# design 1

File: config.mk
export PLATFORM = sky130hd
export DESIGN_NAME = internet_mux_arbiter
export DESIGN_NICKNAME = d
export VERILOG_FILES = /design/src/rtl/internet_mux_arbiter.sv
export SDC_FILE = /design/constraint.sdc
export NUM_CORES = 1
export LEC_CHECK = 0
export CORE_UTILIZATION = 35
export DETAILED_ROUTE_END_ITERATION = 8
export SLEW_MARGIN = 15
export SYNTH_ARGS = -nofsm -noshare
export SYNTH_HDL_FRONTEND = slang
export SYNTH_SLANG_ARGS = --single-unit
export TNS_END_PERCENT = 50
File: constraint.sdc
create_clock -name clk -period 3 [get_ports clk]
set_clock_uncertainty 0.15 [all_clocks]
set_input_delay 0.6 -clock clk [delete_from_list [all_inputs] [get_ports clk]]
set_output_delay 0.6 -clock clk [all_outputs]
set_load 0.005 [all_outputs]
File: src/rtl/internet_mux_arbiter.sv
// rtl/internet_mux_arbiter.sv - four-source round-robin merge onto muxOutput with Sel tag; LIB_PRIORITY_EN gives Lib priority
module internet_mux_arbiter #(
    parameter int WIDTH     = 4,
    parameter int MAX_BURST = 4
) (
    input  logic             clk,
    input  logic             reset,
    input  logic [WIDTH-1:0] Lib,
    input  logic [WIDTH-1:0] FD,
    input  logic [WIDTH-1:0] School,
    input  logic [WIDTH-1:0] Ribs,
    input  logic [3:0]       src_valid,
    output logic [3:0]       src_ready,
    output logic [WIDTH-1:0] muxOutput,
    output logic [1:0]       Sel,
    output logic             Enable,
    input  logic             out_ready
);

    typedef enum logic {IDLE, GRANT} state_t;

    localparam logic [7:0] LAST_BEAT = 8'(MAX_BURST - 1);

    state_t           state_q;
    logic [1:0]       owner_q;
    logic [1:0]       last_owner_q;
    logic [7:0]       beat_cnt_q;
    logic [WIDTH-1:0] data_q;
    logic [1:0]       sel_q;
    logic             en_q;
`ifdef LIB_PRIORITY_EN
    logic [1:0]       last_other_q;
`endif

    logic [WIDTH-1:0] owner_data;
    logic             can_accept;
    logic             xfer;
    logic [1:0]       pick;

    // First requester strictly after 'last', wrapping through 'last' itself.
    function automatic logic [1:0] rr_pick(input logic [3:0] req, input logic [1:0] last);
        logic [1:0] idx;
        logic [1:0] res;
        logic       found;
        res   = last;
        found = 1'b0;
        for (int i = 1; i <= 4; i++) begin
            idx = last + 2'(i);
            if (!found && req[idx]) begin
                res   = idx;
                found = 1'b1;
            end
        end
        return res;
    endfunction

    always_comb begin
        owner_data = Lib;
        case (owner_q)
            2'd0: owner_data = Lib;
            2'd1: owner_data = FD;
            2'd2: owner_data = School;
            2'd3: owner_data = Ribs;
        endcase
    end

    assign can_accept = !en_q || out_ready;
    assign xfer       = (state_q == GRANT) && src_valid[owner_q] && can_accept;
    assign src_ready  = ((state_q == GRANT) && can_accept) ? (4'b0001 << owner_q) : 4'b0000;

`ifdef LIB_PRIORITY_EN
    // Lib yields only right after its own burst, so the others each get a turn between Lib bursts.
    always_comb begin
        pick = 2'd0;
        if (src_valid[0] && ((last_owner_q != 2'd0) || (src_valid[3:1] == 3'b000)))
            pick = 2'd0;
        else
            pick = rr_pick({src_valid[3:1], 1'b0}, last_other_q);
    end
`else
    always_comb begin
        pick = rr_pick(src_valid, last_owner_q);
    end
`endif

    always_ff @(posedge clk) begin
        if (reset) begin
            state_q      <= IDLE;
            owner_q      <= 2'd0;
            last_owner_q <= 2'd3;
            beat_cnt_q   <= 8'd0;
            data_q       <= '0;
            sel_q        <= 2'd0;
            en_q         <= 1'b0;
`ifdef LIB_PRIORITY_EN
            last_other_q <= 2'd3;
`endif
        end else begin
            if (xfer) begin
                data_q <= owner_data;
                sel_q  <= owner_q;
                en_q   <= 1'b1;
            end else if (out_ready) begin
                en_q   <= 1'b0;
            end

            case (state_q)
                IDLE: begin
                    if (|src_valid) begin
                        owner_q    <= pick;
                        beat_cnt_q <= 8'd0;
                        state_q    <= GRANT;
                    end
                end
                GRANT: begin
                    if ((xfer && (beat_cnt_q == LAST_BEAT)) || !src_valid[owner_q]) begin
                        last_owner_q <= owner_q;
`ifdef LIB_PRIORITY_EN
                        if (owner_q != 2'd0)
                            last_other_q <= owner_q;
`endif
                        state_q <= IDLE;
                    end else if (xfer) begin
                        beat_cnt_q <= beat_cnt_q + 8'd1;
                    end
                end
            endcase
        end
    end

    assign muxOutput = data_q;
    assign Sel       = sel_q;
    assign Enable    = en_q;

endmodule

# design 2

**config.mk**
```make
export PLATFORM = sky130hd
export DESIGN_NAME = mem_stage
export DESIGN_NICKNAME = d
export VERILOG_FILES = /design/src/rtl/mem_stage.sv
export SDC_FILE = /design/constraint.sdc
export NUM_CORES = 1
export LEC_CHECK = 0
export ABC_AREA = 0
export CAP_MARGIN = 30
export CELL_PAD_IN_SITES_DETAIL_PLACEMENT = 1
export CELL_PAD_IN_SITES_GLOBAL_PLACEMENT = 2
export CORE_MARGIN = 2
export CORE_UTILIZATION = 25
export CTS_CLUSTER_DIAMETER = 40
export DETAILED_ROUTE_END_ITERATION = 7
export PLACE_DENSITY = 0.77
export SKIP_LAST_GASP = 1
export SYNTH_ARGS = -nofsm -noshare
export SYNTH_HDL_FRONTEND = slang
export SYNTH_SLANG_ARGS = --single-unit
```
**constraint.sdc**
```tcl
create_clock -name clk -period 1.65 [get_ports clk]
set_clock_uncertainty 0.05 [all_clocks]
set_input_delay 0.165 -clock clk [delete_from_list [all_inputs] [get_ports clk]]
set_output_delay 0.165 -clock clk [all_outputs]
set_load 0.005 [all_outputs]
```
**src/rtl/mem_stage.sv**
```systemverilog
// MEM stage: passes ALU results to WB after one register, and runs SRAM loads/stores
// through a small FSM that stalls upstream until the access has completed.
module mem_stage #(
  parameter int          WAIT_CYCLES = 1,
  parameter int          ADDR_W      = 18,
  parameter logic [3:0]  NO_REG      = 4'hF
) (
  input  logic              clk,
  input  logic              rst,
  input  logic [15:0]       memi_instr,
  input  logic [15:0]       memi_pc,
  input  logic [15:0]       memi_result,
  input  logic [3:0]        memi_wreg_addr,
  input  logic [15:0]       memi_store_data,
  input  logic [1:0]        memi_rwe,
  input  logic              memi_branch,
  output logic              memo_stall,
  output logic [15:0]       memo_instr,
  output logic [15:0]       memo_pc,
  output logic [3:0]        memo_wreg_addr,
  output logic              memo_wreg_en,
  output logic [15:0]       memo_wdata,
  output logic              memo_branch,
  output logic [ADDR_W-1:0] sram_addr,
  output logic [15:0]       sram_dout,
  output logic              sram_doe,
  input  logic [15:0]       sram_din,
  output logic              sram_ce_n,
  output logic              sram_oe_n,
  output logic              sram_we_n
);

  typedef enum logic [2:0] {IDLE, RD, WR_SETUP, WR_PULSE, WR_HOLD, DONE} state_t;

  typedef struct packed {
    logic [15:0] instr;
    logic [15:0] pc;
    logic [3:0]  wreg_addr;
    logic        wreg_en;
    logic [15:0] wdata;
    logic        branch;
  } wb_t;

  typedef struct packed {
    logic [15:0] instr;
    logic [15:0] pc;
    logic [3:0]  wreg_addr;
    logic        branch;
    logic        is_load;
  } lat_t;

  localparam logic [3:0] CNT_INIT = 4'(WAIT_CYCLES - 1);

  state_t              state_q, state_d;
  logic [3:0]          cnt_q, cnt_d;
  logic [ADDR_W-1:0]   addr_q, addr_d;
  logic [15:0]         dout_q, dout_d;
  logic [15:0]         rdata_q, rdata_d;
  lat_t                lat_q, lat_d;
  wb_t                 wb_q, wb_d;
  logic                ce_n, oe_n, we_n, doe, stall;

  always_comb begin
    state_d = state_q;
    cnt_d   = cnt_q;
    addr_d  = addr_q;
    dout_d  = dout_q;
    rdata_d = rdata_q;
    lat_d   = lat_q;
    wb_d    = '0;        // bubble unless something retires this edge
    stall   = 1'b1;
    ce_n    = 1'b1;
    oe_n    = 1'b1;
    we_n    = 1'b1;
    doe     = 1'b0;
    case (state_q)
      IDLE: begin
        if (memi_rwe == 2'b00) begin
          stall          = 1'b0;
          wb_d.instr     = memi_instr;
          wb_d.pc        = memi_pc;
          wb_d.wreg_addr = memi_wreg_addr;
          wb_d.wreg_en   = (memi_wreg_addr != NO_REG);
          wb_d.wdata     = memi_result;
          wb_d.branch    = memi_branch;
        end else begin
          addr_d        = ADDR_W'(memi_result);
          dout_d        = memi_store_data;
          lat_d.instr     = memi_instr;
          lat_d.pc        = memi_pc;
          lat_d.wreg_addr = memi_wreg_addr;
          lat_d.branch    = memi_branch;
          lat_d.is_load   = (memi_rwe != 2'b10);
          cnt_d         = CNT_INIT;
          state_d       = (memi_rwe == 2'b10) ? WR_SETUP : RD;
        end
      end
      RD: begin
        ce_n = 1'b0;
        oe_n = 1'b0;
        if (cnt_q == 4'd0) begin
          rdata_d = sram_din;
          state_d = DONE;
        end else begin
          cnt_d = cnt_q - 4'd1;
        end
      end
      WR_SETUP: begin
        ce_n    = 1'b0;
        doe     = 1'b1;
        cnt_d   = CNT_INIT;
        state_d = WR_PULSE;
      end
      WR_PULSE: begin
        ce_n = 1'b0;
        doe  = 1'b1;
        we_n = 1'b0;
        if (cnt_q == 4'd0) state_d = WR_HOLD;
        else               cnt_d   = cnt_q - 4'd1;
      end
      WR_HOLD: begin
        ce_n    = 1'b0;
        doe     = 1'b1;
        state_d = DONE;
      end
      DONE: begin
        // Retire the latched bundle; the next op only starts once back in IDLE.
        stall          = 1'b0;
        wb_d.instr     = lat_q.instr;
        wb_d.pc        = lat_q.pc;
        wb_d.wreg_addr = lat_q.wreg_addr;
        wb_d.wreg_en   = lat_q.is_load && (lat_q.wreg_addr != NO_REG);
        wb_d.wdata     = lat_q.is_load ? rdata_q : addr_q[15:0];
        wb_d.branch    = lat_q.branch;
        state_d        = IDLE;
      end
      default: state_d = IDLE;
    endcase
  end

  always_ff @(posedge clk) begin
    if (rst) begin
      state_q <= IDLE;
      cnt_q   <= '0;
      addr_q  <= '0;
      dout_q  <= '0;
      rdata_q <= '0;
      lat_q   <= '0;
      wb_q    <= '0;
    end else begin
      state_q <= state_d;
      cnt_q   <= cnt_d;
      addr_q  <= addr_d;
      dout_q  <= dout_d;
      rdata_q <= rdata_d;
      lat_q   <= lat_d;
      wb_q    <= wb_d;
    end
  end

  assign memo_stall     = stall;
  assign memo_instr     = wb_q.instr;
  assign memo_pc        = wb_q.pc;
  assign memo_wreg_addr = wb_q.wreg_addr;
  assign memo_wreg_en   = wb_q.wreg_en;
  assign memo_wdata     = wb_q.wdata;
  assign memo_branch    = wb_q.branch;
  assign sram_addr      = addr_q;
  assign sram_dout      = dout_q;
  assign sram_doe       = doe;
  assign sram_ce_n      = ce_n;
  assign sram_oe_n      = oe_n;
  assign sram_we_n      = we_n;

endmodule

```
# design 3

--- src/rtl/rv_branch_pkg.sv ---
// Shared definitions for the RV32I branch resolution unit.
//   - funct3 encodings of the six conditional branches
//   - br_state_t : redirect state machine encoding
//   - bht_cnt_t  : 2-bit saturating predictor counter and its four values
//   - bht_next   : saturating counter step toward taken / not-taken
package rv_branch_pkg;

  localparam logic [2:0] F3_BEQ  = 3'b000;
  localparam logic [2:0] F3_BNE  = 3'b001;
  localparam logic [2:0] F3_BLT  = 3'b100;
  localparam logic [2:0] F3_BGE  = 3'b101;
  localparam logic [2:0] F3_BLTU = 3'b110;
  localparam logic [2:0] F3_BGEU = 3'b111;

  typedef enum logic [1:0] {
    IDLE     = 2'd0,
    REDIRECT = 2'd1,
    FLUSH    = 2'd2
  } br_state_t;

  typedef logic [1:0] bht_cnt_t;

  localparam bht_cnt_t SNT = 2'b00;  // strongly not-taken
  localparam bht_cnt_t WNT = 2'b01;  // weakly not-taken (reset value)
  localparam bht_cnt_t WT  = 2'b10;  // weakly taken
  localparam bht_cnt_t ST  = 2'b11;  // strongly taken

  function automatic bht_cnt_t bht_next(input bht_cnt_t cnt, input logic taken);
    bht_cnt_t nxt;
    nxt = cnt;
    if (taken) begin
      if (cnt != ST) nxt = cnt + 2'd1;
    end else begin
      if (cnt != SNT) nxt = cnt - 2'd1;
    end
    return nxt;
  endfunction

endpackage

--- src/rtl/branch_resolve_bht.sv ---
// bht_2bit: array of 2-bit saturating branch counters.
//   clk, rst_n          : clock, asynchronous active-low reset (all counters -> WNT)
//   rd_idx / rd_taken   : asynchronous lookup, returns the counter MSB
//   upd_en / upd_idx /
//   upd_taken           : synchronous update, one counter stepped per clock
// A lookup of the index being updated in the same cycle sees the old value,
// since the read is taken from the registered array.
module bht_2bit
  import rv_branch_pkg::*;
#(
  parameter int ENTRIES = 16,
  localparam int IDX_W  = $clog2(ENTRIES)
) (
  input  logic             clk,
  input  logic             rst_n,
  input  logic [IDX_W-1:0] rd_idx,
  output logic             rd_taken,
  input  logic             upd_en,
  input  logic [IDX_W-1:0] upd_idx,
  input  logic             upd_taken
);

  bht_cnt_t cnt_q [ENTRIES];
  bht_cnt_t cnt_d [ENTRIES];

  always_comb begin
    cnt_d = cnt_q;
    if (upd_en) cnt_d[upd_idx] = bht_next(cnt_q[upd_idx], upd_taken);
  end

  always_ff @(posedge clk or negedge rst_n) begin
    if (!rst_n) begin
      for (int i = 0; i < ENTRIES; i++) cnt_q[i] <= WNT;
    end else begin
      cnt_q <= cnt_d;
    end
  end

  assign rd_taken = cnt_q[rd_idx][1];

endmodule

--- src/rtl/branch_resolve.sv ---
// branch_resolve: execute-stage branch resolution for RV32I.
//   ex_*            : branch from execute (valid/ready), PC, immediate, prediction
//   BrUn            : comparator select (1 = unsigned), from funct3 alone
//   BrEq, BrLt      : comparator results, same cycle
//   redirect_*      : corrected fetch PC to fetch (valid/ready)
//   flush           : one-cycle kill of IF/ID after the redirect is taken
//   if_pc /
//   if_pred_taken   : BHT lookup for fetch
//   mispredict_cnt  : saturating count of mispredicted branches
//
// Handshakes: a transfer happens on a rising edge where valid && ready are both
// high. A source holding valid keeps its payload stable until that edge; ready
// may depend on state only, never on valid. Here ex_ready is high only in IDLE,
// and redirect_pc is frozen for as long as redirect_valid is high.
module branch_resolve
  import rv_branch_pkg::*;
#(
  parameter int XLEN        = 32,
  parameter int BHT_ENTRIES = 16,
  parameter int CNT_W       = 16
) (
  input  logic             clk,
  input  logic             rst_n,
  input  logic             ex_valid,
  output logic             ex_ready,
  input  logic [2:0]       ex_funct3,
  input  logic [XLEN-1:0]  ex_pc,
  input  logic [XLEN-1:0]  ex_imm,
  input  logic             ex_pred_taken,
  output logic             BrUn,
  input  logic             BrEq,
  input  logic             BrLt,
  output logic             redirect_valid,
  input  logic             redirect_ready,
  output logic [XLEN-1:0]  redirect_pc,
  output logic             flush,
  input  logic [XLEN-1:0]  if_pc,
  output logic             if_pred_taken,
  output logic [CNT_W-1:0] mispredict_cnt
);

  localparam int IDX_W = $clog2(BHT_ENTRIES);

  br_state_t        state_q, state_d;
  logic [XLEN-1:0]  redirect_pc_q, redirect_pc_d;
  logic [CNT_W-1:0] mispredict_cnt_q, mispredict_cnt_d;

  logic            taken;
  logic            legal;
  logic            accept;
  logic            mispredict;
  logic [XLEN-1:0] target;
  logic            unused_if_pc_bits;

  // funct3[1] separates the unsigned forms (BLTU/BGEU) from the signed ones.
  assign BrUn = ex_funct3[1];

  always_comb begin
    taken = 1'b0;
    legal = 1'b1;
    case (ex_funct3)
      F3_BEQ:          taken = BrEq;
      F3_BNE:          taken = !BrEq;
      F3_BLT, F3_BLTU: taken = BrLt;
      F3_BGE, F3_BGEU: taken = !BrLt;
      default:         legal = 1'b0;  // 010/011: resolved not-taken, BHT untouched
    endcase
  end

  assign ex_ready   = (state_q == IDLE);
  assign accept     = ex_valid && ex_ready;
  assign target     = taken ? (ex_pc + ex_imm) : (ex_pc + XLEN'(4));
  assign mispredict = accept && (taken != ex_pred_taken);

  always_comb begin
    state_d          = state_q;
    redirect_pc_d    = redirect_pc_q;
    mispredict_cnt_d = mispredict_cnt_q;
    case (state_q)
      IDLE: begin
        if (mispredict) begin
          state_d       = REDIRECT;
          redirect_pc_d = target;
        end
      end
      REDIRECT: if (redirect_ready) state_d = FLUSH;
      FLUSH:    state_d = IDLE;
      default:  state_d = IDLE;
    endcase
    if (mispredict && (mispredict_cnt_q != '1)) begin
      mispredict_cnt_d = mispredict_cnt_q + CNT_W'(1);
    end
  end

  always_ff @(posedge clk or negedge rst_n) begin
    if (!rst_n) begin
      state_q          <= IDLE;
      redirect_pc_q    <= '0;
      mispredict_cnt_q <= '0;
    end else begin
      state_q          <= state_d;
      redirect_pc_q    <= redirect_pc_d;
      mispredict_cnt_q <= mispredict_cnt_d;
    end
  end

  assign redirect_valid = (state_q == REDIRECT);
  assign redirect_pc    = redirect_pc_q;
  assign flush          = (state_q == FLUSH);
  assign mispredict_cnt = mispredict_cnt_q;

  // Only the word-index bits of the fetch PC address the table.
  assign unused_if_pc_bits = ^{if_pc[XLEN-1:IDX_W+2], if_pc[1:0]};

  bht_2bit #(
    .ENTRIES (BHT_ENTRIES)
  ) u_bht (
    .clk       (clk),
    .rst_n     (rst_n),
    .rd_idx    (if_pc[IDX_W+1:2]),
    .rd_taken  (if_pred_taken),
    .upd_en    (accept && legal),
    .upd_idx   (ex_pc[IDX_W+1:2]),
    .upd_taken (taken)
  );

endmodule

--- config.mk ---
export PLATFORM = sky130hd
export DESIGN_NAME = branch_resolve
export DESIGN_NICKNAME = d
export VERILOG_FILES = /design/src/rtl/rv_branch_pkg.sv /design/src/rtl/branch_resolve_bht.sv /design/src/rtl/branch_resolve.sv
export SDC_FILE = /design/constraint.sdc
export NUM_CORES = 1
export LEC_CHECK = 0
export CAP_MARGIN = 20
export CORE_MARGIN = 3
export CORE_UTILIZATION = 56
export DETAILED_ROUTE_END_ITERATION = 12
export DONT_BUFFER_PORTS = 1
export PLACE_DENSITY = 0.67
export SLEW_MARGIN = 5
export SYNTH_ARGS = -nofsm -noshare
export SYNTH_HDL_FRONTEND = slang
export SYNTH_HIERARCHICAL = 1
export SYNTH_SLANG_ARGS = --single-unit
--- constraint.sdc ---
create_clock -name clk -period 5.7 [get_ports clk]
set_input_delay 1.14 -clock clk [delete_from_list [all_inputs] [get_ports clk]]
set_output_delay 1.14 -clock clk [all_outputs]
set_load 0.01 [all_outputs]
**Design 1: supply network**

Scale bar: 20 µm. Pins as bars on the die edge.
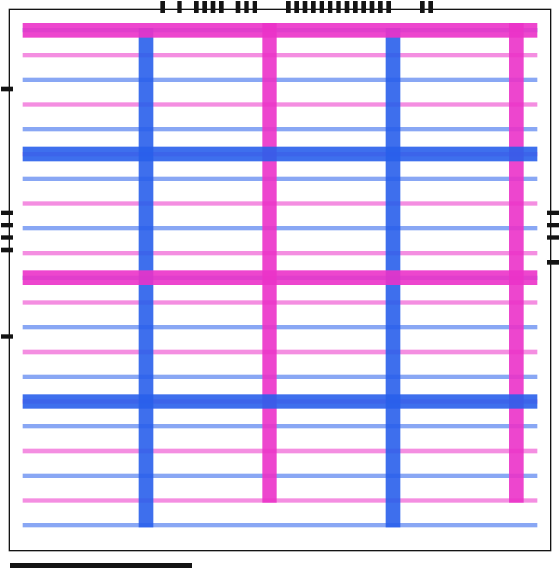
legend:
  VDD:
    color: magenta
  VSS:
    color: blue
met5 straps: 4
signal pins: 34
met4 straps: 4
maximum VDD drop: 183 µV
Core Box Area: 0.00308 mm²
Die Y: 59.4 µm
die outline width: 59.4 µm

**Design 1: placement by cell class**

Scale bar: 20 µm.
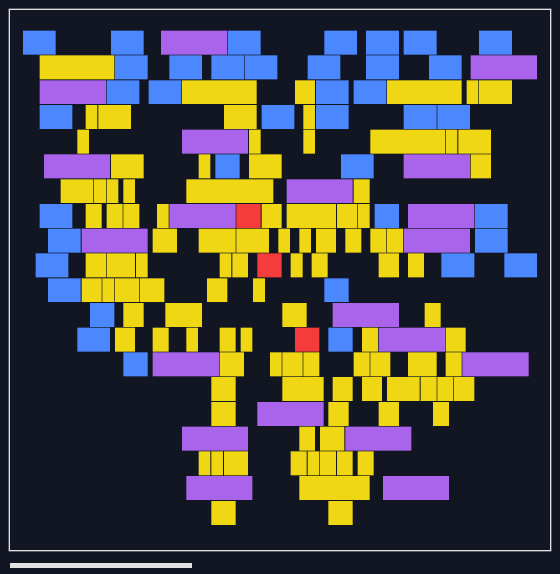
legend:
  flops:
    color: purple
    cells: 20
  combinational and other logic:
    color: yellow
    cells: 102
  other buffers and delay cells:
    color: blue
    cells: 39
  clock drivers:
    color: red
    cells: 3

==> results.py, design 1 <==
# Metrics from the implementation run
metrics = {
    "final_timing": {
        "hold_viol": 0,
        "worst_pin_slew_ns": 0.551,
    },
    "yosys": {
        "flop_cell": "dfxtp_1",
        "ys_chip_area_mm2": 0.00115,
        "ys.warnings.count": 0,
        "async_flop_share_pct": 0,
        "syn_area_mm2": 0.00115,
    },
    "finish": {
        "bufAreaShareNonClock_pct": 23.9,
        "lay_top_count": "clkdlybuf4s50_1",
        "combGateArea_um2": 708,
        "diodes": 0,
        "n_all_inverters": 3,
        "design_area_mm2": 0.00157,
        "largest_register_ffs": 8,
    },
    "route": {
        "vias": 1135,
        "wl_met2_um": 1390,
        "drt-initial-drc-count": 42,
    },
    "placed_design": {
        "hpwlAfterDp_um": 2150,
        "place_inst": 205,
        "dpl-instance-area_mm2": 0.00155,
        "place.gp.congestion": 0.741,
        "preCtsSetupSlack_ns": 0.170,
    },
    "pwr": {
        "seq_power_share_pct": 50.4,
    },
    "outcome": {
        "status": "finished clean",
    },
    "floorplanning": {
        "dieArea_mm2": 0.00352,
        "ios": 34,
    },
    "worst_hold_path": {
        "holdCritStartpoint": "beat_cnt_q[6]",
    },
    "setup_path": {
        "cp_max_fo": 3,
        "r2r_slack_ns": 0.77,
        "crit_path_end_kind": "output pin",
        "worstSetupPathType": "input port to output pin",
        "slowest_delay_ns": 0.51,
        "cp.arrival_ns": 2.07,
        "worstSetupStartpoint": "out_ready",
    },
    "clock_network": {
        "cts_tree": "done",
    },
}
[design 1: synth_stat cells (2+ instances only)]
library cell / count / area [µm²]
mux4_2: 4 / 90.1
or3_1: 5 / 31.3
o211ai_1: 4 / 30.0
nand2b_1: 4 / 25.0
or4_1: 3 / 22.5
inv_1: 3 / 11.3
nand2_1: 8 / 30.0
nor2_1: 15 / 56.3
a21oi_1: 13 / 65.1
and3_1: 3 / 18.8
nand4_1: 2 / 12.5
clkbuf_1: 4 / 15.0
mux2i_1: 8 / 80.1
dfxtp_1: 20 / 400
o21ai_0: 7 / 35.0
and2_1: 3 / 18.8
nand3_1: 4 / 20.0
[design 1: power groups by stage]
stage,clock [mW],combinational (mW),sequential [mW]
2_1_floorplan,0,0.103,0.304
3_3_place_gp,0,0.173,0.314
3_5_place_dp,0,0.176,0.315
4_1_cts,0.133,0.177,0.309
5_1_grt,0.144,0.191,0.313
6_report,0.128,0.176,0.309
[design 1: stage by stage]
step | power [mW] | util (%)
CTS | 0.618 | 51.1
global route | 0.648 | 51.1
global placement | 0.487 | 50.4
detailed placement | 0.491 | 50.4
floorplan | 0.407 | -
finish | 0.612 | 51.1
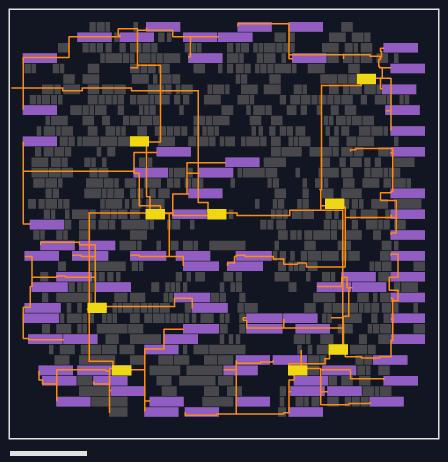
**Above:** design 3 (clock network drawn from the DEF).
Scale bar: 20 µm.
legend:
  flip-flops:
    color: purple
    count: 82
  clock wires:
    color: orange
    length: 1250 µm
  clock drivers:
    color: yellow
    count: 9
flops lie: widely spread
Setup Skew: 0.00817 ns
share of total power in the clock network: 20.1%
clk latency late pin: 0.38 ns

**Design 3: placement by cell class**

Scale bar: 20 µm.
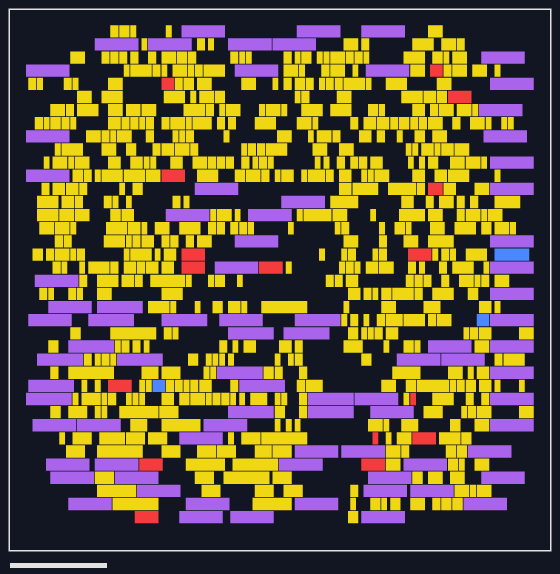
legend:
  clock drivers and dummy loads:
    color: red
    cells: 16
  other buffers and delay cells:
    color: blue
    cells: 3
  flops:
    color: purple
    cells: 82
  combinational and other logic:
    color: yellow
    cells: 585

==> results.py, design 3 <==
# Metrics from the implementation run
metrics = {
    "outcome": {
        "status": "finished clean",
    },
    "route": {
        "top_layer": "met4",
        "dr_wl_met3_um": 1340,
        "antenna_left": 0,
        "wl_met1_um": 6980,
    },
    "grt": {
        "overflow": 0,
        "use_met3_pct": 7.28,
        "grt_usage_pct": 25.8,
    },
    "finish": {
        "final_cell_mix": "nand2_1, dfrtp_1, nor2_1, o21ai_0, a21oi_1",
        "clkbuf_count": 13,
        "nets": 821,
        "final_cells": 826,
        "clkCellAreaFrac_pct": 2.79,
        "combGateArea_mm2": 0.00406,
        "drive_gt1_share_pct": 12.1,
        "diodes": 0,
        "design_area_mm2": 0.00656,
    },
    "final_timing": {
        "worst_pin_slew_ns": 0.853,
        "fin_tns_setup_ns": 0,
        "rsz0062_at_grt": "no",
        "fin_crit_ns": 3.38,
        "setup_violations": 0,
    },
    "yosys": {
        "ys_seq_share_pct": 33.0,
        "syn_area_mm2": 0.00627,
        "flop_cell": "dfrtp_1",
        "area_leaders": "dfrtp_1, dfstp_2, ha_1",
        "synth.top_cell.area_share_pct": 26.3,
        "aoi_share_pct": 18.6,
        "synth_stat.cells": 691,
        "common_cells": "nand2_1, dfrtp_1, nor2_1, o21ai_0, a21oi_1",
    },
    "setup_path": {
        "start_kind": "input port",
        "cp_num_buf_inv": 0,
        "cp.arrival_ns": 3.63,
        "cp_max_fo": 4,
    },
    "pwr": {
        "netSwitchingPower_mw": 0.782,
        "pg_clk_mw": 0.417,
        "irDropWorstVdd_uv": 194,
    },
    "floorplanning": {
        "ios": 159,
        "die_w_um": 112,
        "die_h_um": 112,
        "core_mm2": 0.0109,
    },
    "placed_design": {
        "dpl-instance-area_mm2": 0.00636,
    },
}
design 3: logic make-up (layout without fill, tap and decap cells):
logic type / Yosys count / in the layout
AOI/OAI and AO/OA: 174 / 174
muxes: 38 / 38
adders and majority gates: 37 / 37
buffers and inverters: 33 / 28
and+or+nand+nor: 263 / 263
DFF: 82 / 82
xor gates and xnor gates: 64 / 64
design 3: flip-flops by register name (all words and copies together) (netlist names):
name	cells
u_bht/cnt_q	32
mispredict_cnt	16
state_q	2
redirect_pc	32
design 3: path summary, 6_finish.rpt:
| kind | from | end | slack, ns |
|---|---|---|---|
| min in group clk | u_bht/cnt_q[6] | u_bht/cnt_q[6] | 0.48 |
| max reg2reg | state_q[0] | redirect_pc[20] | 3.15 |
| max | ex_pc[0] | redirect_pc[28] | 2.32 |
| min reg2reg | u_bht/cnt_q[6] | u_bht/cnt_q[6] | 0.48 |
| max in group asynchronous | rst_n | u_bht/cnt_q[10] | 5.06 |
| min | rst_n | mispredict_cnt[5] | 0.45 |
design 3: worst register-to-register path: cells and delay by family (launching register included):
kind             cells  cell delay [ns]
AND-OR/OR-AND        1             0.32
AND/OR/NAND/NOR      4             1.74
flip-flops           1             0.40
**Design 2: clock network drawn from the DEF**

Scale bar: 50 µm.
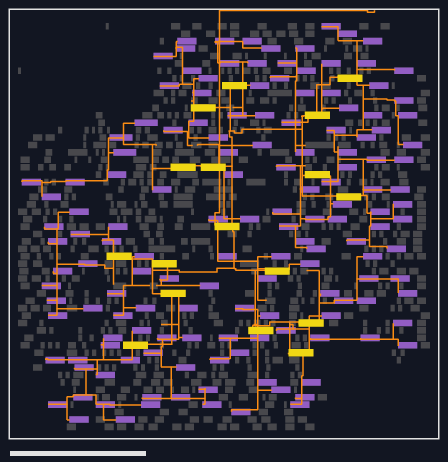
legend:
  clock drivers:
    color: yellow
    count: 17
  clock wires:
    color: orange
    length: 2100 µm
  flip-flops:
    color: purple
    count: 147
routed clock nets: 18
flops lie: widely spread

**Design 2: supply network**

Scale bar: 50 µm. Pins as bars on the die edge.
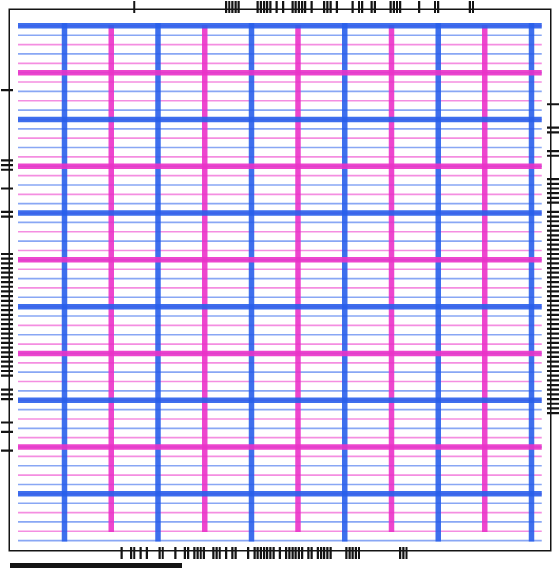
legend:
  VSS:
    color: blue
  VDD:
    color: magenta
met4 straps: 11
met1 rails: 56
rows: 55

==> results.py, design 2 <==
# Metrics from the implementation run
metrics = {
    "yosys": {
        "synth.top_cell.area_share_pct": 50.3,
        "edf_count": 0,
        "synth_cell_types": 41,
        "synth_stat.cells": 668,
        "netlist_instances": 668,
    },
    "outcome": {
        "violations": "setup timing",
        "status": "finished with violations",
    },
    "final_timing": {
        "setup_violations": 1,
        "worst_slack_ns": -0.00464,
    },
    "finish": {
        "final_util_pct": 39.0,
        "logic_gates": 442,
        "seq_area_mm2": 0.00295,
        "final_cell_mix": "clkdlybuf4s50_1, dfxtp_1, nand3_1, a21oi_1, o21ai_0",
        "sh_seq_area_pct": 33.2,
        "comb_share_pct": 29.0,
        "bufAreaShareNonClock_pct": 26.7,
    },
    "setup_path": {
        "reg2reg_to": "memo_wreg_en",
        "slowest_delay_ns": 0.37,
    },
    "pwr": {
        "comb_power_share_pct": 22.6,
    },
    "placed_design": {
        "preCtsSetupSlack_ns": -0.259,
    },
    "clock_network": {
        "cts_tree": "done",
        "post_cts_resize_count": 38,
    },
    "worst_hold_path": {
        "hp-class": "input port to flop",
    },
}
design 2: sequential cells by signal, summed over array words and instances (netlist names):
name            flops
cnt_q               4
memo_instr         16
lat_q              38
memo_wreg_en        1
memo_branch         1
rdata_q            16
memo_wdata         16
state_q             3
sram_dout          16
memo_pc            16
sram_addr          16
memo_wreg_addr      4
design 2: kinds of logic (layout without fill, tap and decap cells):
group | after synthesis | after routing | synth area share, %
flip-flops | 147 | 147 | 50.3
multiplexers | 17 | 17 | 3.25
adder cells (fa/ha/maj) | 1 | 1 | 0.214
buffers and inverters | 80 | 263 | 6.46
AND/OR/NAND/NOR | 182 | 182 | 15.3
AND-OR/OR-AND | 240 | 240 | 24.3
other | 1 | 2 | 0.0641
design 2: worst register-to-register path, cell delays in order, from the launching register on:
cell     delay, ns
dfxtp_4       0.37
buf_4         0.17
or2_1         0.24
a211o_2       0.35
buf_12        0.19
a21oi_1       0.15
design 2: per-layer routing:
metal	track usage [%]	up-vias	share of wire, %
met5	0	-	0
met4	5.59	0	1.2
met3	4.10	19	4.9
met2	28.3	171	48
met1	23.6	2818	46
li1	-	2776	-

# design 4

===== src/rtl/ip_hash_table.sv =====
// ip_hash_table: set-associative IP address table with lookup, insert,
// delete and flush, a valid/ready request handshake and a one-cycle result
// strobe. The table takes one request at a time.
//
// Ports:
//   clk, rst          clock (rising edge), asynchronous active-high reset
//   op_val, op_ready  request handshake; op_ready is high only in IDLE
//   op_code           00 lookup, 01 insert, 10 delete, 11 flush
//   ip_addr           request key (ignored for flush)
//   found_ip_valid    one-cycle result strobe
//   found_ip          hit / key-present result
//   evicted           insert displaced an entry
//   evicted_ip        key that was displaced
//   entry_count       number of valid entries in the table
//
// Optional build macro IP_HASH_STATS_EN adds the saturating 32-bit counters
// stat_lookups, stat_hits and stat_evictions (cleared only by rst).
module ip_hash_table #(
    parameter int IP_ADDR_W = 32,
    parameter int NUM_SETS  = 16,
    parameter int NUM_WAYS  = 2,
    localparam int SET_W    = $clog2(NUM_SETS),
    localparam int WAY_W    = (NUM_WAYS > 1) ? $clog2(NUM_WAYS) : 1,
    localparam int CNT_W    = $clog2(NUM_SETS * NUM_WAYS + 1)
) (
    input  logic                 clk,
    input  logic                 rst,
    input  logic                 op_val,
    input  logic [1:0]           op_code,
    input  logic [IP_ADDR_W-1:0] ip_addr,
    output logic                 op_ready,
    output logic                 found_ip_valid,
    output logic                 found_ip,
    output logic                 evicted,
    output logic [IP_ADDR_W-1:0] evicted_ip,
    output logic [CNT_W-1:0]     entry_count
`ifdef IP_HASH_STATS_EN
    ,
    output logic [31:0]          stat_lookups,
    output logic [31:0]          stat_hits,
    output logic [31:0]          stat_evictions
`endif
);

    localparam logic [1:0] OP_LOOKUP = 2'b00;
    localparam logic [1:0] OP_INSERT = 2'b01;
    localparam logic [1:0] OP_DELETE = 2'b10;
    localparam logic [1:0] OP_FLUSH  = 2'b11;

    typedef enum logic [1:0] {IDLE, CHECK, FLUSH, RESP} state_t;

    // XOR-fold the key into SET_W-bit chunks from bit 0 upward; a partial
    // top chunk simply contributes to the low bits (zero extension).
    function automatic logic [SET_W-1:0] hash_key(input logic [IP_ADDR_W-1:0] key);
        logic [SET_W-1:0] h;
        h = '0;
        for (int i = 0; i < IP_ADDR_W; i++) begin
            h[i % SET_W] = h[i % SET_W] ^ key[i];
        end
        return h;
    endfunction

    function automatic logic [WAY_W-1:0] rr_next(input logic [WAY_W-1:0] p);
        if (p == WAY_W'(NUM_WAYS - 1)) begin
            return '0;
        end
        return p + WAY_W'(1);
    endfunction

    function automatic logic [31:0] sat_inc(input logic [31:0] v);
        return (v == 32'hFFFF_FFFF) ? v : v + 32'd1;
    endfunction

    state_t                 state_q, state_d;
    logic                   op_ready_q, op_ready_d;
    logic [1:0]             opc_q, opc_d;
    logic [IP_ADDR_W-1:0]   key_q, key_d;
    logic [SET_W-1:0]       flush_idx_q, flush_idx_d;
    logic [NUM_WAYS-1:0]    valid_q [NUM_SETS];
    logic [NUM_WAYS-1:0]    valid_d [NUM_SETS];
    logic [WAY_W-1:0]       rr_q [NUM_SETS];
    logic [WAY_W-1:0]       rr_d [NUM_SETS];
    logic [IP_ADDR_W-1:0]   tag_q [NUM_SETS][NUM_WAYS];
    logic [CNT_W-1:0]       count_q, count_d;
    logic                   found_valid_q, found_valid_d;
    logic                   found_q, found_d;
    logic                   evicted_q, evicted_d;
    logic [IP_ADDR_W-1:0]   evicted_ip_q, evicted_ip_d;

    logic                   tag_we;
    logic [WAY_W-1:0]       tag_way;
    logic [SET_W-1:0]       set_idx;
    logic                   hit, free;
    logic [WAY_W-1:0]       hit_way, free_way;

    assign set_idx = hash_key(key_q);

    // Way search for the latched key: matching way and lowest free way.
    always_comb begin
        hit      = 1'b0;
        hit_way  = '0;
        free     = 1'b0;
        free_way = '0;
        for (int w = 0; w < NUM_WAYS; w++) begin
            if (valid_q[set_idx][w] && (tag_q[set_idx][w] == key_q) && !hit) begin
                hit     = 1'b1;
                hit_way = WAY_W'(w);
            end
            if (!valid_q[set_idx][w] && !free) begin
                free     = 1'b1;
                free_way = WAY_W'(w);
            end
        end
    end

    always_comb begin
        state_d       = state_q;
        op_ready_d    = op_ready_q;
        opc_d         = opc_q;
        key_d         = key_q;
        flush_idx_d   = flush_idx_q;
        valid_d       = valid_q;
        rr_d          = rr_q;
        count_d       = count_q;
        found_valid_d = 1'b0;
        found_d       = found_q;
        evicted_d     = evicted_q;
        evicted_ip_d  = evicted_ip_q;
        tag_we        = 1'b0;
        tag_way       = '0;

        case (state_q)
            IDLE: begin
                if (op_val && op_ready_q) begin
                    opc_d       = op_code;
                    key_d       = ip_addr;
                    op_ready_d  = 1'b0;
                    flush_idx_d = '0;
                    state_d     = (op_code == OP_FLUSH) ? FLUSH : CHECK;
                end
            end
            CHECK: begin
                evicted_d = 1'b0;
                case (opc_q)
                    OP_LOOKUP: found_d = hit;
                    OP_INSERT: begin
                        found_d = hit;
                        if (!hit) begin
                            tag_we = 1'b1;
                            if (free) begin
                                tag_way                    = free_way;
                                valid_d[set_idx][free_way] = 1'b1;
                                count_d                    = count_q + CNT_W'(1);
                            end else begin
                                tag_way       = rr_q[set_idx];
                                evicted_d     = 1'b1;
                                evicted_ip_d  = tag_q[set_idx][rr_q[set_idx]];
                                rr_d[set_idx] = rr_next(rr_q[set_idx]);
                            end
                        end
                    end
                    OP_DELETE: begin
                        found_d = hit;
                        if (hit) begin
                            valid_d[set_idx][hit_way] = 1'b0;
                            count_d                   = count_q - CNT_W'(1);
                        end
                    end
                    default: ;
                endcase
                found_valid_d = 1'b1;
                state_d       = RESP;
            end
            FLUSH: begin
                // One set cleared per cycle, walking set 0 upward.
                valid_d[flush_idx_q] = '0;
                rr_d[flush_idx_q]    = '0;
                if (flush_idx_q == SET_W'(NUM_SETS - 1)) begin
                    count_d       = '0;
                    found_d       = 1'b0;
                    evicted_d     = 1'b0;
                    found_valid_d = 1'b1;
                    state_d       = RESP;
                end else begin
                    flush_idx_d = flush_idx_q + SET_W'(1);
                end
            end
            RESP: begin
                op_ready_d = 1'b1;
                state_d    = IDLE;
            end
            default: state_d = IDLE;
        endcase
    end

    always_ff @(posedge clk or posedge rst) begin
        if (rst) begin
            state_q       <= IDLE;
            op_ready_q    <= 1'b1;
            opc_q         <= OP_LOOKUP;
            key_q         <= '0;
            flush_idx_q   <= '0;
            count_q       <= '0;
            found_valid_q <= 1'b0;
            found_q       <= 1'b0;
            evicted_q     <= 1'b0;
            evicted_ip_q  <= '0;
            for (int s = 0; s < NUM_SETS; s++) begin
                valid_q[s] <= '0;
                rr_q[s]    <= '0;
            end
        end else begin
            state_q       <= state_d;
            op_ready_q    <= op_ready_d;
            opc_q         <= opc_d;
            key_q         <= key_d;
            flush_idx_q   <= flush_idx_d;
            count_q       <= count_d;
            found_valid_q <= found_valid_d;
            found_q       <= found_d;
            evicted_q     <= evicted_d;
            evicted_ip_q  <= evicted_ip_d;
            valid_q       <= valid_d;
            rr_q          <= rr_d;
        end
    end

    // Key storage carries no reset; entries are qualified by valid_q.
    always_ff @(posedge clk) begin
        if (tag_we) begin
            tag_q[set_idx][tag_way] <= key_q;
        end
    end

    assign op_ready       = op_ready_q;
    assign found_ip_valid = found_valid_q;
    assign found_ip       = found_q;
    assign evicted        = evicted_q;
    assign evicted_ip     = evicted_ip_q;
    assign entry_count    = count_q;

`ifdef IP_HASH_STATS_EN
    logic [31:0] stat_lookups_q, stat_lookups_d;
    logic [31:0] stat_hits_q, stat_hits_d;
    logic [31:0] stat_evictions_q, stat_evictions_d;

    always_comb begin
        stat_lookups_d   = stat_lookups_q;
        stat_hits_d      = stat_hits_q;
        stat_evictions_d = stat_evictions_q;
        if (state_q == CHECK) begin
            if (opc_q == OP_LOOKUP) begin
                stat_lookups_d = sat_inc(stat_lookups_q);
                if (hit) begin
                    stat_hits_d = sat_inc(stat_hits_q);
                end
            end
            if ((opc_q == OP_INSERT) && !hit && !free) begin
                stat_evictions_d = sat_inc(stat_evictions_q);
            end
        end
    end

    always_ff @(posedge clk or posedge rst) begin
        if (rst) begin
            stat_lookups_q   <= '0;
            stat_hits_q      <= '0;
            stat_evictions_q <= '0;
        end else begin
            stat_lookups_q   <= stat_lookups_d;
            stat_hits_q      <= stat_hits_d;
            stat_evictions_q <= stat_evictions_d;
        end
    end

    assign stat_lookups   = stat_lookups_q;
    assign stat_hits      = stat_hits_q;
    assign stat_evictions = stat_evictions_q;
`endif

endmodule


===== config.mk =====
export PLATFORM = sky130hd
export DESIGN_NAME = ip_hash_table
export DESIGN_NICKNAME = d
export VERILOG_FILES = /design/src/rtl/ip_hash_table.sv
export SDC_FILE = /design/constraint.sdc
export NUM_CORES = 1
export LEC_CHECK = 0
export CORE_MARGIN = 5
export CORE_UTILIZATION = 50
export CTS_CLUSTER_DIAMETER = 40
export DETAILED_ROUTE_END_ITERATION = 6
export GPL_TIMING_DRIVEN = 0
export PLACE_DENSITY_LB_ADDON = 0.05
export SYNTH_ARGS = -nofsm -noshare
export SYNTH_HDL_FRONTEND = slang
export SYNTH_SLANG_ARGS = --single-unit

===== constraint.sdc =====
create_clock -name clk -period 8.8 [get_ports clk]
set_clock_uncertainty 0.1 [all_clocks]
set_input_delay 1.32 -clock clk [delete_from_list [all_inputs] [get_ports clk]]
set_output_delay 1.32 -clock clk [all_outputs]
set_load 0.02 [all_outputs]

# design 5

$ cat src/rtl/pipelined_adder_pkg.sv
// Shared helpers for the pipelined ripple-carry adder: default geometry,
// stage-count derivation and the WIDTH/SEG legality check.
package pipelined_adder_pkg;

    localparam int DEFAULT_WIDTH = 16;
    localparam int DEFAULT_SEG   = 4;

    // Number of pipeline stages: one SEG-bit ripple segment per stage.
    function automatic int stages_of(input int width, input int seg);
        return width / seg;
    endfunction

    // Legal geometry: positive segment no wider than the word, dividing it evenly.
    function automatic bit seg_ok(input int width, input int seg);
        return (seg > 0) && (seg <= width) && ((width % seg) == 0);
    endfunction

endpackage

$ cat src/rtl/full_adder.sv
// Single-bit full-adder cell; the building block of every ripple segment.
module full_adder (
    input  logic a,
    input  logic b,
    input  logic ci,
    output logic s,
    output logic co
);

    assign s  = a ^ b ^ ci;
    assign co = (a & b) | (ci & (a ^ b));

endmodule

$ cat src/rtl/rca_segment.sv
// SEG-bit combinational ripple-carry adder built from a chain of full adders.
module rca_segment #(
    parameter int SEG = 4
) (
    input  logic [SEG-1:0] a,
    input  logic [SEG-1:0] b,
    input  logic           cin,
    output logic [SEG-1:0] sum,
    output logic           cout
);

    logic [SEG:0] c;

    assign c[0] = cin;

    for (genvar i = 0; i < SEG; i++) begin : g_fa
        full_adder u_fa (
            .a  (a[i]),
            .b  (b[i]),
            .ci (c[i]),
            .s  (sum[i]),
            .co (c[i+1])
        );
    end

    assign cout = c[SEG];

endmodule

$ cat src/rtl/pipelined_ripple_adder.sv
// Pipelined ripple-carry adder with a valid/ready stream interface.
// Each stage adds one SEG-bit segment using the carry registered by the
// previous stage; not-yet-added operand bits ride along with the beat and
// finished sum bits accumulate, so one beat is accepted per cycle at a
// latency of WIDTH/SEG cycles. The whole pipe stalls as a unit when the
// output is held, so bubbles keep their position.
// Optional: define ADDER_OVF_DETECT_EN to add the signed-overflow output ovf.
module pipelined_ripple_adder
    import pipelined_adder_pkg::*;
#(
    parameter int WIDTH = DEFAULT_WIDTH,
    parameter int SEG   = DEFAULT_SEG
) (
    input  logic             clk,
    input  logic             rst_n,
    input  logic             in_valid,
    output logic             in_ready,
    input  logic [WIDTH-1:0] a,
    input  logic [WIDTH-1:0] b,
    input  logic             cin,
    output logic             out_valid,
    input  logic             out_ready,
    output logic [WIDTH-1:0] sum,
`ifdef ADDER_OVF_DETECT_EN
    output logic             cout,
    output logic             ovf
`else
    output logic             cout
`endif
);

    localparam int STAGES = stages_of(WIDTH, SEG);

    if (!seg_ok(WIDTH, SEG)) begin : g_bad_cfg
        $error("pipelined_ripple_adder: WIDTH must be a non-zero multiple of SEG");
    end

    logic              adv;
    logic              accept;
    logic [STAGES-1:0] vld_pipe;   // bit k: stage k holds a live beat

    assign adv      = out_ready | ~out_valid;
    assign in_ready = adv;
    assign accept   = in_valid & in_ready;

    // Valid shift register: advances with the pipe, injecting a bubble when nothing is accepted.
    always_ff @(posedge clk or negedge rst_n) begin
        if (!rst_n) begin
            vld_pipe <= '0;
        end else if (adv) begin
            vld_pipe <= (vld_pipe << 1) | STAGES'(accept);
        end
    end

    for (genvar k = 0; k < STAGES; k++) begin : g_stg
        localparam int DONE = (k + 1) * SEG;   // sum bits complete after this stage
        localparam int REM  = WIDTH - DONE;    // operand bits still to be added

        logic [SEG-1:0]  seg_a;
        logic [SEG-1:0]  seg_b;
        logic [SEG-1:0]  seg_s;
        logic            seg_ci;
        logic            seg_co;
        logic            vin;
        logic [DONE-1:0] s_next;
        logic [DONE-1:0] s_q;
        logic            c_q;

        if (k == 0) begin : g_head
            assign vin    = accept;
            assign seg_a  = a[SEG-1:0];
            assign seg_b  = b[SEG-1:0];
            assign seg_ci = cin;
            assign s_next = seg_s;
        end else begin : g_body
            assign vin    = vld_pipe[k-1];
            assign seg_a  = g_stg[k-1].g_rem.ar_q[SEG-1:0];
            assign seg_b  = g_stg[k-1].g_rem.br_q[SEG-1:0];
            assign seg_ci = g_stg[k-1].c_q;
            assign s_next = {seg_s, g_stg[k-1].s_q};
        end

        rca_segment #(.SEG(SEG)) u_seg (
            .a    (seg_a),
            .b    (seg_b),
            .cin  (seg_ci),
            .sum  (seg_s),
            .cout (seg_co)
        );

        // Capture finished sum bits and this segment's carry when a live beat moves in.
        always_ff @(posedge clk or negedge rst_n) begin
            if (!rst_n) begin
                s_q <= '0;
                c_q <= 1'b0;
            end else if (adv && vin) begin
                s_q <= s_next;
                c_q <= seg_co;
            end
        end

        if (REM > 0) begin : g_rem
            logic [REM-1:0] ar_q;
            logic [REM-1:0] br_q;
            logic [REM-1:0] ar_d;
            logic [REM-1:0] br_d;

            if (k == 0) begin : g_src
                assign ar_d = a[WIDTH-1:DONE];
                assign br_d = b[WIDTH-1:DONE];
            end else begin : g_src
                assign ar_d = g_stg[k-1].g_rem.ar_q[REM+SEG-1:SEG];
                assign br_d = g_stg[k-1].g_rem.br_q[REM+SEG-1:SEG];
            end

            // Skew the untouched upper operand bits so they meet their carry one stage later.
            always_ff @(posedge clk or negedge rst_n) begin
                if (!rst_n) begin
                    ar_q <= '0;
                    br_q <= '0;
                end else if (adv && vin) begin
                    ar_q <= ar_d;
                    br_q <= br_d;
                end
            end
        end

`ifdef ADDER_OVF_DETECT_EN
        if (k == STAGES - 1) begin : g_ovf
            logic ovf_q;

            // Last segment sees the operand MSBs: flag same-sign inputs giving an opposite-sign sum.
            always_ff @(posedge clk or negedge rst_n) begin
                if (!rst_n) begin
                    ovf_q <= 1'b0;
                end else if (adv && vin) begin
                    ovf_q <= (seg_a[SEG-1] == seg_b[SEG-1]) & (seg_s[SEG-1] != seg_a[SEG-1]);
                end
            end
        end
`endif
    end

    assign out_valid = vld_pipe[STAGES-1];
    assign sum       = g_stg[STAGES-1].s_q;
    assign cout      = g_stg[STAGES-1].c_q;
`ifdef ADDER_OVF_DETECT_EN
    assign ovf       = g_stg[STAGES-1].g_ovf.ovf_q;
`endif

endmodule

$ cat config.mk
export PLATFORM = sky130hd
export DESIGN_NAME = pipelined_ripple_adder
export DESIGN_NICKNAME = d
export VERILOG_FILES = /design/src/rtl/pipelined_adder_pkg.sv /design/src/rtl/full_adder.sv /design/src/rtl/rca_segment.sv /design/src/rtl/pipelined_ripple_adder.sv
export SDC_FILE = /design/constraint.sdc
export NUM_CORES = 1
export LEC_CHECK = 0
export ABC_AREA = 0
export CAP_MARGIN = 25
export CORE_MARGIN = 1.5
export CORE_UTILIZATION = 40
export CTS_BUF_LIST = sky130_fd_sc_hd__clkbuf_8
export CTS_CLUSTER_DIAMETER = 60
export CTS_CLUSTER_SIZE = 25
export DETAILED_ROUTE_END_ITERATION = 8
export GPL_TIMING_DRIVEN = 0
export PLACE_DENSITY_LB_ADDON = 0.08
export SLEW_MARGIN = 10
export SYNTH_ARGS = -nofsm -noshare
export SYNTH_HDL_FRONTEND = slang
export SYNTH_SLANG_ARGS = --single-unit
$ cat constraint.sdc
create_clock -name clk -period 2.95 [get_ports clk]
set_input_delay 0.4425 -clock clk [delete_from_list [all_inputs] [get_ports clk]]
set_output_delay 0.4425 -clock clk [all_outputs]
set_load 0.02 [all_outputs]
# design 6

===== config.mk =====
export PLATFORM = sky130hd
export DESIGN_NAME = fetch_unit
export DESIGN_NICKNAME = d
export VERILOG_FILES = /design/src/rtl/fetch_unit.sv
export SDC_FILE = /design/constraint.sdc
export NUM_CORES = 1
export LEC_CHECK = 0
export CAP_MARGIN = 10
export CORE_MARGIN = 4
export CORE_UTILIZATION = 53
export CTS_BUF_LIST = sky130_fd_sc_hd__clkbuf_4 sky130_fd_sc_hd__clkbuf_8
export CTS_CLUSTER_SIZE = 20
export DETAILED_ROUTE_END_ITERATION = 12
export GPL_TIMING_DRIVEN = 0
export PLACE_DENSITY = 0.88
export SLEW_MARGIN = 20
export SYNTH_ARGS = -nofsm -noshare
export SYNTH_HDL_FRONTEND = slang
export SYNTH_SLANG_ARGS = --single-unit

===== constraint.sdc =====
create_clock -name clk -period 3.7 [get_ports clk]
set_input_delay 1.11 -clock clk [delete_from_list [all_inputs] [get_ports clk]]
set_output_delay 1.11 -clock clk [all_outputs]
set_load 0.02 [all_outputs]

===== src/rtl/fetch_unit.sv =====
// Program-counter sequencer feeding a combinational instruction ROM.
// Picks the next pc from the returned opcode and the execute-stage redirect.
// Also detects HALT, supports stall and restart, and counts retired instructions.
module fetch_unit #(
  parameter int          PC_W       = 16,
  parameter int          CNT_W      = 16,
  parameter logic [PC_W-1:0] START_ADDR = '0,
  parameter logic [3:0]  HALT_OPC   = 4'b1110
) (
  input  logic             clk,
  input  logic             reset,
  input  logic             start,
  input  logic             stall,
  input  logic [3:0]       opcode,
  input  logic             redirect,
  input  logic [PC_W-1:0]  redirect_pc,
  output logic [PC_W-1:0]  pc,
  output logic             fetch_valid,
  output logic             done,
  output logic [CNT_W-1:0] instr_count
);

  typedef enum logic [1:0] {
    IDLE   = 2'd0,
    RUN    = 2'd1,
    HALTED = 2'd2
  } state_t;

  state_t state;

  // Saturating increment: the count sticks at all-ones instead of wrapping.
  logic [CNT_W-1:0] count_inc;
  assign count_inc = (&instr_count) ? instr_count : instr_count + 1'b1;

  // fetch_valid is the only output decoded straight from state.
  assign fetch_valid = (state == RUN);

  // Sequencer: state, pc, done and retired-instruction count.
  always_ff @(posedge clk) begin
    if (reset) begin
      state       <= IDLE;
      pc          <= START_ADDR;
      done        <= 1'b0;
      instr_count <= '0;
    end else begin
      case (state)
        IDLE: begin
          pc   <= START_ADDR;
          done <= 1'b0;
          if (start) begin
            state       <= RUN;
            instr_count <= '0;
          end
        end
        RUN: begin
          // A stall freezes everything, so a HALT or redirect under stall
          // is evaluated again once the stall drops.
          if (!stall) begin
            if (opcode == HALT_OPC) begin
              // HALT retires nothing; pc keeps pointing at the HALT word.
              state <= HALTED;
              done  <= 1'b1;
            end else if (redirect) begin
              pc          <= redirect_pc;
              instr_count <= count_inc;
            end else begin
              pc          <= pc + 1'b1;
              instr_count <= count_inc;
            end
          end
        end
        HALTED: begin
          if (start) begin
            state       <= RUN;
            pc          <= START_ADDR;
            instr_count <= '0;
            done        <= 1'b0;
          end
        end
        default: begin
          // Unused encoding recovers to a clean IDLE.
          state <= IDLE;
          pc    <= START_ADDR;
          done  <= 1'b0;
        end
      endcase
    end
  end

endmodule


# design 7

[src/rtl/rom_fetch_ctrl.sv]
// Instruction-fetch sequencer: walks a PC over a dual-word ROM, queues up to two words
// per cycle in a small FIFO and hands them to decode one per cycle over valid/ready.
module rom_fetch_ctrl #(
   parameter int WIDTH    = 32,
   parameter int AWIDTH   = 30,
   parameter int DEPTH    = 2048,
   parameter int QDEPTH   = 4,
   parameter int RESET_PC = 0
) (
   input  logic                    clk,
   input  logic                    rst,
   input  logic                    start,
   input  logic                    stop,
   input  logic                    redirect_vld,
   input  logic [AWIDTH-1:0]       redirect_pc,
   output logic                    rom_cs,
   output logic [AWIDTH-1:0]       rom_addr,
   input  logic [WIDTH-1:0]        rom_dout_eve,
   input  logic [WIDTH-1:0]        rom_dout_odd,
   output logic                    inst_vld,
   input  logic                    inst_rdy,
   output logic [WIDTH-1:0]        inst_data,
   output logic [AWIDTH-1:0]       inst_pc,
   output logic [$clog2(QDEPTH):0] q_count,
   output logic                    busy
);
   localparam int PW = $clog2(QDEPTH);
   localparam int CW = PW + 1;
   localparam logic [AWIDTH-1:0] LAST_PC = AWIDTH'(DEPTH - 1);
   localparam logic [AWIDTH-1:0] PEN_PC  = AWIDTH'(DEPTH - 2);

   typedef enum logic {IDLE = 1'b0, FETCH = 1'b1} state_t;

   state_t            state_q, state_d;
   logic [AWIDTH-1:0] pc_q, pc_d;
   logic [CW-1:0]     count_q, count_d;
   logic [PW-1:0]     rd_ptr_q, rd_ptr_d;
   logic [PW-1:0]     wr_ptr_q, wr_ptr_d;
   logic [WIDTH-1:0]  data_q [QDEPTH];
   logic [WIDTH-1:0]  data_d [QDEPTH];
   logic [AWIDTH-1:0] ipc_q [QDEPTH];
   logic [AWIDTH-1:0] ipc_d [QDEPTH];
   logic              pop;
   logic              at_last;
   logic [CW-1:0]     push_n;

   always_comb begin
      at_last  = (pc_q == LAST_PC);
      // Free space is judged from the registered count only, so a same-cycle pop never enables a fetch.
      rom_cs   = (state_q == FETCH) && !redirect_vld && (count_q <= CW'(QDEPTH - 2));
      rom_addr = pc_q;
      inst_vld = (count_q != '0) && !redirect_vld;
      pop      = inst_vld && inst_rdy;
      push_n   = '0;
      if (rom_cs) begin
         push_n = at_last ? CW'(1) : CW'(2);
      end

      state_d  = state_q;
      pc_d     = pc_q;
      count_d  = count_q;
      rd_ptr_d = rd_ptr_q;
      wr_ptr_d = wr_ptr_q;
      data_d   = data_q;
      ipc_d    = ipc_q;

      if (redirect_vld) begin
         pc_d     = redirect_pc % AWIDTH'(DEPTH);
         count_d  = '0;
         rd_ptr_d = '0;
         wr_ptr_d = '0;
      end else begin
         if (rom_cs) begin
            data_d[wr_ptr_q] = rom_dout_eve;
            ipc_d[wr_ptr_q]  = pc_q;
            // The odd word lies past the end of the ROM when pc is the last address.
            if (!at_last) begin
               data_d[wr_ptr_q + PW'(1)] = rom_dout_odd;
               ipc_d[wr_ptr_q + PW'(1)]  = pc_q + AWIDTH'(1);
            end
            pc_d = (at_last || pc_q == PEN_PC) ? '0 : pc_q + AWIDTH'(2);
         end
         wr_ptr_d = wr_ptr_q + push_n[PW-1:0];
         rd_ptr_d = rd_ptr_q + PW'(pop);
         count_d  = count_q + push_n - CW'(pop);
         if (stop) begin
            state_d = IDLE;
         end else if (start) begin
            state_d = FETCH;
         end
      end

      inst_data = data_q[rd_ptr_q];
      inst_pc   = ipc_q[rd_ptr_q];
      q_count   = count_q;
      busy      = (state_q == FETCH);
   end

   always_ff @(posedge clk) begin
      if (rst) begin
         state_q  <= IDLE;
         pc_q     <= AWIDTH'(RESET_PC);
         count_q  <= '0;
         rd_ptr_q <= '0;
         wr_ptr_q <= '0;
         data_q   <= '{default: '0};
         ipc_q    <= '{default: '0};
      end else begin
         state_q  <= state_d;
         pc_q     <= pc_d;
         count_q  <= count_d;
         rd_ptr_q <= rd_ptr_d;
         wr_ptr_q <= wr_ptr_d;
         data_q   <= data_d;
         ipc_q    <= ipc_d;
      end
   end

endmodule

[config.mk]
export PLATFORM = sky130hd
export DESIGN_NAME = rom_fetch_ctrl
export DESIGN_NICKNAME = d
export VERILOG_FILES = /design/src/rtl/rom_fetch_ctrl.sv
export SDC_FILE = /design/constraint.sdc
export NUM_CORES = 1
export LEC_CHECK = 0
export CAP_MARGIN = 5
export CELL_PAD_IN_SITES_DETAIL_PLACEMENT = 1
export CELL_PAD_IN_SITES_GLOBAL_PLACEMENT = 1
export CORE_ASPECT_RATIO = 1.2
export CORE_MARGIN = 2
export CORE_UTILIZATION = 45
export DETAILED_ROUTE_END_ITERATION = 8
export GPL_TIMING_DRIVEN = 0
export PLACE_DENSITY_LB_ADDON = 0.1
export SYNTH_ARGS = -nofsm -noshare
export SYNTH_HDL_FRONTEND = slang
export SYNTH_SLANG_ARGS = --single-unit
[constraint.sdc]
create_clock -name clk -period 4.85 [get_ports clk]
set_clock_uncertainty 0.2 [all_clocks]
set_input_delay 0.485 -clock clk [delete_from_list [all_inputs] [get_ports clk]]
set_output_delay 0.485 -clock clk [all_outputs]
set_load 0.03 [all_outputs]
# design 8

$ cat config.mk
export PLATFORM = sky130hd
export DESIGN_NAME = tlc_phase_sequencer
export DESIGN_NICKNAME = d
export VERILOG_FILES = /design/src/rtl/tlc_phase_sequencer.sv
export SDC_FILE = /design/constraint.sdc
export NUM_CORES = 1
export LEC_CHECK = 0
export CAP_MARGIN = 0
export CORE_MARGIN = 1.5
export CORE_UTILIZATION = 41
export DETAILED_ROUTE_END_ITERATION = 12
export PLACE_DENSITY = 0.79
export SETUP_SLACK_MARGIN = 0.2
export SKIP_CTS_REPAIR_TIMING = 1
export SYNTH_ARGS = -nofsm -noshare
export SYNTH_HDL_FRONTEND = slang
export SYNTH_SLANG_ARGS = --single-unit
$ cat constraint.sdc
create_clock -name clk -period 1.45 [get_ports clk]
set_input_delay 0.435 -clock clk [delete_from_list [all_inputs] [get_ports clk]]
set_output_delay 0.435 -clock clk [all_outputs]
set_load 0.1 [all_outputs]
$ cat src/rtl/tlc_phase_sequencer.sv
// rtl/tlc_phase_sequencer.sv - highway/farm-road light phase sequencer driving the shared phase timer
module tlc_phase_sequencer #(
    parameter int           N    = 13,
    parameter logic [N-1:0] T_HG = 13'd4999,
    parameter logic [N-1:0] T_Y  = 13'd999,
    parameter logic [N-1:0] T_AR = 13'd199,
    parameter logic [N-1:0] T_FG = 13'd2999
) (
    input  logic         clk,
    input  logic         reset,
    input  logic         farm_car,
    input  logic         ped_req,
    input  logic         tmr_done,
    output logic [N-1:0] tmr_final_value,
    output logic         tmr_restart_n,
    output logic [2:0]   hwy_light,
    output logic [2:0]   farm_light,
    output logic         walk
);
    localparam logic [2:0] S_HG  = 3'd0;
    localparam logic [2:0] S_HY  = 3'd1;
    localparam logic [2:0] S_AR1 = 3'd2;
    localparam logic [2:0] S_FG  = 3'd3;
    localparam logic [2:0] S_FY  = 3'd4;
    localparam logic [2:0] S_AR2 = 3'd5;

    localparam logic [2:0] RED = 3'b100;
    localparam logic [2:0] YEL = 3'b010;
    localparam logic [2:0] GRN = 3'b001;

    logic [2:0]   state;
    logic [2:0]   state_nxt;
    logic         ped_pending;
    logic         min_green_met;
    logic         mgm_nxt;
    logic         done_q;
    logic         fg_entry;
    logic [N-1:0] final_nxt;
    logic [2:0]   hwy_nxt;
    logic [2:0]   farm_nxt;

    // The timer is held in restart while tmr_restart_n is low, so its done flag is stale then.
    assign done_q   = tmr_done & tmr_restart_n;
    assign fg_entry = (state_nxt == S_FG) && (state != S_FG);

    always_comb begin
        state_nxt = state;
        mgm_nxt   = min_green_met;
        case (state)
            S_AR2: if (done_q) state_nxt = S_HG;
            S_HG: begin
                mgm_nxt = min_green_met | done_q;
                if (mgm_nxt && (farm_car || ped_pending)) state_nxt = S_HY;
            end
            S_HY:  if (done_q) state_nxt = S_AR1;
            S_AR1: if (done_q) state_nxt = S_FG;
            S_FG:  if (done_q) state_nxt = S_FY;
            S_FY:  if (done_q) state_nxt = S_AR2;
            default: state_nxt = S_AR2;
        endcase
    end

    always_comb begin
        final_nxt = T_AR;
        hwy_nxt   = RED;
        farm_nxt  = RED;
        case (state_nxt)
            S_HG: begin final_nxt = T_HG; hwy_nxt = GRN; end
            S_HY: begin final_nxt = T_Y;  hwy_nxt = YEL; end
            S_FG: begin final_nxt = T_FG; farm_nxt = GRN; end
            S_FY: begin final_nxt = T_Y;  farm_nxt = YEL; end
            default: final_nxt = T_AR;
        endcase
    end

    always_ff @(posedge clk) begin
        if (reset) begin
            state           <= S_AR2;
            tmr_final_value <= T_AR;
            tmr_restart_n   <= 1'b0;
            hwy_light       <= RED;
            farm_light      <= RED;
            walk            <= 1'b0;
            ped_pending     <= 1'b0;
            min_green_met   <= 1'b0;
        end else begin
            state           <= state_nxt;
            tmr_final_value <= final_nxt;
            tmr_restart_n   <= (state_nxt == state);
            hwy_light       <= hwy_nxt;
            farm_light      <= farm_nxt;
            min_green_met   <= (state == S_HG && state_nxt == S_HG) ? mgm_nxt : 1'b0;
            // A press on the AR1->FG edge itself is still honoured in this farm phase.
            if (fg_entry) begin
                walk        <= ped_pending | ped_req;
                ped_pending <= 1'b0;
            end else begin
                if (state_nxt != S_FG) walk <= 1'b0;
                if (ped_req && state != S_FG) ped_pending <= 1'b1;
            end
        end
    end
endmodule

**Design 6: clock network drawn from the DEF**

Scale bar: 20 µm.
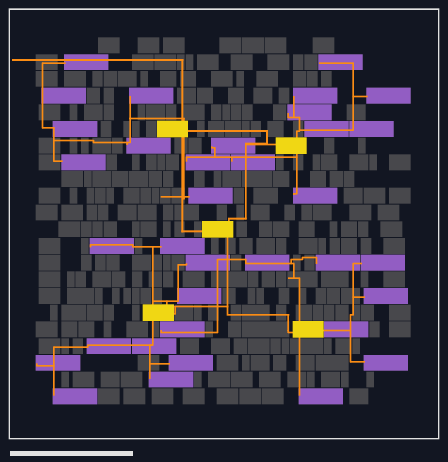
legend:
  flip-flops:
    color: purple
    count: 35
  clock wires:
    color: orange
    length: 458 µm
  clock drivers:
    color: yellow
    count: 5
routed clock nets: 6
flops lie: widely spread
Setup Skew: 0.00699 ns

==> results.py, design 6 <==
# Metrics from the implementation run
metrics = {
    "outcome": {
        "status": "finished clean",
    },
    "clock_network": {
        "cts_max_path_buffers": 2,
        "ctsHoldBuffers": 0,
        "post_cts_buffers": 0,
    },
    "yosys": {
        "async_flop_share_pct": 0,
        "top_area_cell": "dfxtp_1",
        "ys_sh_adder_pct": 1.24,
        "synth.top_cell.area_share_pct": 34.7,
        "synth.avg_cell_area_um2": 7.94,
        "ys_seq_share_pct": 34.7,
        "synthXorXnorAreaFrac_pct": 4.78,
    },
    "setup_path": {
        "worstSetupPathType": "input port to flop",
        "r2r_slack_ns": 1.57,
        "r2r_cells": 6,
        "rr_startpoint": "pc[0]",
        "cp_top_family": "simple AND/OR/NAND/NOR gates",
        "crit_cells": 6,
        "cp.arrival_ns": 3.13,
    },
    "route": {
        "drc": 0,
        "avgViaCountPerCell": 6.09,
        "firstDrtPassIters": 5,
        "antenna_left": 0,
        "wl_per_cell_um": 15.9,
    },
    "final_timing": {
        "rsz0062_at_grt": "no",
        "fin_crit_ns": 2.90,
    },
    "placed_design": {
        "preCtsSetupSlack_ns": 0.611,
    },
    "grt": {
        "grt.busiest_layer": "met2",
        "grt_max_degree": 11,
        "grt_usage_pct": 24.4,
        "grt_util_met2_pct": 40.1,
        "grt_pass1_vias": 2121,
    },
    "floorplanning": {
        "die_w_um": 69.7,
        "die_h_um": 69.7,
    },
    "worst_hold_path": {
        "holdCritStartpoint": "done",
    },
    "finish": {
        "final_util_pct": 74.7,
        "diodes": 0,
    },
}
==> design 6: state kept, by name (all words and copies together) (netlist names) <==
| register | count |
|---|---|
| state | 2 |
| done | 1 |
| instr_count | 16 |
| pc | 16 |
==> design 6: stage by stage <==
stage	cell area [µm²]	std cells	hold WS, ns
after floorplan	2020	254	0.533
after global placement	2650	359	0.452
after detailed placement	2650	359	0.466
after CTS	2740	366	0.483
after global routing	2740	366	0.527
final	2740	366	0.485
==> design 6: worst reg2reg max path, delay by kind of cell (launching register included) <==
family,cells,cell delay [ns]
and+or+nand+nor,5,1.38
DFF,1,0.45
adders and majority gates,1,0.26
==> design 6: layout make-up <==
| class | instances | area (µm²) |
|---|---|---|
| multi-input combinational | 200 | 1230 |
| fill | 314 | 926 |
| sequential | 35 | 701 |
| timing repair buffer | 57 | 571 |
| clock buffer | 6 | 82.6 |
| buffer | 13 | 63.8 |
| tap | 48 | 60.1 |
| inverter | 6 | 22.5 |
| clock inverter | 1 | 5.00 |
==> design 6: per-layer routing <==
metal	up-vias	share of wire [%]
li1	1074	-
met1	1030	42
met2	117	49
met3	8	8.4
met4	0	0.95
met5	-	0
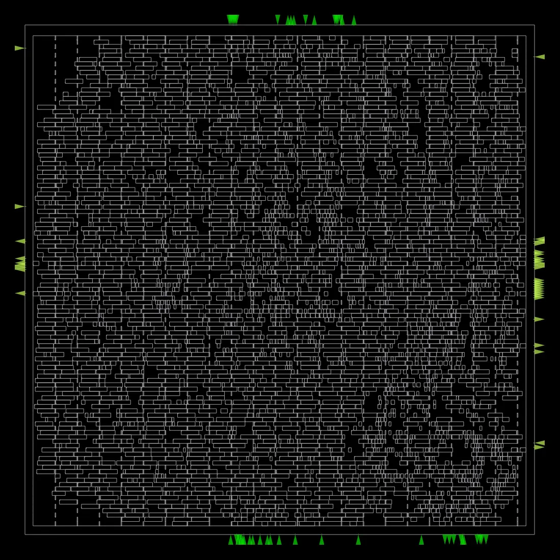
**Above:** design 4 (cell outlines without signal wires).
# rows: 113
final core utilization: 60.2%
Seq area share: 59.6%
filler cell count: 7132
tap cells: 1265

==> results.py, design 4 <==
# Metrics from the implementation run
metrics = {
    "final_timing": {
        "worst_pin_slew_ns": 1.41,
        "setup_violations": 0,
        "rsz0062_at_grt": "no",
    },
    "finish": {
        "flop-count": 1154,
        "design_area_mm2": 0.0572,
        "logic_gates": 1590,
    },
    "grt": {
        "antenna_found_initial": 8,
        "grt_max_degree": 82,
    },
    "setup_path": {
        "r2r_slack_ns": 0.12,
        "reg2reg_to": "tag_q[10][49]",
        "cp_top_family": "simple AND/OR/NAND/NOR gates",
    },
    "outcome": {
        "status": "finished clean",
    },
    "placed_design": {
        "dpl-instance-area_mm2": 0.0517,
    },
    "yosys": {
        "ys_sh_simple_pct": 7.25,
        "async_flop_share_pct": 11.3,
    },
}
design 4: cells in the mapped netlist, drive strengths merged, types with 6 or more instances:
master  count  share of area, %
o21ai      40              0.42
edfxtp   1024                64
and2        8              0.10
o311ai     11              0.20
a32o        7              0.15
mux2i     192               4.0
a31oi      25              0.33
a32oi      76               1.4
ha         12              0.31
o221ai     13              0.32
xnor2      58               1.1
nand3      93              0.97
nor3       17              0.23
and3       41              0.54
o21bai     15              0.24
dfrtp     129               6.7
a31o        9              0.16
a311oi     11              0.20
a22oi       9              0.14
nor2      122              0.96
mux2       47               1.2
nand2     404               3.2
mux4      139               6.5
a21oi      31              0.36
xor2       27              0.51
nor4       12              0.17
nor2b       9              0.13
buf       107               1.7
o22ai      30              0.39
clkbuf     53              0.42
or3        13              0.17
nand4      36              0.47
a311o       6              0.13
o211ai     15              0.39
inv        48              0.38
a21boi      8              0.13
design 4: what timing repair did:
item / 4_1_cts / 5_1_grt
resized: 16 / 14
cloned: 0 / 0
endpoints found under the setup margin: 711 / 492
setup buffers: 0 / 0
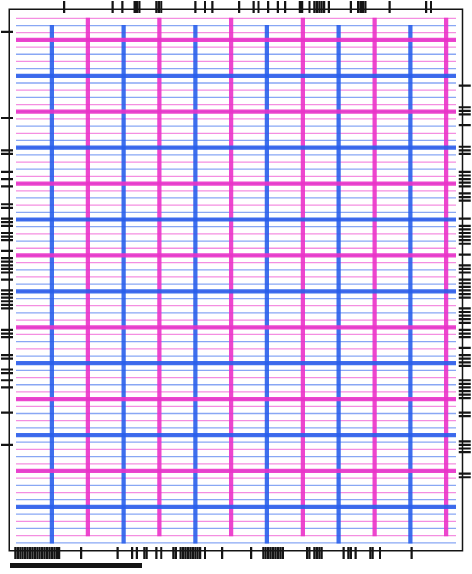
**Above:** design 7 (supply network).
Scale bar: 50 µm. Pins as bars on the die edge.
legend:
  VDD:
    color: magenta
  VSS:
    color: blue
met4 straps: 12
met1 rails: 74

==> results.py, design 7 <==
# Metrics from the implementation run
metrics = {
    "worst_hold_path": {
        "hp-class": "flop to flop",
        "holdCritStartpoint": "ipc_q[1]",
    },
    "route": {
        "dr_wl_met3_um": 4750,
        "drt-initial-drc-count": 1147,
        "avgViaCountPerCell": 6.38,
        "antenna_left": 0,
        "wirelength_um": 65700,
    },
    "yosys": {
        "ys.warnings.count": 0,
        "async_flop_share_pct": 0,
        "top_area_cell": "dfxtp_1",
        "syn-num-nets": 1942,
    },
    "placed_design": {
        "preCtsSetupSlack_ns": -0.204,
    },
    "outcome": {
        "status": "finished clean",
    },
    "grt": {
        "grt.busiest_layer": "met2",
        "grt_use_met1_pct": 43.4,
        "grt_util_met2_pct": 63.8,
        "grt_usage_pct": 37.3,
        "antenna_found_initial": 0,
    },
    "final_timing": {
        "rsz0062_at_grt": "no",
    },
    "clock_network": {
        "cts.sinks": 286,
        "post_cts_resize_count": 0,
        "clkTransAtPathRegs_ns": 0.06,
    },
    "finish": {
        "synthToLayoutAreaGrowth_pct": 23.2,
    },
    "floorplanning": {
        "ios": 198,
    },
}
## design 7: final timing paths
| check | slack, ns | to | cells after the start |
|---|---|---|---|
| max | 0.09 | inst_data[26] | 5 |
| min | 0.26 | ipc_q[1] | 2 |
| max reg2reg | 0.41 | ipc_q[45] | 10 |
| min reg2reg | 0.26 | ipc_q[1] | 2 |
## design 7: cell type report
| cell class | instances | area (µm²) | area share, % |
|---|---|---|---|
| sequential | 286 | 5730 | 30.9 |
| inverter | 20 | 75.1 | 0.405 |
| clock inverter | 10 | 106 | 0.573 |
| tap | 450 | 563 | 3.03 |
| timing repair buffer | 177 | 1770 | 9.55 |
| multi-input combinational | 1338 | 8520 | 45.9 |
| buffer | 188 | 757 | 4.08 |
| clock buffer | 52 | 1040 | 5.62 |
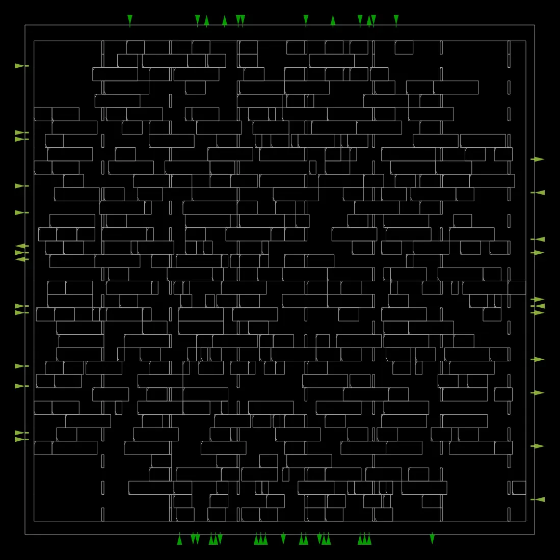
**Above:** design 5 (cell outlines without signal wires).
final core utilization: 51.2%
filler cell count: 885
tap cells: 133
Non-Filler Instances: 468

==> results.py, design 5 <==
# Metrics from the implementation run
metrics = {
    "yosys": {
        "flop_cell": "dfrtp_1",
        "netlist_instances": 263,
        "synthTopLogicFamily": "multiplexers",
        "ys_sh_adder_pct": 7.87,
        "common_cells": "dfrtp_1, mux2_2, inv_1, fa_1, mux2_4",
        "ys_seq_share_pct": 59.0,
        "synth.top_cell.area_share_pct": 59.0,
    },
    "grt": {
        "grt_use_met1_pct": 17.3,
        "grt_pass1_vias": 2160,
        "grt_usage_pct": 13.6,
    },
    "final_timing": {
        "whs_ns": 0.156,
        "fmax_ghz": 0.409,
    },
    "setup_path": {
        "r2r_cells": 8,
        "crit_top_cell": "clkdlybuf4s50_1",
        "cp_num_buf_inv": 4,
        "cp_max_fo": 10,
    },
    "route": {
        "vias": 2115,
        "wl_per_cell_um": 14.1,
        "firstDrtPassIters": 3,
    },
    "outcome": {
        "status": "finished clean",
    },
    "floorplanning": {
        "dieArea_mm2": 0.0108,
    },
    "run": {
        "warnings": 26,
    },
    "clock_network": {
        "post_cts_buffers": 0,
    },
    "finish": {
        "diodes": 0,
    },
    "worst_hold_path": {
        "hp-class": "input port to async pin",
    },
}
==> design 5: worst max path at each step <==
stage	startpoint	endpoint	slack, ns	cells past startpoint
5_1_grt	out_ready	in_ready	0.39	5
3_3_place_gp	rst_n	g_stg[0].g_rem.ar_q[6]	-2.18	1
2_1_floorplan	g_stg[0].c_q	g_stg[1].s_q[7]	0.78	8
6_report	out_ready	in_ready	0.51	5
3_5_place_dp	a[0]	g_stg[0].s_q[3]	0.32	9
4_1_cts	out_ready	in_ready	0.49	5
==> design 5: cell type report <==
class / count / area share [%]
flip-flops and latches: 96 / 47.7
multi-input cells: 120 / 28.4
repair buffers: 56 / 11.3
well taps: 133 / 3.31
inverters: 37 / 2.76
clock buffers: 10 / 2.73
plain buffers: 10 / 1.96
clock inverters: 6 / 1.79
==> design 5: state kept, by name, summed over array words and instances (netlist names) <==
register and flops:
cout 1, g_stg.s_q 24, vld_pipe 4, g_stg.g_rem.ar_q 24, g_stg.c_q 3, g_stg.g_rem.br_q 24, sum 16
**Design 8: cell outlines without signal wires**

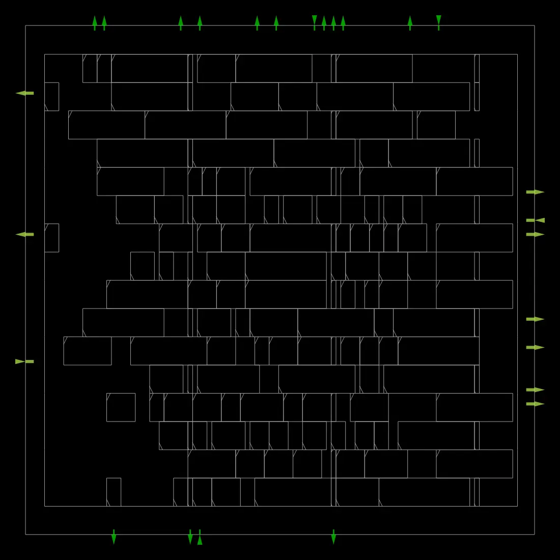
Seq area share: 28.3%
Core Box Area: 0.00198 mm²
# rows: 16
Non-Filler Instances: 150

==> results.py, design 8 <==
# Metrics from the implementation run
metrics = {
    "yosys": {
        "synth_cell_types": 36,
        "synth_stat.cells": 92,
        "ys_seq_elements": 18,
        "flop_cell": "dfxtp_1",
        "ys_sh_simple_pct": 20.6,
    },
    "setup_path": {
        "rr_startpoint": "state[2]",
        "r2r_slack_ns": -0.07,
        "r2r_cells": 6,
        "slowest_stage": "dfxtp_2",
        "path_cells": "or2_4, nor4_4, buf_4, buf_12, o211a_4, a21boi_2",
        "cp.arrival_ns": 1.76,
        "cp_max_fo": 4,
    },
    "floorplanning": {
        "dieArea_mm2": 0.00240,
        "fp_util_pct": 43.8,
    },
    "route": {
        "wl_per_cell_um": 14.4,
        "wl_met2_um": 1200,
        "top_layer": "met4",
        "avgViaCountPerCell": 5.10,
        "wirelength_um": 2170,
    },
    "final_timing": {
        "worst_slack_ns": -0.0689,
        "hold_viol": 0,
        "setup_violations": 2,
    },
    "placed_design": {
        "portBuffers": 19,
    },
    "finish": {
        "final_cell_mix": "buf_12, buf_4, nor2_1, dfxtp_2, conb_1",
        "final_util_pct": 68.9,
        "diodes": 0,
        "drive_gt1_share_pct": 53.7,
    },
    "outcome": {
        "status": "finished with violations",
        "violations": "setup timing",
    },
    "clock_network": {
        "root_buffer": "clkbuf_4",
    },
    "worst_hold_path": {
        "holdCritStartpoint": "farm_car",
        "hp-class": "input port to flop",
    },
}
==> design 8: registers in the layout, summed over array words and instances (netlist names) <==
signal,flops
min_green_met,1
farm_light,3
ped_pending,1
tmr_restart_n,1
state,3
walk,1
tmr_final_value,5
hwy_light,3
==> design 8: cells in the mapped netlist, types with 2 or more instances <==
cell type   n  area [µm²]
a21oi_1     5        25.0
and2_1      2        12.5
buf_4       8        60.1
buf_6       3        33.8
clkbuf_8    2        27.5
conb_1      2        7.51
dfxtp_1    18         360
nand2_1     4        15.0
nand3_1     4        20.0
nor2_1     13        48.8
nor3_1      3        15.0
o21ai_0     4        20.0
==> design 8: area by class of cell <==
class / count / area (µm²)
tap: 27 / 33.8
clock buffer: 4 / 26.3
multi-input combinational: 64 / 427
timing repair buffer: 37 / 492
fill: 138 / 617
sequential: 18 / 387
==> design 8: metrics by stage <==
stage	TNS, ns	instances	worst slack [ns]
floorplan	-0.110	96	-0.0508
global placement	-6.54	139	-0.488
detailed placement	-7.44	139	-0.604
CTS	-1.99	143	-0.296
global route	-0.139	150	-0.0890
finish	-0.0737	150	-0.0689

# design 9

**Design 9: placement by cell class**

Scale bar: 20 µm.
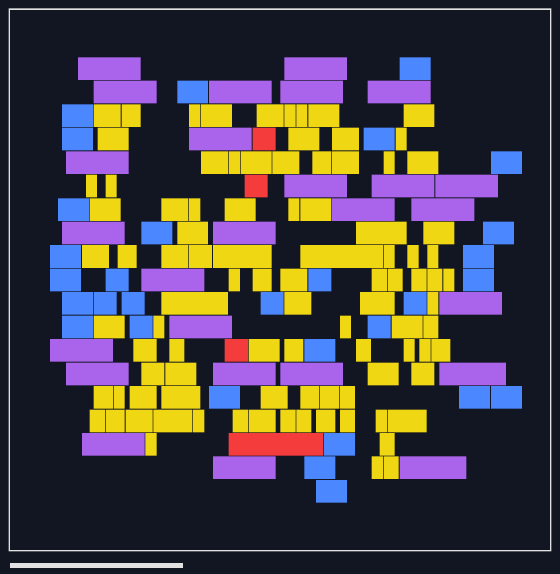

<file path="config.mk">
export PLATFORM = sky130hd
export DESIGN_NAME = seq_detector_param
export DESIGN_NICKNAME = d
export VERILOG_FILES = /design/src/rtl/seq_det_pkg.sv /design/src/rtl/sat_counter.sv /design/src/rtl/seq_detector_param.sv
export SDC_FILE = /design/constraint.sdc
export NUM_CORES = 1
export LEC_CHECK = 0
export CAP_MARGIN = 0
export CORE_MARGIN = 3
export CORE_UTILIZATION = 39
export DETAILED_ROUTE_END_ITERATION = 7
export GPL_TIMING_DRIVEN = 1
export HOLD_SLACK_MARGIN = 0.15
export SLEW_MARGIN = 40
export SYNTH_ARGS = -nofsm -noshare
export SYNTH_HDL_FRONTEND = slang
export SYNTH_SLANG_ARGS = --single-unit
</file>
<file path="constraint.sdc">
create_clock -name clk -period 1.9 [get_ports clk]
set_input_delay 0.19 -clock clk [delete_from_list [all_inputs] [get_ports clk]]
set_output_delay 0.19 -clock clk [all_outputs]
set_load 0.05 [all_outputs]
</file>
<file path="src/rtl/seq_det_pkg.sv">
// Shared constants and enumerations for the parametrised serial pattern detector.
package seq_det_pkg;

    localparam int                     DEFAULT_LEN     = 7;
    localparam logic [DEFAULT_LEN-1:0] DEFAULT_PATTERN = 7'b1000001;

    typedef enum logic {
        MODE_NON_OVL = 1'b0,
        MODE_OVL     = 1'b1
    } mode_e;

    typedef enum logic {
        S_FILL = 1'b0,
        S_RUN  = 1'b1
    } state_e;

endpackage

</file>
<file path="src/rtl/sat_counter.sv">
// Saturating up-counter; a clear that coincides with an increment leaves the count at 1.
module sat_counter #(
    parameter int W = 8
) (
    input  logic         clk,
    input  logic         reset,
    input  logic         clr,
    input  logic         inc,
    output logic [W-1:0] cnt
);

    localparam logic [W-1:0] CNT_MAX = {W{1'b1}};

    logic [W-1:0] cnt_q;
    logic [W-1:0] cnt_d;

    always_comb begin
        cnt_d = cnt_q;
        if (clr) begin
            cnt_d = W'(inc);
        end else if (inc && (cnt_q != CNT_MAX)) begin
            cnt_d = cnt_q + W'(1);
        end
    end

    always_ff @(posedge clk) begin
        if (reset) begin
            cnt_q <= '0;
        end else begin
            cnt_q <= cnt_d;
        end
    end

    assign cnt = cnt_q;

endmodule

</file>
<file path="src/rtl/seq_detector_param.sv">
// Serial framing-word detector with reloadable pattern, selectable overlap and match counter.
//   state  | meaning
//   S_FILL | fewer than LEN-1 valid bits held in history, no match possible
//   S_RUN  | history full, next valid bit can complete a match
module seq_detector_param
    import seq_det_pkg::*;
#(
    parameter int             LEN     = DEFAULT_LEN,
    parameter logic [LEN-1:0] PATTERN = DEFAULT_PATTERN,
    parameter int             CNT_W   = 8
) (
    input  logic             clk,
    input  logic             reset,
    input  logic             in,
    input  logic             in_valid,
    input  logic             overlap,
    input  logic             pat_load,
    input  logic [LEN-1:0]   pat_in,
    input  logic             cnt_clr,
    output logic             out,
    output logic [CNT_W-1:0] match_count
);

    localparam int             FILL_W    = $clog2(LEN);
    localparam logic [FILL_W-1:0] FILL_LAST = FILL_W'(LEN - 1);

    state_e            state_q, state_d;
    logic [LEN-1:0]    pat_q, pat_d;
    logic [LEN-2:0]    hist_q, hist_d;
    logic [FILL_W-1:0] fill_q, fill_d;
    logic              out_q, out_d;
    logic [LEN-1:0]    word;
    logic              hit;

    // Candidate word: history with the incoming bit appended as the newest (LSB).
    assign word = {hist_q, in};

    always_ff @(posedge clk) begin
        if (reset) begin
            state_q <= S_FILL;
            pat_q   <= PATTERN;
            hist_q  <= '0;
            fill_q  <= '0;
            out_q   <= 1'b0;
        end else begin
            state_q <= state_d;
            pat_q   <= pat_d;
            hist_q  <= hist_d;
            fill_q  <= fill_d;
            out_q   <= out_d;
        end
    end

    always_comb begin
        pat_d  = pat_q;
        hist_d = hist_q;
        fill_d = fill_q;
        if (pat_load) begin
            pat_d  = pat_in;
            fill_d = '0;
        end else if (in_valid) begin
            hist_d = word[LEN-2:0];
            if (hit && (mode_e'(overlap) == MODE_NON_OVL)) begin
                fill_d = '0;
            end else if (fill_q != FILL_LAST) begin
                fill_d = fill_q + FILL_W'(1);
            end
        end
        state_d = (fill_d == FILL_LAST) ? S_RUN : S_FILL;
    end

    always_comb begin
        hit   = in_valid && !pat_load && (state_q == S_RUN) && (word == pat_q);
        out_d = hit;
    end

    sat_counter #(
        .W (CNT_W)
    ) u_match_cnt (
        .clk   (clk),
        .reset (reset),
        .clr   (cnt_clr),
        .inc   (hit),
        .cnt   (match_count)
    );

    assign out = out_q;

endmodule

</file>
# design 10

<file path="config.mk">
export PLATFORM = sky130hd
export DESIGN_NAME = ctrl_seq
export DESIGN_NICKNAME = d
export VERILOG_FILES = /design/src/rtl/ctrl_seq.sv
export SDC_FILE = /design/constraint.sdc
export NUM_CORES = 1
export LEC_CHECK = 0
export ABC_CLOCK_PERIOD_IN_PS = 2000
export CAP_MARGIN = 15
export CORE_AREA = 10 10 63 65
export DETAILED_ROUTE_END_ITERATION = 10
export DIE_AREA = 0 0 73 75
export PLACE_DENSITY_LB_ADDON = 0.25
export SLEW_MARGIN = 20
export SYNTH_ARGS = -nofsm -noshare
export SYNTH_HDL_FRONTEND = slang
export SYNTH_SLANG_ARGS = --single-unit
export TNS_END_PERCENT = 20
</file>
<file path="constraint.sdc">
create_clock -name Clk -period 2 [get_ports Clk]
set_clock_uncertainty 0.2 [all_clocks]
set_input_delay 0.4 -clock Clk [delete_from_list [all_inputs] [get_ports Clk]]
set_output_delay 0.4 -clock Clk [all_outputs]
set_load 0.01 [all_outputs]
</file>
<file path="src/rtl/ctrl_seq.sv">
// Registered instruction decoder: one instruction per cycle into register-file,
// ALU, data-memory and fetch controls, with a load/store wait state and a halt state.
module ctrl_seq #(
    parameter int IW     = 9,
    parameter int RW     = 3,
    parameter int MEM_TO = 8
) (
    input  logic          Clk,
    input  logic          Reset,
    input  logic          instr_valid,
    input  logic [IW-1:0] instr,
    input  logic          zero_in,
    input  logic          mem_ready,
    output logic [RW-1:0] rAddrA,
    output logic [RW-1:0] rAddrB,
    output logic [RW-1:0] wAddr,
    output logic          write_en,
    output logic          ReadMem,
    output logic          WriteMem,
    output logic [2:0]    alu_op,
    output logic          jump_en,
    output logic          branch_en,
    output logic          flag_z,
    output logic          stall,
    output logic          halt,
    output logic          mem_err,
    output logic [1:0]    dbg_state
);

    // Handshake: an instruction is taken on a rising edge where instr_valid=1
    // and the sequencer is in RUN (stall=0); while stall=1 instr must be held
    // and instr_valid is ignored. mem_ready is sampled only while in MEM.
    typedef enum logic [1:0] {
        S_RUN  = 2'd0,
        S_MEM  = 2'd1,
        S_HALT = 2'd2
    } state_t;

    localparam logic [2:0] OP_ADD   = 3'b000;
    localparam logic [2:0] OP_SHIFT = 3'b001;
    localparam logic [2:0] OP_STORE = 3'b010;
    localparam logic [2:0] OP_LOAD  = 3'b011;
    localparam logic [2:0] OP_MOVE  = 3'b100;
    localparam logic [2:0] OP_CMP   = 3'b101;
    localparam logic [2:0] OP_JUMP  = 3'b110;
    localparam logic [2:0] OP_BEQ   = 3'b111;

    localparam int CW = $clog2(MEM_TO + 1);
    localparam logic [CW-1:0] CNT_LAST = CW'(MEM_TO - 1);

    state_t        r_state, w_state;
    logic [CW-1:0] r_cnt, w_cnt;
    logic [RW-1:0] r_a, w_a, r_b, w_b, r_w, w_w;
    logic          r_we, w_we, r_rd, w_rd, r_wr, w_wr;
    logic [2:0]    r_alu, w_alu;
    logic          r_jump, w_jump, r_branch, w_branch;
    logic          r_flag, w_flag, r_cmp_pend, w_cmp_pend;
    logic          r_stall, w_stall, r_halt, w_halt, r_err, w_err;

    logic [2:0]    w_opc;
    logic [IW-4:0] w_f;
    logic [RW-1:0] w_ra, w_rb;
    logic          w_bz;

    assign w_opc = instr[IW-1:IW-3];
    assign w_f   = instr[IW-4:0];
    assign w_ra  = w_f[2*RW-1:RW];
    assign w_rb  = w_f[RW-1:0];
    // A CMP issued last cycle has not reached r_flag yet; take the live ALU result.
    assign w_bz  = r_cmp_pend ? zero_in : r_flag;

    always_comb begin
        w_state    = r_state;
        w_cnt      = r_cnt;
        w_a        = r_a;
        w_b        = r_b;
        w_w        = r_w;
        w_we       = 1'b0;
        w_rd       = 1'b0;
        w_wr       = 1'b0;
        w_alu      = r_alu;
        w_jump     = 1'b0;
        w_branch   = 1'b0;
        w_flag     = r_cmp_pend ? zero_in : r_flag;
        w_cmp_pend = 1'b0;
        w_stall    = 1'b0;
        w_halt     = 1'b0;
        w_err      = 1'b0;
        case (r_state)
            S_RUN: begin
                if (instr_valid) begin
                    w_alu = w_opc;
                    case (w_opc)
                        OP_ADD, OP_SHIFT, OP_MOVE: begin
                            w_a  = w_ra;
                            w_b  = w_rb;
                            w_w  = w_ra;
                            w_we = 1'b1;
                        end
                        OP_CMP: begin
                            w_a        = w_ra;
                            w_b        = w_rb;
                            w_cmp_pend = 1'b1;
                        end
                        OP_JUMP: begin
                            w_b    = w_rb;
                            w_jump = 1'b1;
                        end
                        OP_BEQ: begin
                            if (&w_f) begin
                                w_state = S_HALT;
                                w_halt  = 1'b1;
                                w_stall = 1'b1;
                            end else begin
                                w_b      = w_rb;
                                w_branch = 1'b1;
                                w_jump   = w_bz;
                            end
                        end
                        OP_LOAD: begin
                            w_b     = w_rb;
                            w_w     = w_ra;
                            w_rd    = 1'b1;
                            w_stall = 1'b1;
                            w_cnt   = '0;
                            w_state = S_MEM;
                        end
                        default: begin  // OP_STORE
                            w_a     = w_ra;
                            w_b     = w_rb;
                            w_wr    = 1'b1;
                            w_stall = 1'b1;
                            w_cnt   = '0;
                            w_state = S_MEM;
                        end
                    endcase
                end
            end
            S_MEM: begin
                // mem_ready has priority over the timeout on the same cycle.
                if (mem_ready) begin
                    w_state = S_RUN;
                    w_we    = r_rd;
                    w_cnt   = '0;
                end else if (r_cnt == CNT_LAST) begin
                    w_state = S_RUN;
                    w_err   = 1'b1;
                    w_cnt   = '0;
                end else begin
                    w_rd    = r_rd;
                    w_wr    = r_wr;
                    w_stall = 1'b1;
                    w_cnt   = r_cnt + CW'(1);
                end
            end
            S_HALT: begin
                w_halt  = 1'b1;
                w_stall = 1'b1;
            end
            default: w_state = S_RUN;
        endcase
    end

    always_ff @(posedge Clk or posedge Reset) begin
        if (Reset) begin
            r_state    <= S_RUN;
            r_cnt      <= '0;
            r_a        <= '0;
            r_b        <= '0;
            r_w        <= '0;
            r_we       <= 1'b0;
            r_rd       <= 1'b0;
            r_wr       <= 1'b0;
            r_alu      <= '0;
            r_jump     <= 1'b0;
            r_branch   <= 1'b0;
            r_flag     <= 1'b0;
            r_cmp_pend <= 1'b0;
            r_stall    <= 1'b0;
            r_halt     <= 1'b0;
            r_err      <= 1'b0;
        end else begin
            r_state    <= w_state;
            r_cnt      <= w_cnt;
            r_a        <= w_a;
            r_b        <= w_b;
            r_w        <= w_w;
            r_we       <= w_we;
            r_rd       <= w_rd;
            r_wr       <= w_wr;
            r_alu      <= w_alu;
            r_jump     <= w_jump;
            r_branch   <= w_branch;
            r_flag     <= w_flag;
            r_cmp_pend <= w_cmp_pend;
            r_stall    <= w_stall;
            r_halt     <= w_halt;
            r_err      <= w_err;
        end
    end

    assign rAddrA    = r_a;
    assign rAddrB    = r_b;
    assign wAddr     = r_w;
    assign write_en  = r_we;
    assign ReadMem   = r_rd;
    assign WriteMem  = r_wr;
    assign alu_op    = r_alu;
    assign jump_en   = r_jump;
    assign branch_en = r_branch;
    assign flag_z    = r_flag;
    assign stall     = r_stall;
    assign halt      = r_halt;
    assign mem_err   = r_err;
    assign dbg_state = r_state;

endmodule

</file>
# design 11

**src/rtl/serdes_tx_ctrl_if.sv**
```systemverilog
// Parallel word handshake between a word source and serdes_tx_ctrl.
// The source drives data_in/data_valid; the controller returns data_ready.
interface serdes_tx_ctrl_if #(
  parameter int unsigned WIDTH = 8
);
  logic [WIDTH-1:0] data_in;
  logic             data_valid;
  logic             data_ready;

  modport master (
    output data_in,
    output data_valid,
    input  data_ready
  );

  modport slave (
    input  data_in,
    input  data_valid,
    output data_ready
  );
endinterface

```
**src/rtl/serdes_tx_ctrl.sv**
```systemverilog
// Serdes transmit controller: captures a parallel word on handshake and shifts it out
// one bit per enabled clock with frame strobe and inter-word gap. Define PARITY_EN to
// append an even-parity bit to every frame.
module serdes_tx_ctrl #(
  parameter int unsigned WIDTH      = 8,
  parameter int unsigned GAP_CYCLES = 1,
  parameter bit          MSB_FIRST  = 1'b1
) (
  input  logic              clk,
  input  logic              reset,
  input  logic              enb,
  serdes_tx_ctrl_if.slave   word,
  output logic              ser_out,
  output logic              ser_frame,
  output logic              busy,
  output logic              word_done
);

  localparam int unsigned CntW = $clog2(WIDTH);
  localparam int unsigned GapW = $clog2(GAP_CYCLES + 1);
  localparam logic [CntW-1:0] LastBit = CntW'(WIDTH - 1);
  localparam logic [GapW-1:0] LastGap = GapW'(GAP_CYCLES - 1);

  typedef enum logic [1:0] {
    StIdle,
    StShift,
    StParity,
    StGap
  } state_e;

  state_e           state_q, state_d;
  logic [WIDTH-1:0] shift_q, shift_d;
  logic [CntW-1:0]  bit_cnt_q, bit_cnt_d;
  logic [GapW-1:0]  gap_cnt_q, gap_cnt_d;
  logic             ser_out_d, ser_frame_d, busy_d, word_done_d;
  logic             done_pend_q, done_pend_d;
  logic [WIDTH-1:0] data_in;
  logic             handshake;
`ifdef PARITY_EN
  logic             parity_q, parity_d;
`endif

  assign data_in         = word.data_in;
  assign word.data_ready = enb & (state_q == StIdle);
  assign handshake       = word.data_valid & word.data_ready;

  function automatic logic head_bit(input logic [WIDTH-1:0] w);
    return MSB_FIRST ? w[WIDTH-1] : w[0];
  endfunction

  function automatic logic [WIDTH-1:0] shift_word(input logic [WIDTH-1:0] w);
    return MSB_FIRST ? {w[WIDTH-2:0], 1'b0} : {1'b0, w[WIDTH-1:1]};
  endfunction

  always_comb begin
    state_d     = state_q;
    shift_d     = shift_q;
    bit_cnt_d   = bit_cnt_q;
    gap_cnt_d   = gap_cnt_q;
    ser_out_d   = ser_out;
    ser_frame_d = ser_frame;
    word_done_d = 1'b0;
    done_pend_d = done_pend_q;
`ifdef PARITY_EN
    parity_d    = parity_q;
`endif

    if (!enb) begin
      // A pulse that ends on a frozen edge was never consumed; replay it on resume.
      if (word_done) begin
        done_pend_d = 1'b1;
      end
    end else begin
      if (done_pend_q) begin
        word_done_d = 1'b1;
        done_pend_d = 1'b0;
      end
      unique case (state_q)
        StIdle: begin
          ser_out_d   = 1'b0;
          ser_frame_d = 1'b0;
          if (handshake) begin
            // First bit goes straight from data_in so it appears the cycle after capture.
            shift_d     = shift_word(data_in);
            ser_out_d   = head_bit(data_in);
            ser_frame_d = 1'b1;
            bit_cnt_d   = '0;
            state_d     = StShift;
`ifdef PARITY_EN
            parity_d    = ^data_in;
`endif
          end
        end
        StShift: begin
          if (bit_cnt_q == LastBit) begin
`ifdef PARITY_EN
            state_d     = StParity;
            ser_out_d   = parity_q;
            ser_frame_d = 1'b1;
`else
            state_d     = StGap;
            ser_out_d   = 1'b0;
            ser_frame_d = 1'b0;
            word_done_d = 1'b1;
            gap_cnt_d   = '0;
`endif
          end else begin
            bit_cnt_d = bit_cnt_q + 1'b1;
            ser_out_d = head_bit(shift_q);
            shift_d   = shift_word(shift_q);
          end
        end
        StParity: begin
          state_d     = StGap;
          ser_out_d   = 1'b0;
          ser_frame_d = 1'b0;
          word_done_d = 1'b1;
          gap_cnt_d   = '0;
        end
        StGap: begin
          ser_out_d   = 1'b0;
          ser_frame_d = 1'b0;
          if (gap_cnt_q == LastGap) begin
            state_d = StIdle;
          end else begin
            gap_cnt_d = gap_cnt_q + 1'b1;
          end
        end
        default: begin
          state_d = StIdle;
        end
      endcase
    end

    busy_d = (state_d != StIdle);
  end

  always_ff @(posedge clk or posedge reset) begin
    if (reset) begin
      state_q     <= StIdle;
      shift_q     <= '0;
      bit_cnt_q   <= '0;
      gap_cnt_q   <= '0;
      ser_out     <= 1'b0;
      ser_frame   <= 1'b0;
      busy        <= 1'b0;
      word_done   <= 1'b0;
      done_pend_q <= 1'b0;
    end else begin
      state_q     <= state_d;
      shift_q     <= shift_d;
      bit_cnt_q   <= bit_cnt_d;
      gap_cnt_q   <= gap_cnt_d;
      ser_out     <= ser_out_d;
      ser_frame   <= ser_frame_d;
      busy        <= busy_d;
      word_done   <= word_done_d;
      done_pend_q <= done_pend_d;
    end
  end

`ifdef PARITY_EN
  always_ff @(posedge clk or posedge reset) begin
    if (reset) begin
      parity_q <= 1'b0;
    end else begin
      parity_q <= parity_d;
    end
  end
`endif

endmodule

```
**src/flat_wrapper.sv**
```systemverilog
// flat-port wrapper written by rule: the top's interface ports become plain ports
module serdes_tx_ctrl_flat 
#(
  parameter int unsigned WIDTH      = 8,
  parameter int unsigned GAP_CYCLES = 1,
  parameter bit          MSB_FIRST  = 1'b1
)
  (clk, reset, enb, ser_out, ser_frame, busy, word_done, word_data_in, word_data_valid, word_data_ready);
  serdes_tx_ctrl_if #(.WIDTH(WIDTH)) word_i ();
  input  logic clk;
  input  logic reset;
  input  logic enb;
  output logic ser_out;
  output logic ser_frame;
  output logic busy;
  output logic word_done;
  input wire logic [$bits(word_i.data_in)-1:0] word_data_in;
  input wire logic [$bits(word_i.data_valid)-1:0] word_data_valid;
  output wire logic [$bits(word_i.data_ready)-1:0] word_data_ready;
  assign word_i.data_in = word_data_in;
  assign word_i.data_valid = word_data_valid;
  assign word_data_ready = word_i.data_ready;
  serdes_tx_ctrl #(.WIDTH(WIDTH), .GAP_CYCLES(GAP_CYCLES), .MSB_FIRST(MSB_FIRST)) u_core (.clk(clk), .reset(reset), .enb(enb), .word(word_i), .ser_out(ser_out), .ser_frame(ser_frame), .busy(busy), .word_done(word_done));
endmodule
```
**config.mk**
```make
export PLATFORM = sky130hd
export DESIGN_NAME = serdes_tx_ctrl_flat
export DESIGN_NICKNAME = d
export VERILOG_FILES = /design/src/rtl/serdes_tx_ctrl_if.sv /design/src/rtl/serdes_tx_ctrl.sv /design/src/flat_wrapper.sv
export SDC_FILE = /design/constraint.sdc
export NUM_CORES = 1
export LEC_CHECK = 0
export ABC_AREA = 0
export CORE_MARGIN = 3
export CORE_UTILIZATION = 39
export DETAILED_ROUTE_END_ITERATION = 7
export PLACE_DENSITY = 0.64
export SLEW_MARGIN = 20
export SYNTH_ARGS = -nofsm -noshare
export SYNTH_HDL_FRONTEND = slang
export SYNTH_SLANG_ARGS = --single-unit
```
**constraint.sdc**
```tcl
create_clock -name clk -period 2.1 [get_ports clk]
set_input_delay 0.42 -clock clk [delete_from_list [all_inputs] [get_ports clk]]
set_output_delay 0.42 -clock clk [all_outputs]
set_load 0.05 [all_outputs]
```
# design 12

==> config.mk <==
export PLATFORM = sky130hd
export DESIGN_NAME = piece_lock
export DESIGN_NICKNAME = d
export VERILOG_FILES = /design/src/rtl/piece_lock.sv
export SDC_FILE = /design/constraint.sdc
export NUM_CORES = 1
export LEC_CHECK = 0
export CAP_MARGIN = 25
export CELL_PAD_IN_SITES_DETAIL_PLACEMENT = 0
export CELL_PAD_IN_SITES_GLOBAL_PLACEMENT = 2
export CORE_AREA = 2 2 297 299
export CTS_BUF_LIST = sky130_fd_sc_hd__clkbuf_16
export CTS_CLUSTER_SIZE = 14
export DETAILED_ROUTE_END_ITERATION = 6
export DIE_AREA = 0 0 299 301
export PLACE_DENSITY_LB_ADDON = 0.15
export SLEW_MARGIN = 20
export SYNTH_ARGS = -nofsm -noshare
export SYNTH_HDL_FRONTEND = slang
export SYNTH_SLANG_ARGS = --single-unit
==> constraint.sdc <==
create_clock -name vsync -period 5.8 [get_ports vsync]
set_clock_uncertainty 0.2 [all_clocks]
set_input_delay 0.58 -clock vsync [delete_from_list [all_inputs] [get_ports vsync]]
set_output_delay 0.58 -clock vsync [all_outputs]
set_load 0.01 [all_outputs]
==> src/rtl/piece_lock.sv <==
// piece_lock: merges a landed tetromino into a board snapshot, flags full rows and presents the result with a one-cycle update pulse.
// Optional feature macro: PIECE_LOCK_SCORE_EN adds a saturating 20-bit score output.
`default_nettype none

module piece_lock #(
  parameter int ROWS  = 22,
  parameter int COLS  = 12,
  parameter int CELLS = 4
) (
  input  logic                   vsync,
  input  logic                   reset_n,
  input  logic                   lock_req,
  input  logic [5*CELLS-1:0]     piece_row,
  input  logic [4*CELLS-1:0]     piece_col,
  input  logic [COLS*ROWS-1:0]   in_row_contents,
  output logic                   busy,
  output logic [COLS*ROWS-1:0]   row_contents,
  output logic                   update,
  output logic [ROWS-1:0]        full_mask,
  output logic [2:0]             full_count,
  output logic                   collision
`ifdef PIECE_LOCK_SCORE_EN
  ,
  output logic [19:0]            score
`endif
);

  localparam int KW = (CELLS > 1) ? $clog2(CELLS) : 1;
  localparam logic [COLS-1:0] c_SOLID = '1;
  localparam logic [COLS-1:0] c_WALL  = {1'b1, {(COLS-2){1'b0}}, 1'b1};

  typedef enum logic [1:0] {
    S_IDLE  = 2'd0,
    S_WRITE = 2'd1,
    S_SCAN  = 2'd2,
    S_DONE  = 2'd3
  } state_t;

  state_t                r_state;
  logic [COLS-1:0]       r_board    [ROWS];
  logic [4:0]            r_cell_row [CELLS];
  logic [3:0]            r_cell_col [CELLS];
  logic [KW-1:0]         r_k;
  logic                  r_busy;
  logic                  r_update;
  logic                  r_collision;
  logic [ROWS-1:0]       r_full_mask;
  logic [2:0]            r_full_count;
  logic [COLS*ROWS-1:0]  r_row_contents;

  logic [4:0]            w_row;
  logic [3:0]            w_col;
  logic                  w_in_range;
  logic [4:0]            w_row_idx;
  logic [3:0]            w_col_idx;
  logic                  w_cell_ok;
  logic [ROWS-1:0]       w_mask;
  logic [2:0]            w_count;

  assign w_row      = r_cell_row[r_k];
  assign w_col      = r_cell_col[r_k];
  assign w_in_range = (w_row >= 5'd1) && (w_row <= 5'(ROWS-2)) &&
                      (w_col >= 4'd1) && (w_col <= 4'(COLS-2));
  // Out-of-range coordinates are steered to a safe index; the cell is rejected anyway.
  assign w_row_idx  = w_in_range ? w_row : 5'd0;
  assign w_col_idx  = w_in_range ? w_col : 4'd0;
  assign w_cell_ok  = w_in_range && !r_board[w_row_idx][w_col_idx];

  always_comb begin
    w_mask  = '0;
    w_count = '0;
    for (int r = 1; r < ROWS-1; r++) begin
      w_mask[r] = (r_board[r] == c_SOLID);
      w_count   = w_count + 3'(w_mask[r]);
    end
  end

`ifdef PIECE_LOCK_SCORE_EN
  logic [19:0] r_score;
  logic [19:0] w_points;
  logic [20:0] w_score_sum;

  always_comb begin
    case (r_full_count)
      3'd1:    w_points = 20'd40;
      3'd2:    w_points = 20'd100;
      3'd3:    w_points = 20'd300;
      3'd4:    w_points = 20'd1200;
      default: w_points = 20'd0;
    endcase
    if (r_collision) w_points = 20'd0;
  end

  assign w_score_sum = {1'b0, r_score} + {1'b0, w_points};
  assign score       = r_score;

  always_ff @(posedge vsync or negedge reset_n) begin
    if (!reset_n) begin
      r_score <= '0;
    end else if (r_state == S_DONE) begin
      r_score <= w_score_sum[20] ? 20'hFFFFF : w_score_sum[19:0];
    end
  end
`endif

  always_ff @(posedge vsync or negedge reset_n) begin
    if (!reset_n) begin
      r_state      <= S_IDLE;
      r_k          <= '0;
      r_busy       <= 1'b0;
      r_update     <= 1'b0;
      r_collision  <= 1'b0;
      r_full_mask  <= '0;
      r_full_count <= '0;
      for (int r = 0; r < ROWS; r++) begin
        r_board[r]                        <= (r == 0 || r == ROWS-1) ? c_SOLID : c_WALL;
        r_row_contents[r*COLS +: COLS]    <= (r == 0 || r == ROWS-1) ? c_SOLID : c_WALL;
      end
      for (int k = 0; k < CELLS; k++) begin
        r_cell_row[k] <= '0;
        r_cell_col[k] <= '0;
      end
    end else begin
      r_update <= 1'b0;
      case (r_state)
        S_IDLE: begin
          if (lock_req) begin
            for (int k = 0; k < CELLS; k++) begin
              r_cell_row[k] <= piece_row[k*5 +: 5];
              r_cell_col[k] <= piece_col[k*4 +: 4];
            end
            for (int r = 0; r < ROWS; r++) begin
              r_board[r] <= (r == 0 || r == ROWS-1) ? c_SOLID
                                                    : (in_row_contents[r*COLS +: COLS] | c_WALL);
            end
            r_collision <= 1'b0;
            r_k         <= '0;
            r_busy      <= 1'b1;
            r_state     <= S_WRITE;
          end
        end
        S_WRITE: begin
          if (w_cell_ok) begin
            r_board[w_row_idx][w_col_idx] <= 1'b1;
          end else begin
            r_collision <= 1'b1;
          end
          if (r_k == KW'(CELLS-1)) begin
            r_state <= S_SCAN;
          end else begin
            r_k <= r_k + 1'b1;
          end
        end
        S_SCAN: begin
          r_full_mask  <= w_mask;
          r_full_count <= w_count;
          r_state      <= S_DONE;
        end
        S_DONE: begin
          for (int r = 0; r < ROWS; r++) begin
            r_row_contents[r*COLS +: COLS] <= r_board[r];
          end
          r_update <= 1'b1;
          r_busy   <= 1'b0;
          r_state  <= S_IDLE;
        end
        default: r_state <= S_IDLE;
      endcase
    end
  end

  assign busy         = r_busy;
  assign update       = r_update;
  assign collision    = r_collision;
  assign full_mask    = r_full_mask;
  assign full_count   = r_full_count;
  assign row_contents = r_row_contents;

endmodule

`default_nettype wire
**Design 12: cell outlines without signal wires**

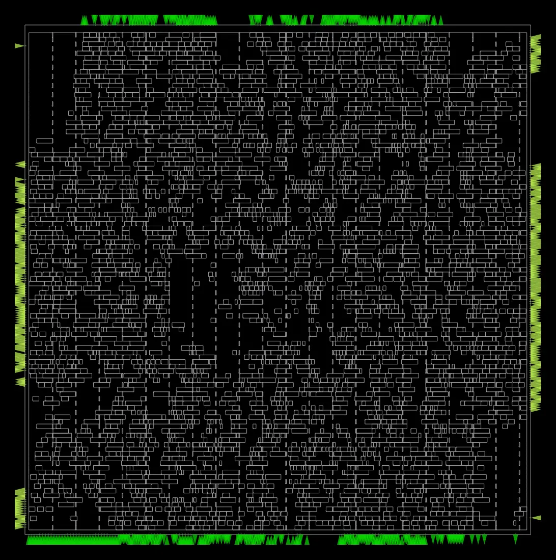
Non-Filler Instances: 4259
# rows: 108
Seq area share: 39.4%
tap cells: 1155
Core Box Area: 0.0865 mm²

==> results.py, design 12 <==
# Metrics from the implementation run
metrics = {
    "finish": {
        "final_cell_mix": "clkdlybuf4s50_1, dfrtp_1, mux2_2, o21ai_0, a22oi_1",
        "n_fill_cell": 8165,
        "drive_gt1_share_pct": 27.5,
    },
    "final_timing": {
        "fin_crit_sh_pct": 94.0,
        "worst_pin_slew_ns": 1.12,
        "worst_slack_ns": 0.346,
    },
    "setup_path": {
        "crit_top_cell": "fa_1",
        "cp_top_family": "adder cells",
    },
    "grt": {
        "grt_max_degree": 145,
        "use_met3_pct": 4.83,
        "overflow": 0,
    },
    "yosys": {
        "syn_area_mm2": 0.0292,
        "flop_cell": "dfrtp_1",
        "top_area_cell": "dfrtp_1",
    },
    "clock_network": {
        "cts_tree": "done",
    },
    "route": {
        "dr_wl_met3_um": 8110,
    },
    "outcome": {
        "status": "finished clean",
    },
    "pwr": {
        "power_density_mw_per_mm2": 758,
    },
}
[design 12: cells in the mapped netlist (all sizes together) (69+ instances only)]
library cell  number
clkbuf           137
nor2             114
buf               84
o21ai            377
inv               92
mux2             320
a21oi             90
nand2             88
nand2b            69
dfrtp            466
dfstp            128
a22oi            158
[design 12: flip-flops by register name (all words and copies together) (netlist names)]
| name | cells |
|---|---|
| r_cell_row | 20 |
| full_mask | 20 |
| collision | 1 |
| r_k | 2 |
| update | 1 |
| r_board | 264 |
| r_state | 2 |
| full_count | 3 |
| busy | 1 |
| r_cell_col | 16 |
| row_contents | 264 |
[design 12: report_power, final]
part / internal [mW] / total [mW] / leakage, nW / switching [mW]
Combinational: 6.39 / 16.9 / 6.85 / 10.5
Clock: 2.47 / 4.32 / 1.14 / 1.84
Sequential: 5.96 / 7.66 / 6.76 / 1.70
[design 12: area by class of cell]
class / count / share of cell area, %
Tap cell: 1155 / 3.79
Inverter: 92 / 0.905
Sequential cell: 594 / 39.4
Clock buffer: 72 / 4.72
Timing Repair Buffer: 640 / 16.8
Clock inverter: 56 / 1.03
Multi-Input combinational cell: 1650 / 33.3
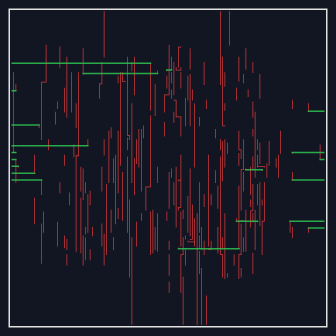
**Above:** design 9 (metal layers overlaid).
Only two layers are drawn.
legend:
  metal 3:
    color: green
    wire_length: 122 µm
  metal 2:
    color: red
    wire_length: 1160 µm
GRT Total Usage: 12.7%
WL per Instance: 12.0 µm
total number of vias: 984
Detailed Route WL: 2370 µm

Notes on 'placement by cell class' of design 9 above:
legend:
  other buffers and delay cells:
    color: blue
    cells: 30
  flops:
    color: purple
    cells: 26
  combinational and other logic:
    color: yellow
    cells: 95
  clock drivers and dummy loads:
    color: red
    cells: 4

==> results.py, design 9 <==
# Metrics from the implementation run
metrics = {
    "outcome": {
        "status": "finished clean",
    },
    "finish": {
        "final_util_pct": 55.5,
        "bufAreaShareNonClock_pct": 17.4,
        "clkbuf_count": 3,
        "diodes": 0,
    },
    "worst_hold_path": {
        "holdCritStartpoint": "pat_in[0]",
    },
    "pwr": {
        "comb_power_share_pct": 10.0,
    },
    "grt": {
        "grt_pass1_vias": 933,
    },
    "final_timing": {
        "fin_crit_ns": 1.80,
        "fmax_ghz": 0.555,
    },
    "route": {
        "dr_wl_met3_um": 121,
    },
    "yosys": {
        "synth_cell_types": 34,
        "synthTopLogicFamily": "simple AND/OR/NAND/NOR gates",
        "netlist_instances": 126,
    },
    "clock_network": {
        "cts.sinks": 26,
    },
    "placed_design": {
        "preCtsSetupSlack_ns": -0.00592,
    },
}
-- design 9: cell usage after synthesis --
cell type / number
and4b_1: 2
and3_1: 1
nor2b_1: 2
buf_1: 1
nor4_1: 5
o21ai_0: 2
mux2i_1: 12
nor4b_1: 1
nand3_1: 5
buf_6: 1
o311ai_4: 1
xnor2_1: 11
or2_1: 1
and3b_2: 1
or4_1: 1
nor3_2: 1
ha_1: 3
o31ai_1: 1
nor3_1: 6
o41ai_2: 1
inv_1: 3
nor3b_4: 1
a211o_1: 3
or2b_1: 1
nand2_1: 3
nor2_4: 1
dfxtp_1: 26
a21oi_1: 2
clkbuf_1: 3
nand4_1: 2
a21boi_0: 1
nor2_1: 19
nand4_4: 1
or4b_1: 1
-- design 9: power by group through the flow --
stage / registers (mW) / logic [mW] / clock network, mW
after detailed placement: 0.580 / 0.106 / 0
after CTS: 0.568 / 0.107 / 0.396
after floorplan: 0.577 / 0.0581 / 0
after global routing: 0.570 / 0.116 / 0.421
final: 0.568 / 0.106 / 0.380
after global placement: 0.580 / 0.105 / 0
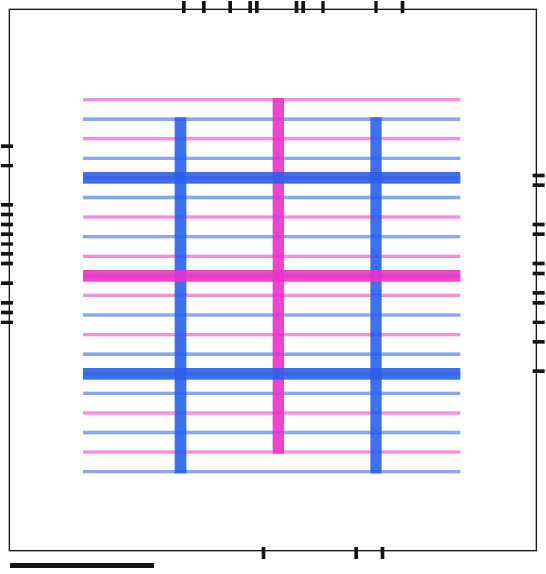
**Above:** design 10 (supply network).
Scale bar: 20 µm. Pins as bars on the die edge.
legend:
  VSS:
    color: blue
  VDD:
    color: magenta
met1 rails: 20
met5 straps: 3
rows: 19
maximum VDD drop: 621 µV
die outline width: 73 µm

==> results.py, design 10 <==
# Metrics from the implementation run
metrics = {
    "pwr": {
        "pg_clk_mw": 0.223,
        "power-top-group": "registers",
        "seq_power_share_pct": 55.1,
        "power.internal_mw": 0.890,
        "seq-power_mw": 0.674,
        "swShare_pct": 27.1,
    },
    "yosys": {
        "synth_cell_types": 39,
    },
    "final_timing": {
        "setup_violations": 0,
        "worst_pin_slew_ns": 0.396,
    },
    "run": {
        "maxCapViolCount": 0,
    },
    "clock_network": {
        "post_cts_buffers": 0,
        "htreeDepth": 1,
        "worstSkewPairLatency_ns": 0.32,
        "clkTransAtPathRegs_ns": 0.13,
        "cts_max_path_buffers": 2,
    },
    "setup_path": {
        "crit_path_end_kind": "output pin",
        "cp.arrival_ns": 1.29,
        "cp_num_buf_inv": 1,
        "slowest_stage": "clkdlybuf4s50_1",
        "r2r_slack_ns": 0.29,
        "cp_max_fo": 4,
    },
    "finish": {
        "diodes": 0,
        "final_cell_mix": "clkdlybuf4s50_1, dfrtp_1, buf_4, nand2_1, mux2_1",
    },
    "grt": {
        "grt_util_met2_pct": 15.7,
    },
    "outcome": {
        "status": "finished clean",
    },
    "floorplanning": {
        "dieArea_mm2": 0.00548,
    },
    "route": {
        "antenna_left": 0,
        "drt-initial-drc-count": 44,
        "dr_wl_met3_um": 293,
    },
}
design 10: final timing paths:
path	from	to	cells after the start
max	dbg_state[1]	dbg_state[1]	1
min	Reset	WriteMem	3
max reg2reg	dbg_state[1]	stall	4
min reg2reg	alu_op[2]	alu_op[2]	2
max in group asynchronous	Reset	dbg_state[1]	3
min in group Clk	alu_op[2]	alu_op[2]	2
design 10: area by class of cell:
cell class / count / area [µm²] / area share [%]
sequential: 28 / 703 / 40.4
multi-input combinational: 70 / 490 / 28.2
timing repair buffer: 50 / 468 / 26.9
tap: 31 / 38.8 / 2.23
clock buffer: 3 / 22.5 / 1.29
inverter: 5 / 18.8 / 1.08
design 10: logic make-up (layout without fill, tap and decap cells):
logic type	Yosys count	count (layout)	share of synthesized area, %
AND/OR/NAND/NOR	41	41	19.0
flip-flops	28	28	56.7
adder cells (fa/ha/maj)	1	1	1.01
multiplexers	10	10	9.02
AND-OR/OR-AND	18	18	10.6
buffers and inverters	9	58	3.55
design 10: flip-flops by register name (all words and copies together), names as in the netlist, 2 cells and up:
signal,count
alu_op,3
dbg_state,2
rAddrA,3
rAddrB,3
r_cnt,4
wAddr,3
**Design 11: supply network**

Scale bar: 20 µm. Pins as bars on the die edge.
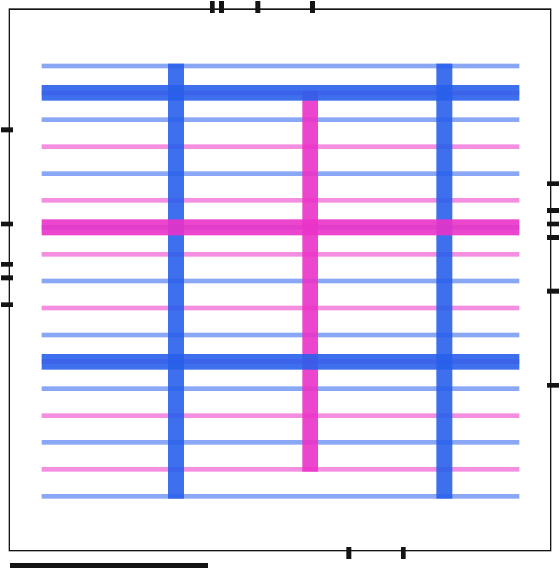
legend:
  VSS:
    color: blue
  VDD:
    color: magenta
met5 straps: 3
met1 rails: 17
rows: 16

==> results.py, design 11 <==
# Metrics from the implementation run
metrics = {
    "final_timing": {
        "fin_crit_sh_pct": 94.4,
        "fin_skew_ns": 0.00863,
    },
    "floorplanning": {
        "ios": 17,
        "die_w_um": 54.6,
        "rows": 16,
    },
    "route": {
        "vias": 625,
        "firstDrtPassIters": 3,
        "wirelength_um": 1570,
        "wl_per_cell_um": 12.4,
    },
    "yosys": {
        "flop_cell": "dfrtp_1",
        "aoi_share_pct": 10.3,
        "async_flop_share_pct": 100,
        "ys_chip_area_um2": 922,
        "top_area_cell": "dfrtp_1",
        "synthXorXnorAreaFrac_pct": 0,
        "netlist_instances": 80,
        "synth_cell_types": 24,
        "ys_seq_elements": 17,
        "ys_sh_simple_pct": 9.91,
        "synth.top_cell.area_share_pct": 46.1,
    },
    "setup_path": {
        "r2r_cells": 5,
        "start_kind": "flop",
        "reg2reg_to": "u_core.shift_q[2]",
        "worstPathRequired_ns": 1.68,
        "cp.arrival_ns": 1.56,
        "critPathCapture": "word_data_ready",
        "worstSetupStartpoint": "u_core.state_q[1]",
    },
    "clock_network": {
        "ctsHoldBuffers": 0,
        "cts_max_path_buffers": 2,
        "cts.sinks": 17,
        "post_cts_resize_count": 0,
    },
    "grt": {
        "grt_use_met1_pct": 15.0,
        "grt_usage_pct": 13.7,
        "grt.busiest_layer": "met2",
    },
    "finish": {
        "final_cell_mix": "dfrtp_1, clkdlybuf4s50_1, mux2_2, inv_1",
        "lay_top_count": "dfrtp_1",
        "synthToLayoutAreaGrowth_pct": 24.4,
        "n_fill_cell": 198,
        "nets": 119,
    },
    "pwr": {
        "power_density_mw_per_mm2": 1340,
    },
    "outcome": {
        "status": "finished clean",
    },
    "placed_design": {
        "portBuffers": 16,
        "place.gp.congestion": 0.789,
    },
}
-- design 11: power breakdown --
part | switching [mW] | internal, mW | leakage, nW | total, mW
Sequential | 0.0680 | 0.461 | 0.212 | 0.529
Clock | 0.105 | 0.0739 | 0.0150 | 0.179
Combinational | 0.411 | 0.422 | 0.283 | 0.833
-- design 11: registers in the layout (all words and copies together) (netlist names) --
signal              flops
u_core.bit_cnt_q        3
u_core.busy             1
u_core.done_pend_q      1
u_core.ser_frame        1
u_core.ser_out          1
u_core.shift_q          7
u_core.state_q          2
u_core.word_done        1
-- design 11: layout make-up --
type                            count  area, µm²  share of cell area, %
Multi-Input combinational cell     52        439                   38.3
Sequential cell                    17        425                   37.1
Clock buffer                        4       26.3                   2.29
Inverter                            8       30.0                   2.62
Timing Repair Buffer               19        193                   16.8
Tap cell                           27       33.8                   2.94
-- design 11: through the flow --
stage | setup slack, ns | cell area [µm²]
after floorplan | 0.211 | 922
after global placement | 0.226 | 1120
after detailed placement | 0.209 | 1120
after CTS | 0.0970 | 1150
after global routing | 0.0133 | 1150
final | 0.118 | 1150

==> gallery <==
Clock network drawn from the DEF.
image #1
Scale bar: 20 µm.
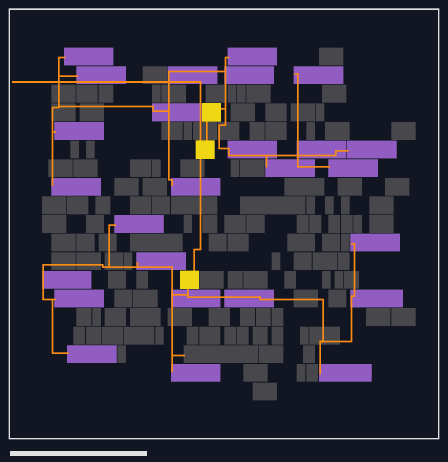
image #2
Scale bar: 20 µm.
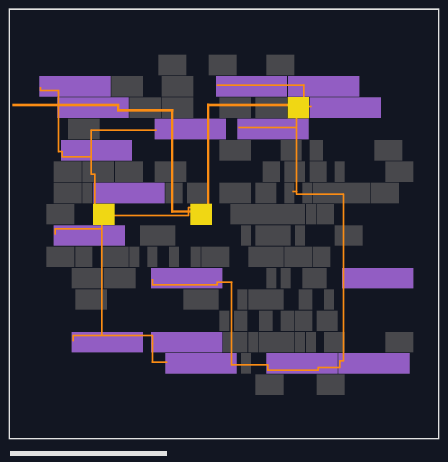
image #3
Scale bar: 20 µm.
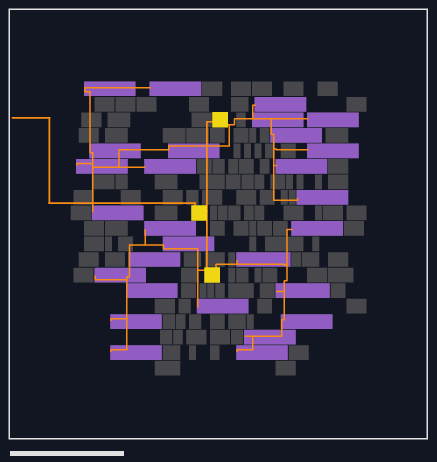
image #4
Scale bar: 100 µm.
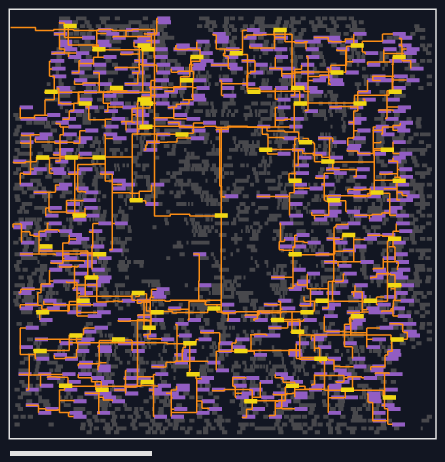
Of these, largest die: image #4
Of these, smallest die: image #2
Image #3 comes from design 10.
Image #4 comes from design 12.
Image #2 comes from design 11.
Image #1 comes from design 9.



==> screenshots <==
Placement by cell class.
Plate I
Scale bar: 20 µm.
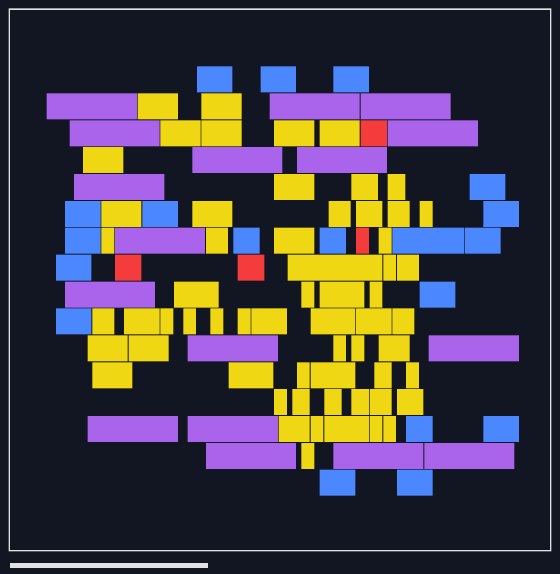
Plate II
Scale bar: 50 µm.
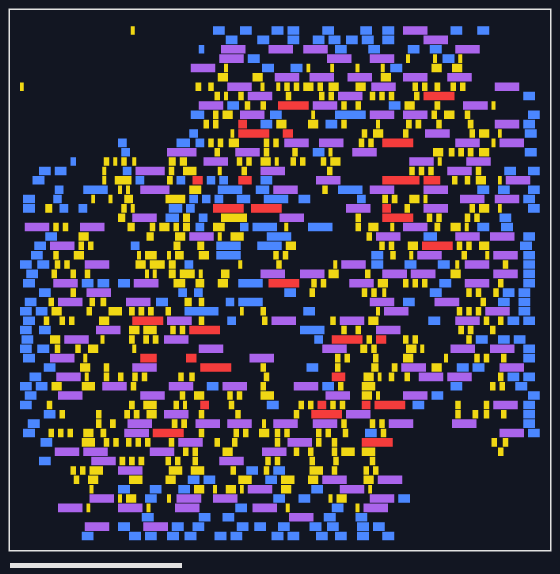
Plate III
Scale bar: 50 µm.
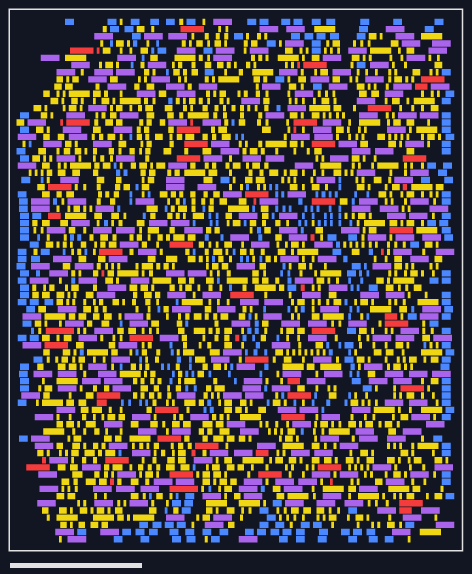
Plate IV
Scale bar: 10 µm.
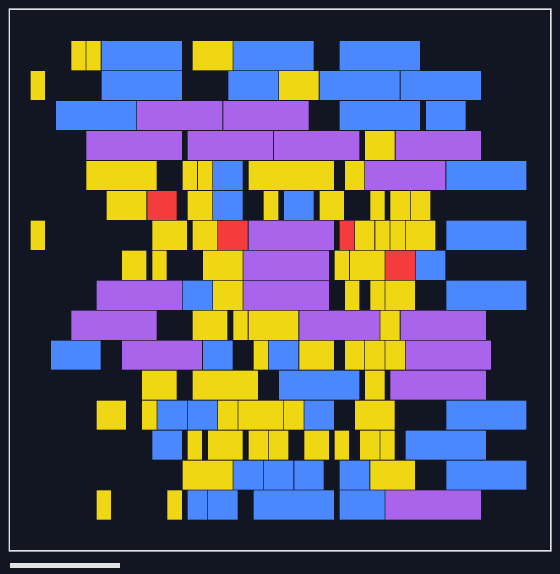
Plate V
Scale bar: 100 µm.
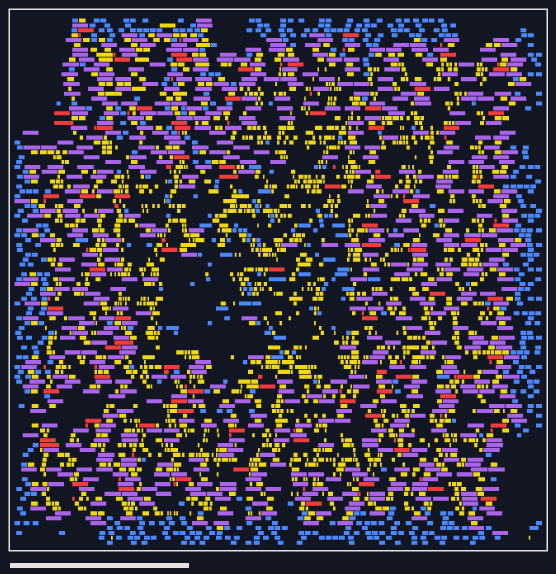
Plate VI
Scale bar: 20 µm.
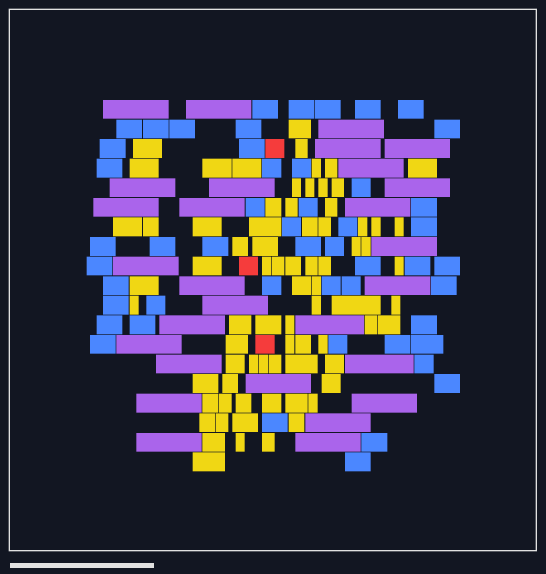
Of these, largest die: Plate V
Of these, fewest cells: Plate I
- Plate VI = design 10
- Plate II = design 2
- Plate V = design 12
- Plate I = design 11
- Plate III = design 7
- Plate IV = design 8

Key to Plate III:
legend:
  flops:
    color: purple
    cells: 286
  other buffers and delay cells:
    color: blue
    cells: 365
  combinational and other logic:
    color: yellow
    cells: 1358
  clock drivers and dummy loads:
    color: red
    cells: 62


==> notes/layouts.md <==
Pictures saved along the way, in no particular order.

Supply network.
picture 1
Scale bar: 10 µm. Pins as bars on the die edge.
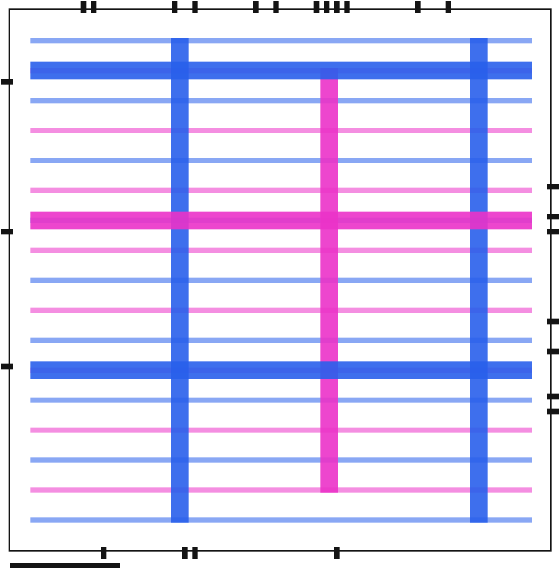
picture 2
Scale bar: 20 µm. Pins as bars on the die edge.
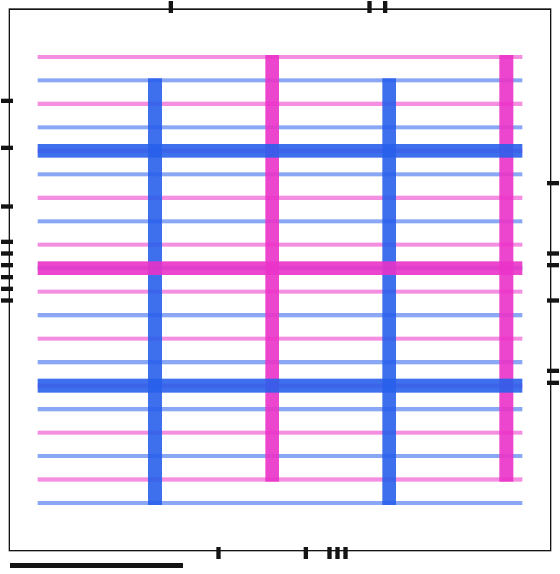
picture 3
Scale bar: 20 µm. Pins as bars on the die edge.
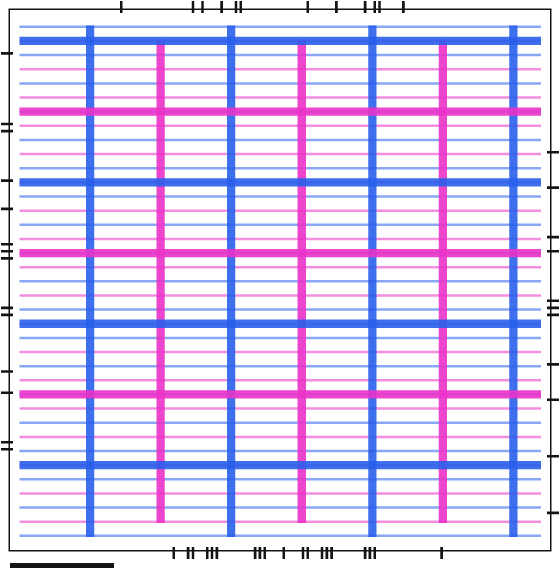
picture 4
Scale bar: 100 µm. Pins as bars on the die edge.
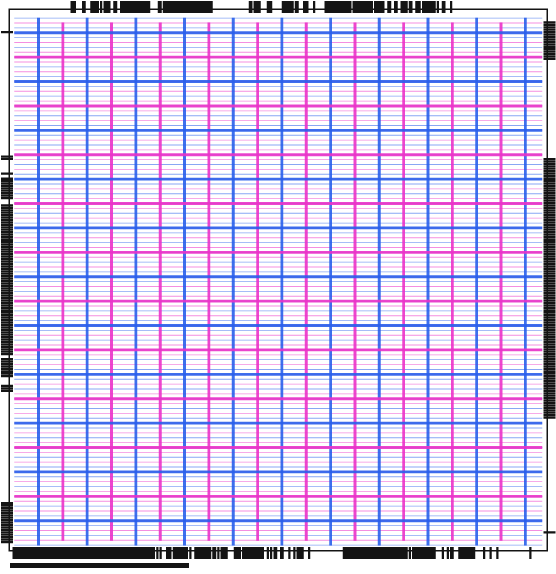
picture 5
Scale bar: 20 µm. Pins as bars on the die edge.
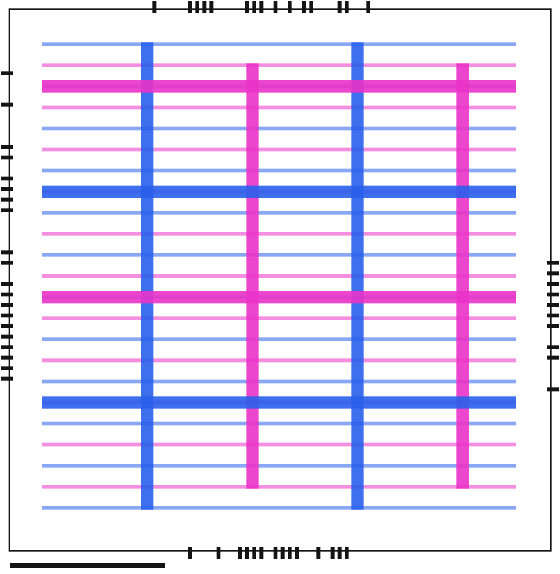
design 12: picture 4
design 8: picture 1
design 5: picture 3
design 9: picture 2
design 6: picture 5

No activity file was given, so power comes from the tool's default toggle rates.
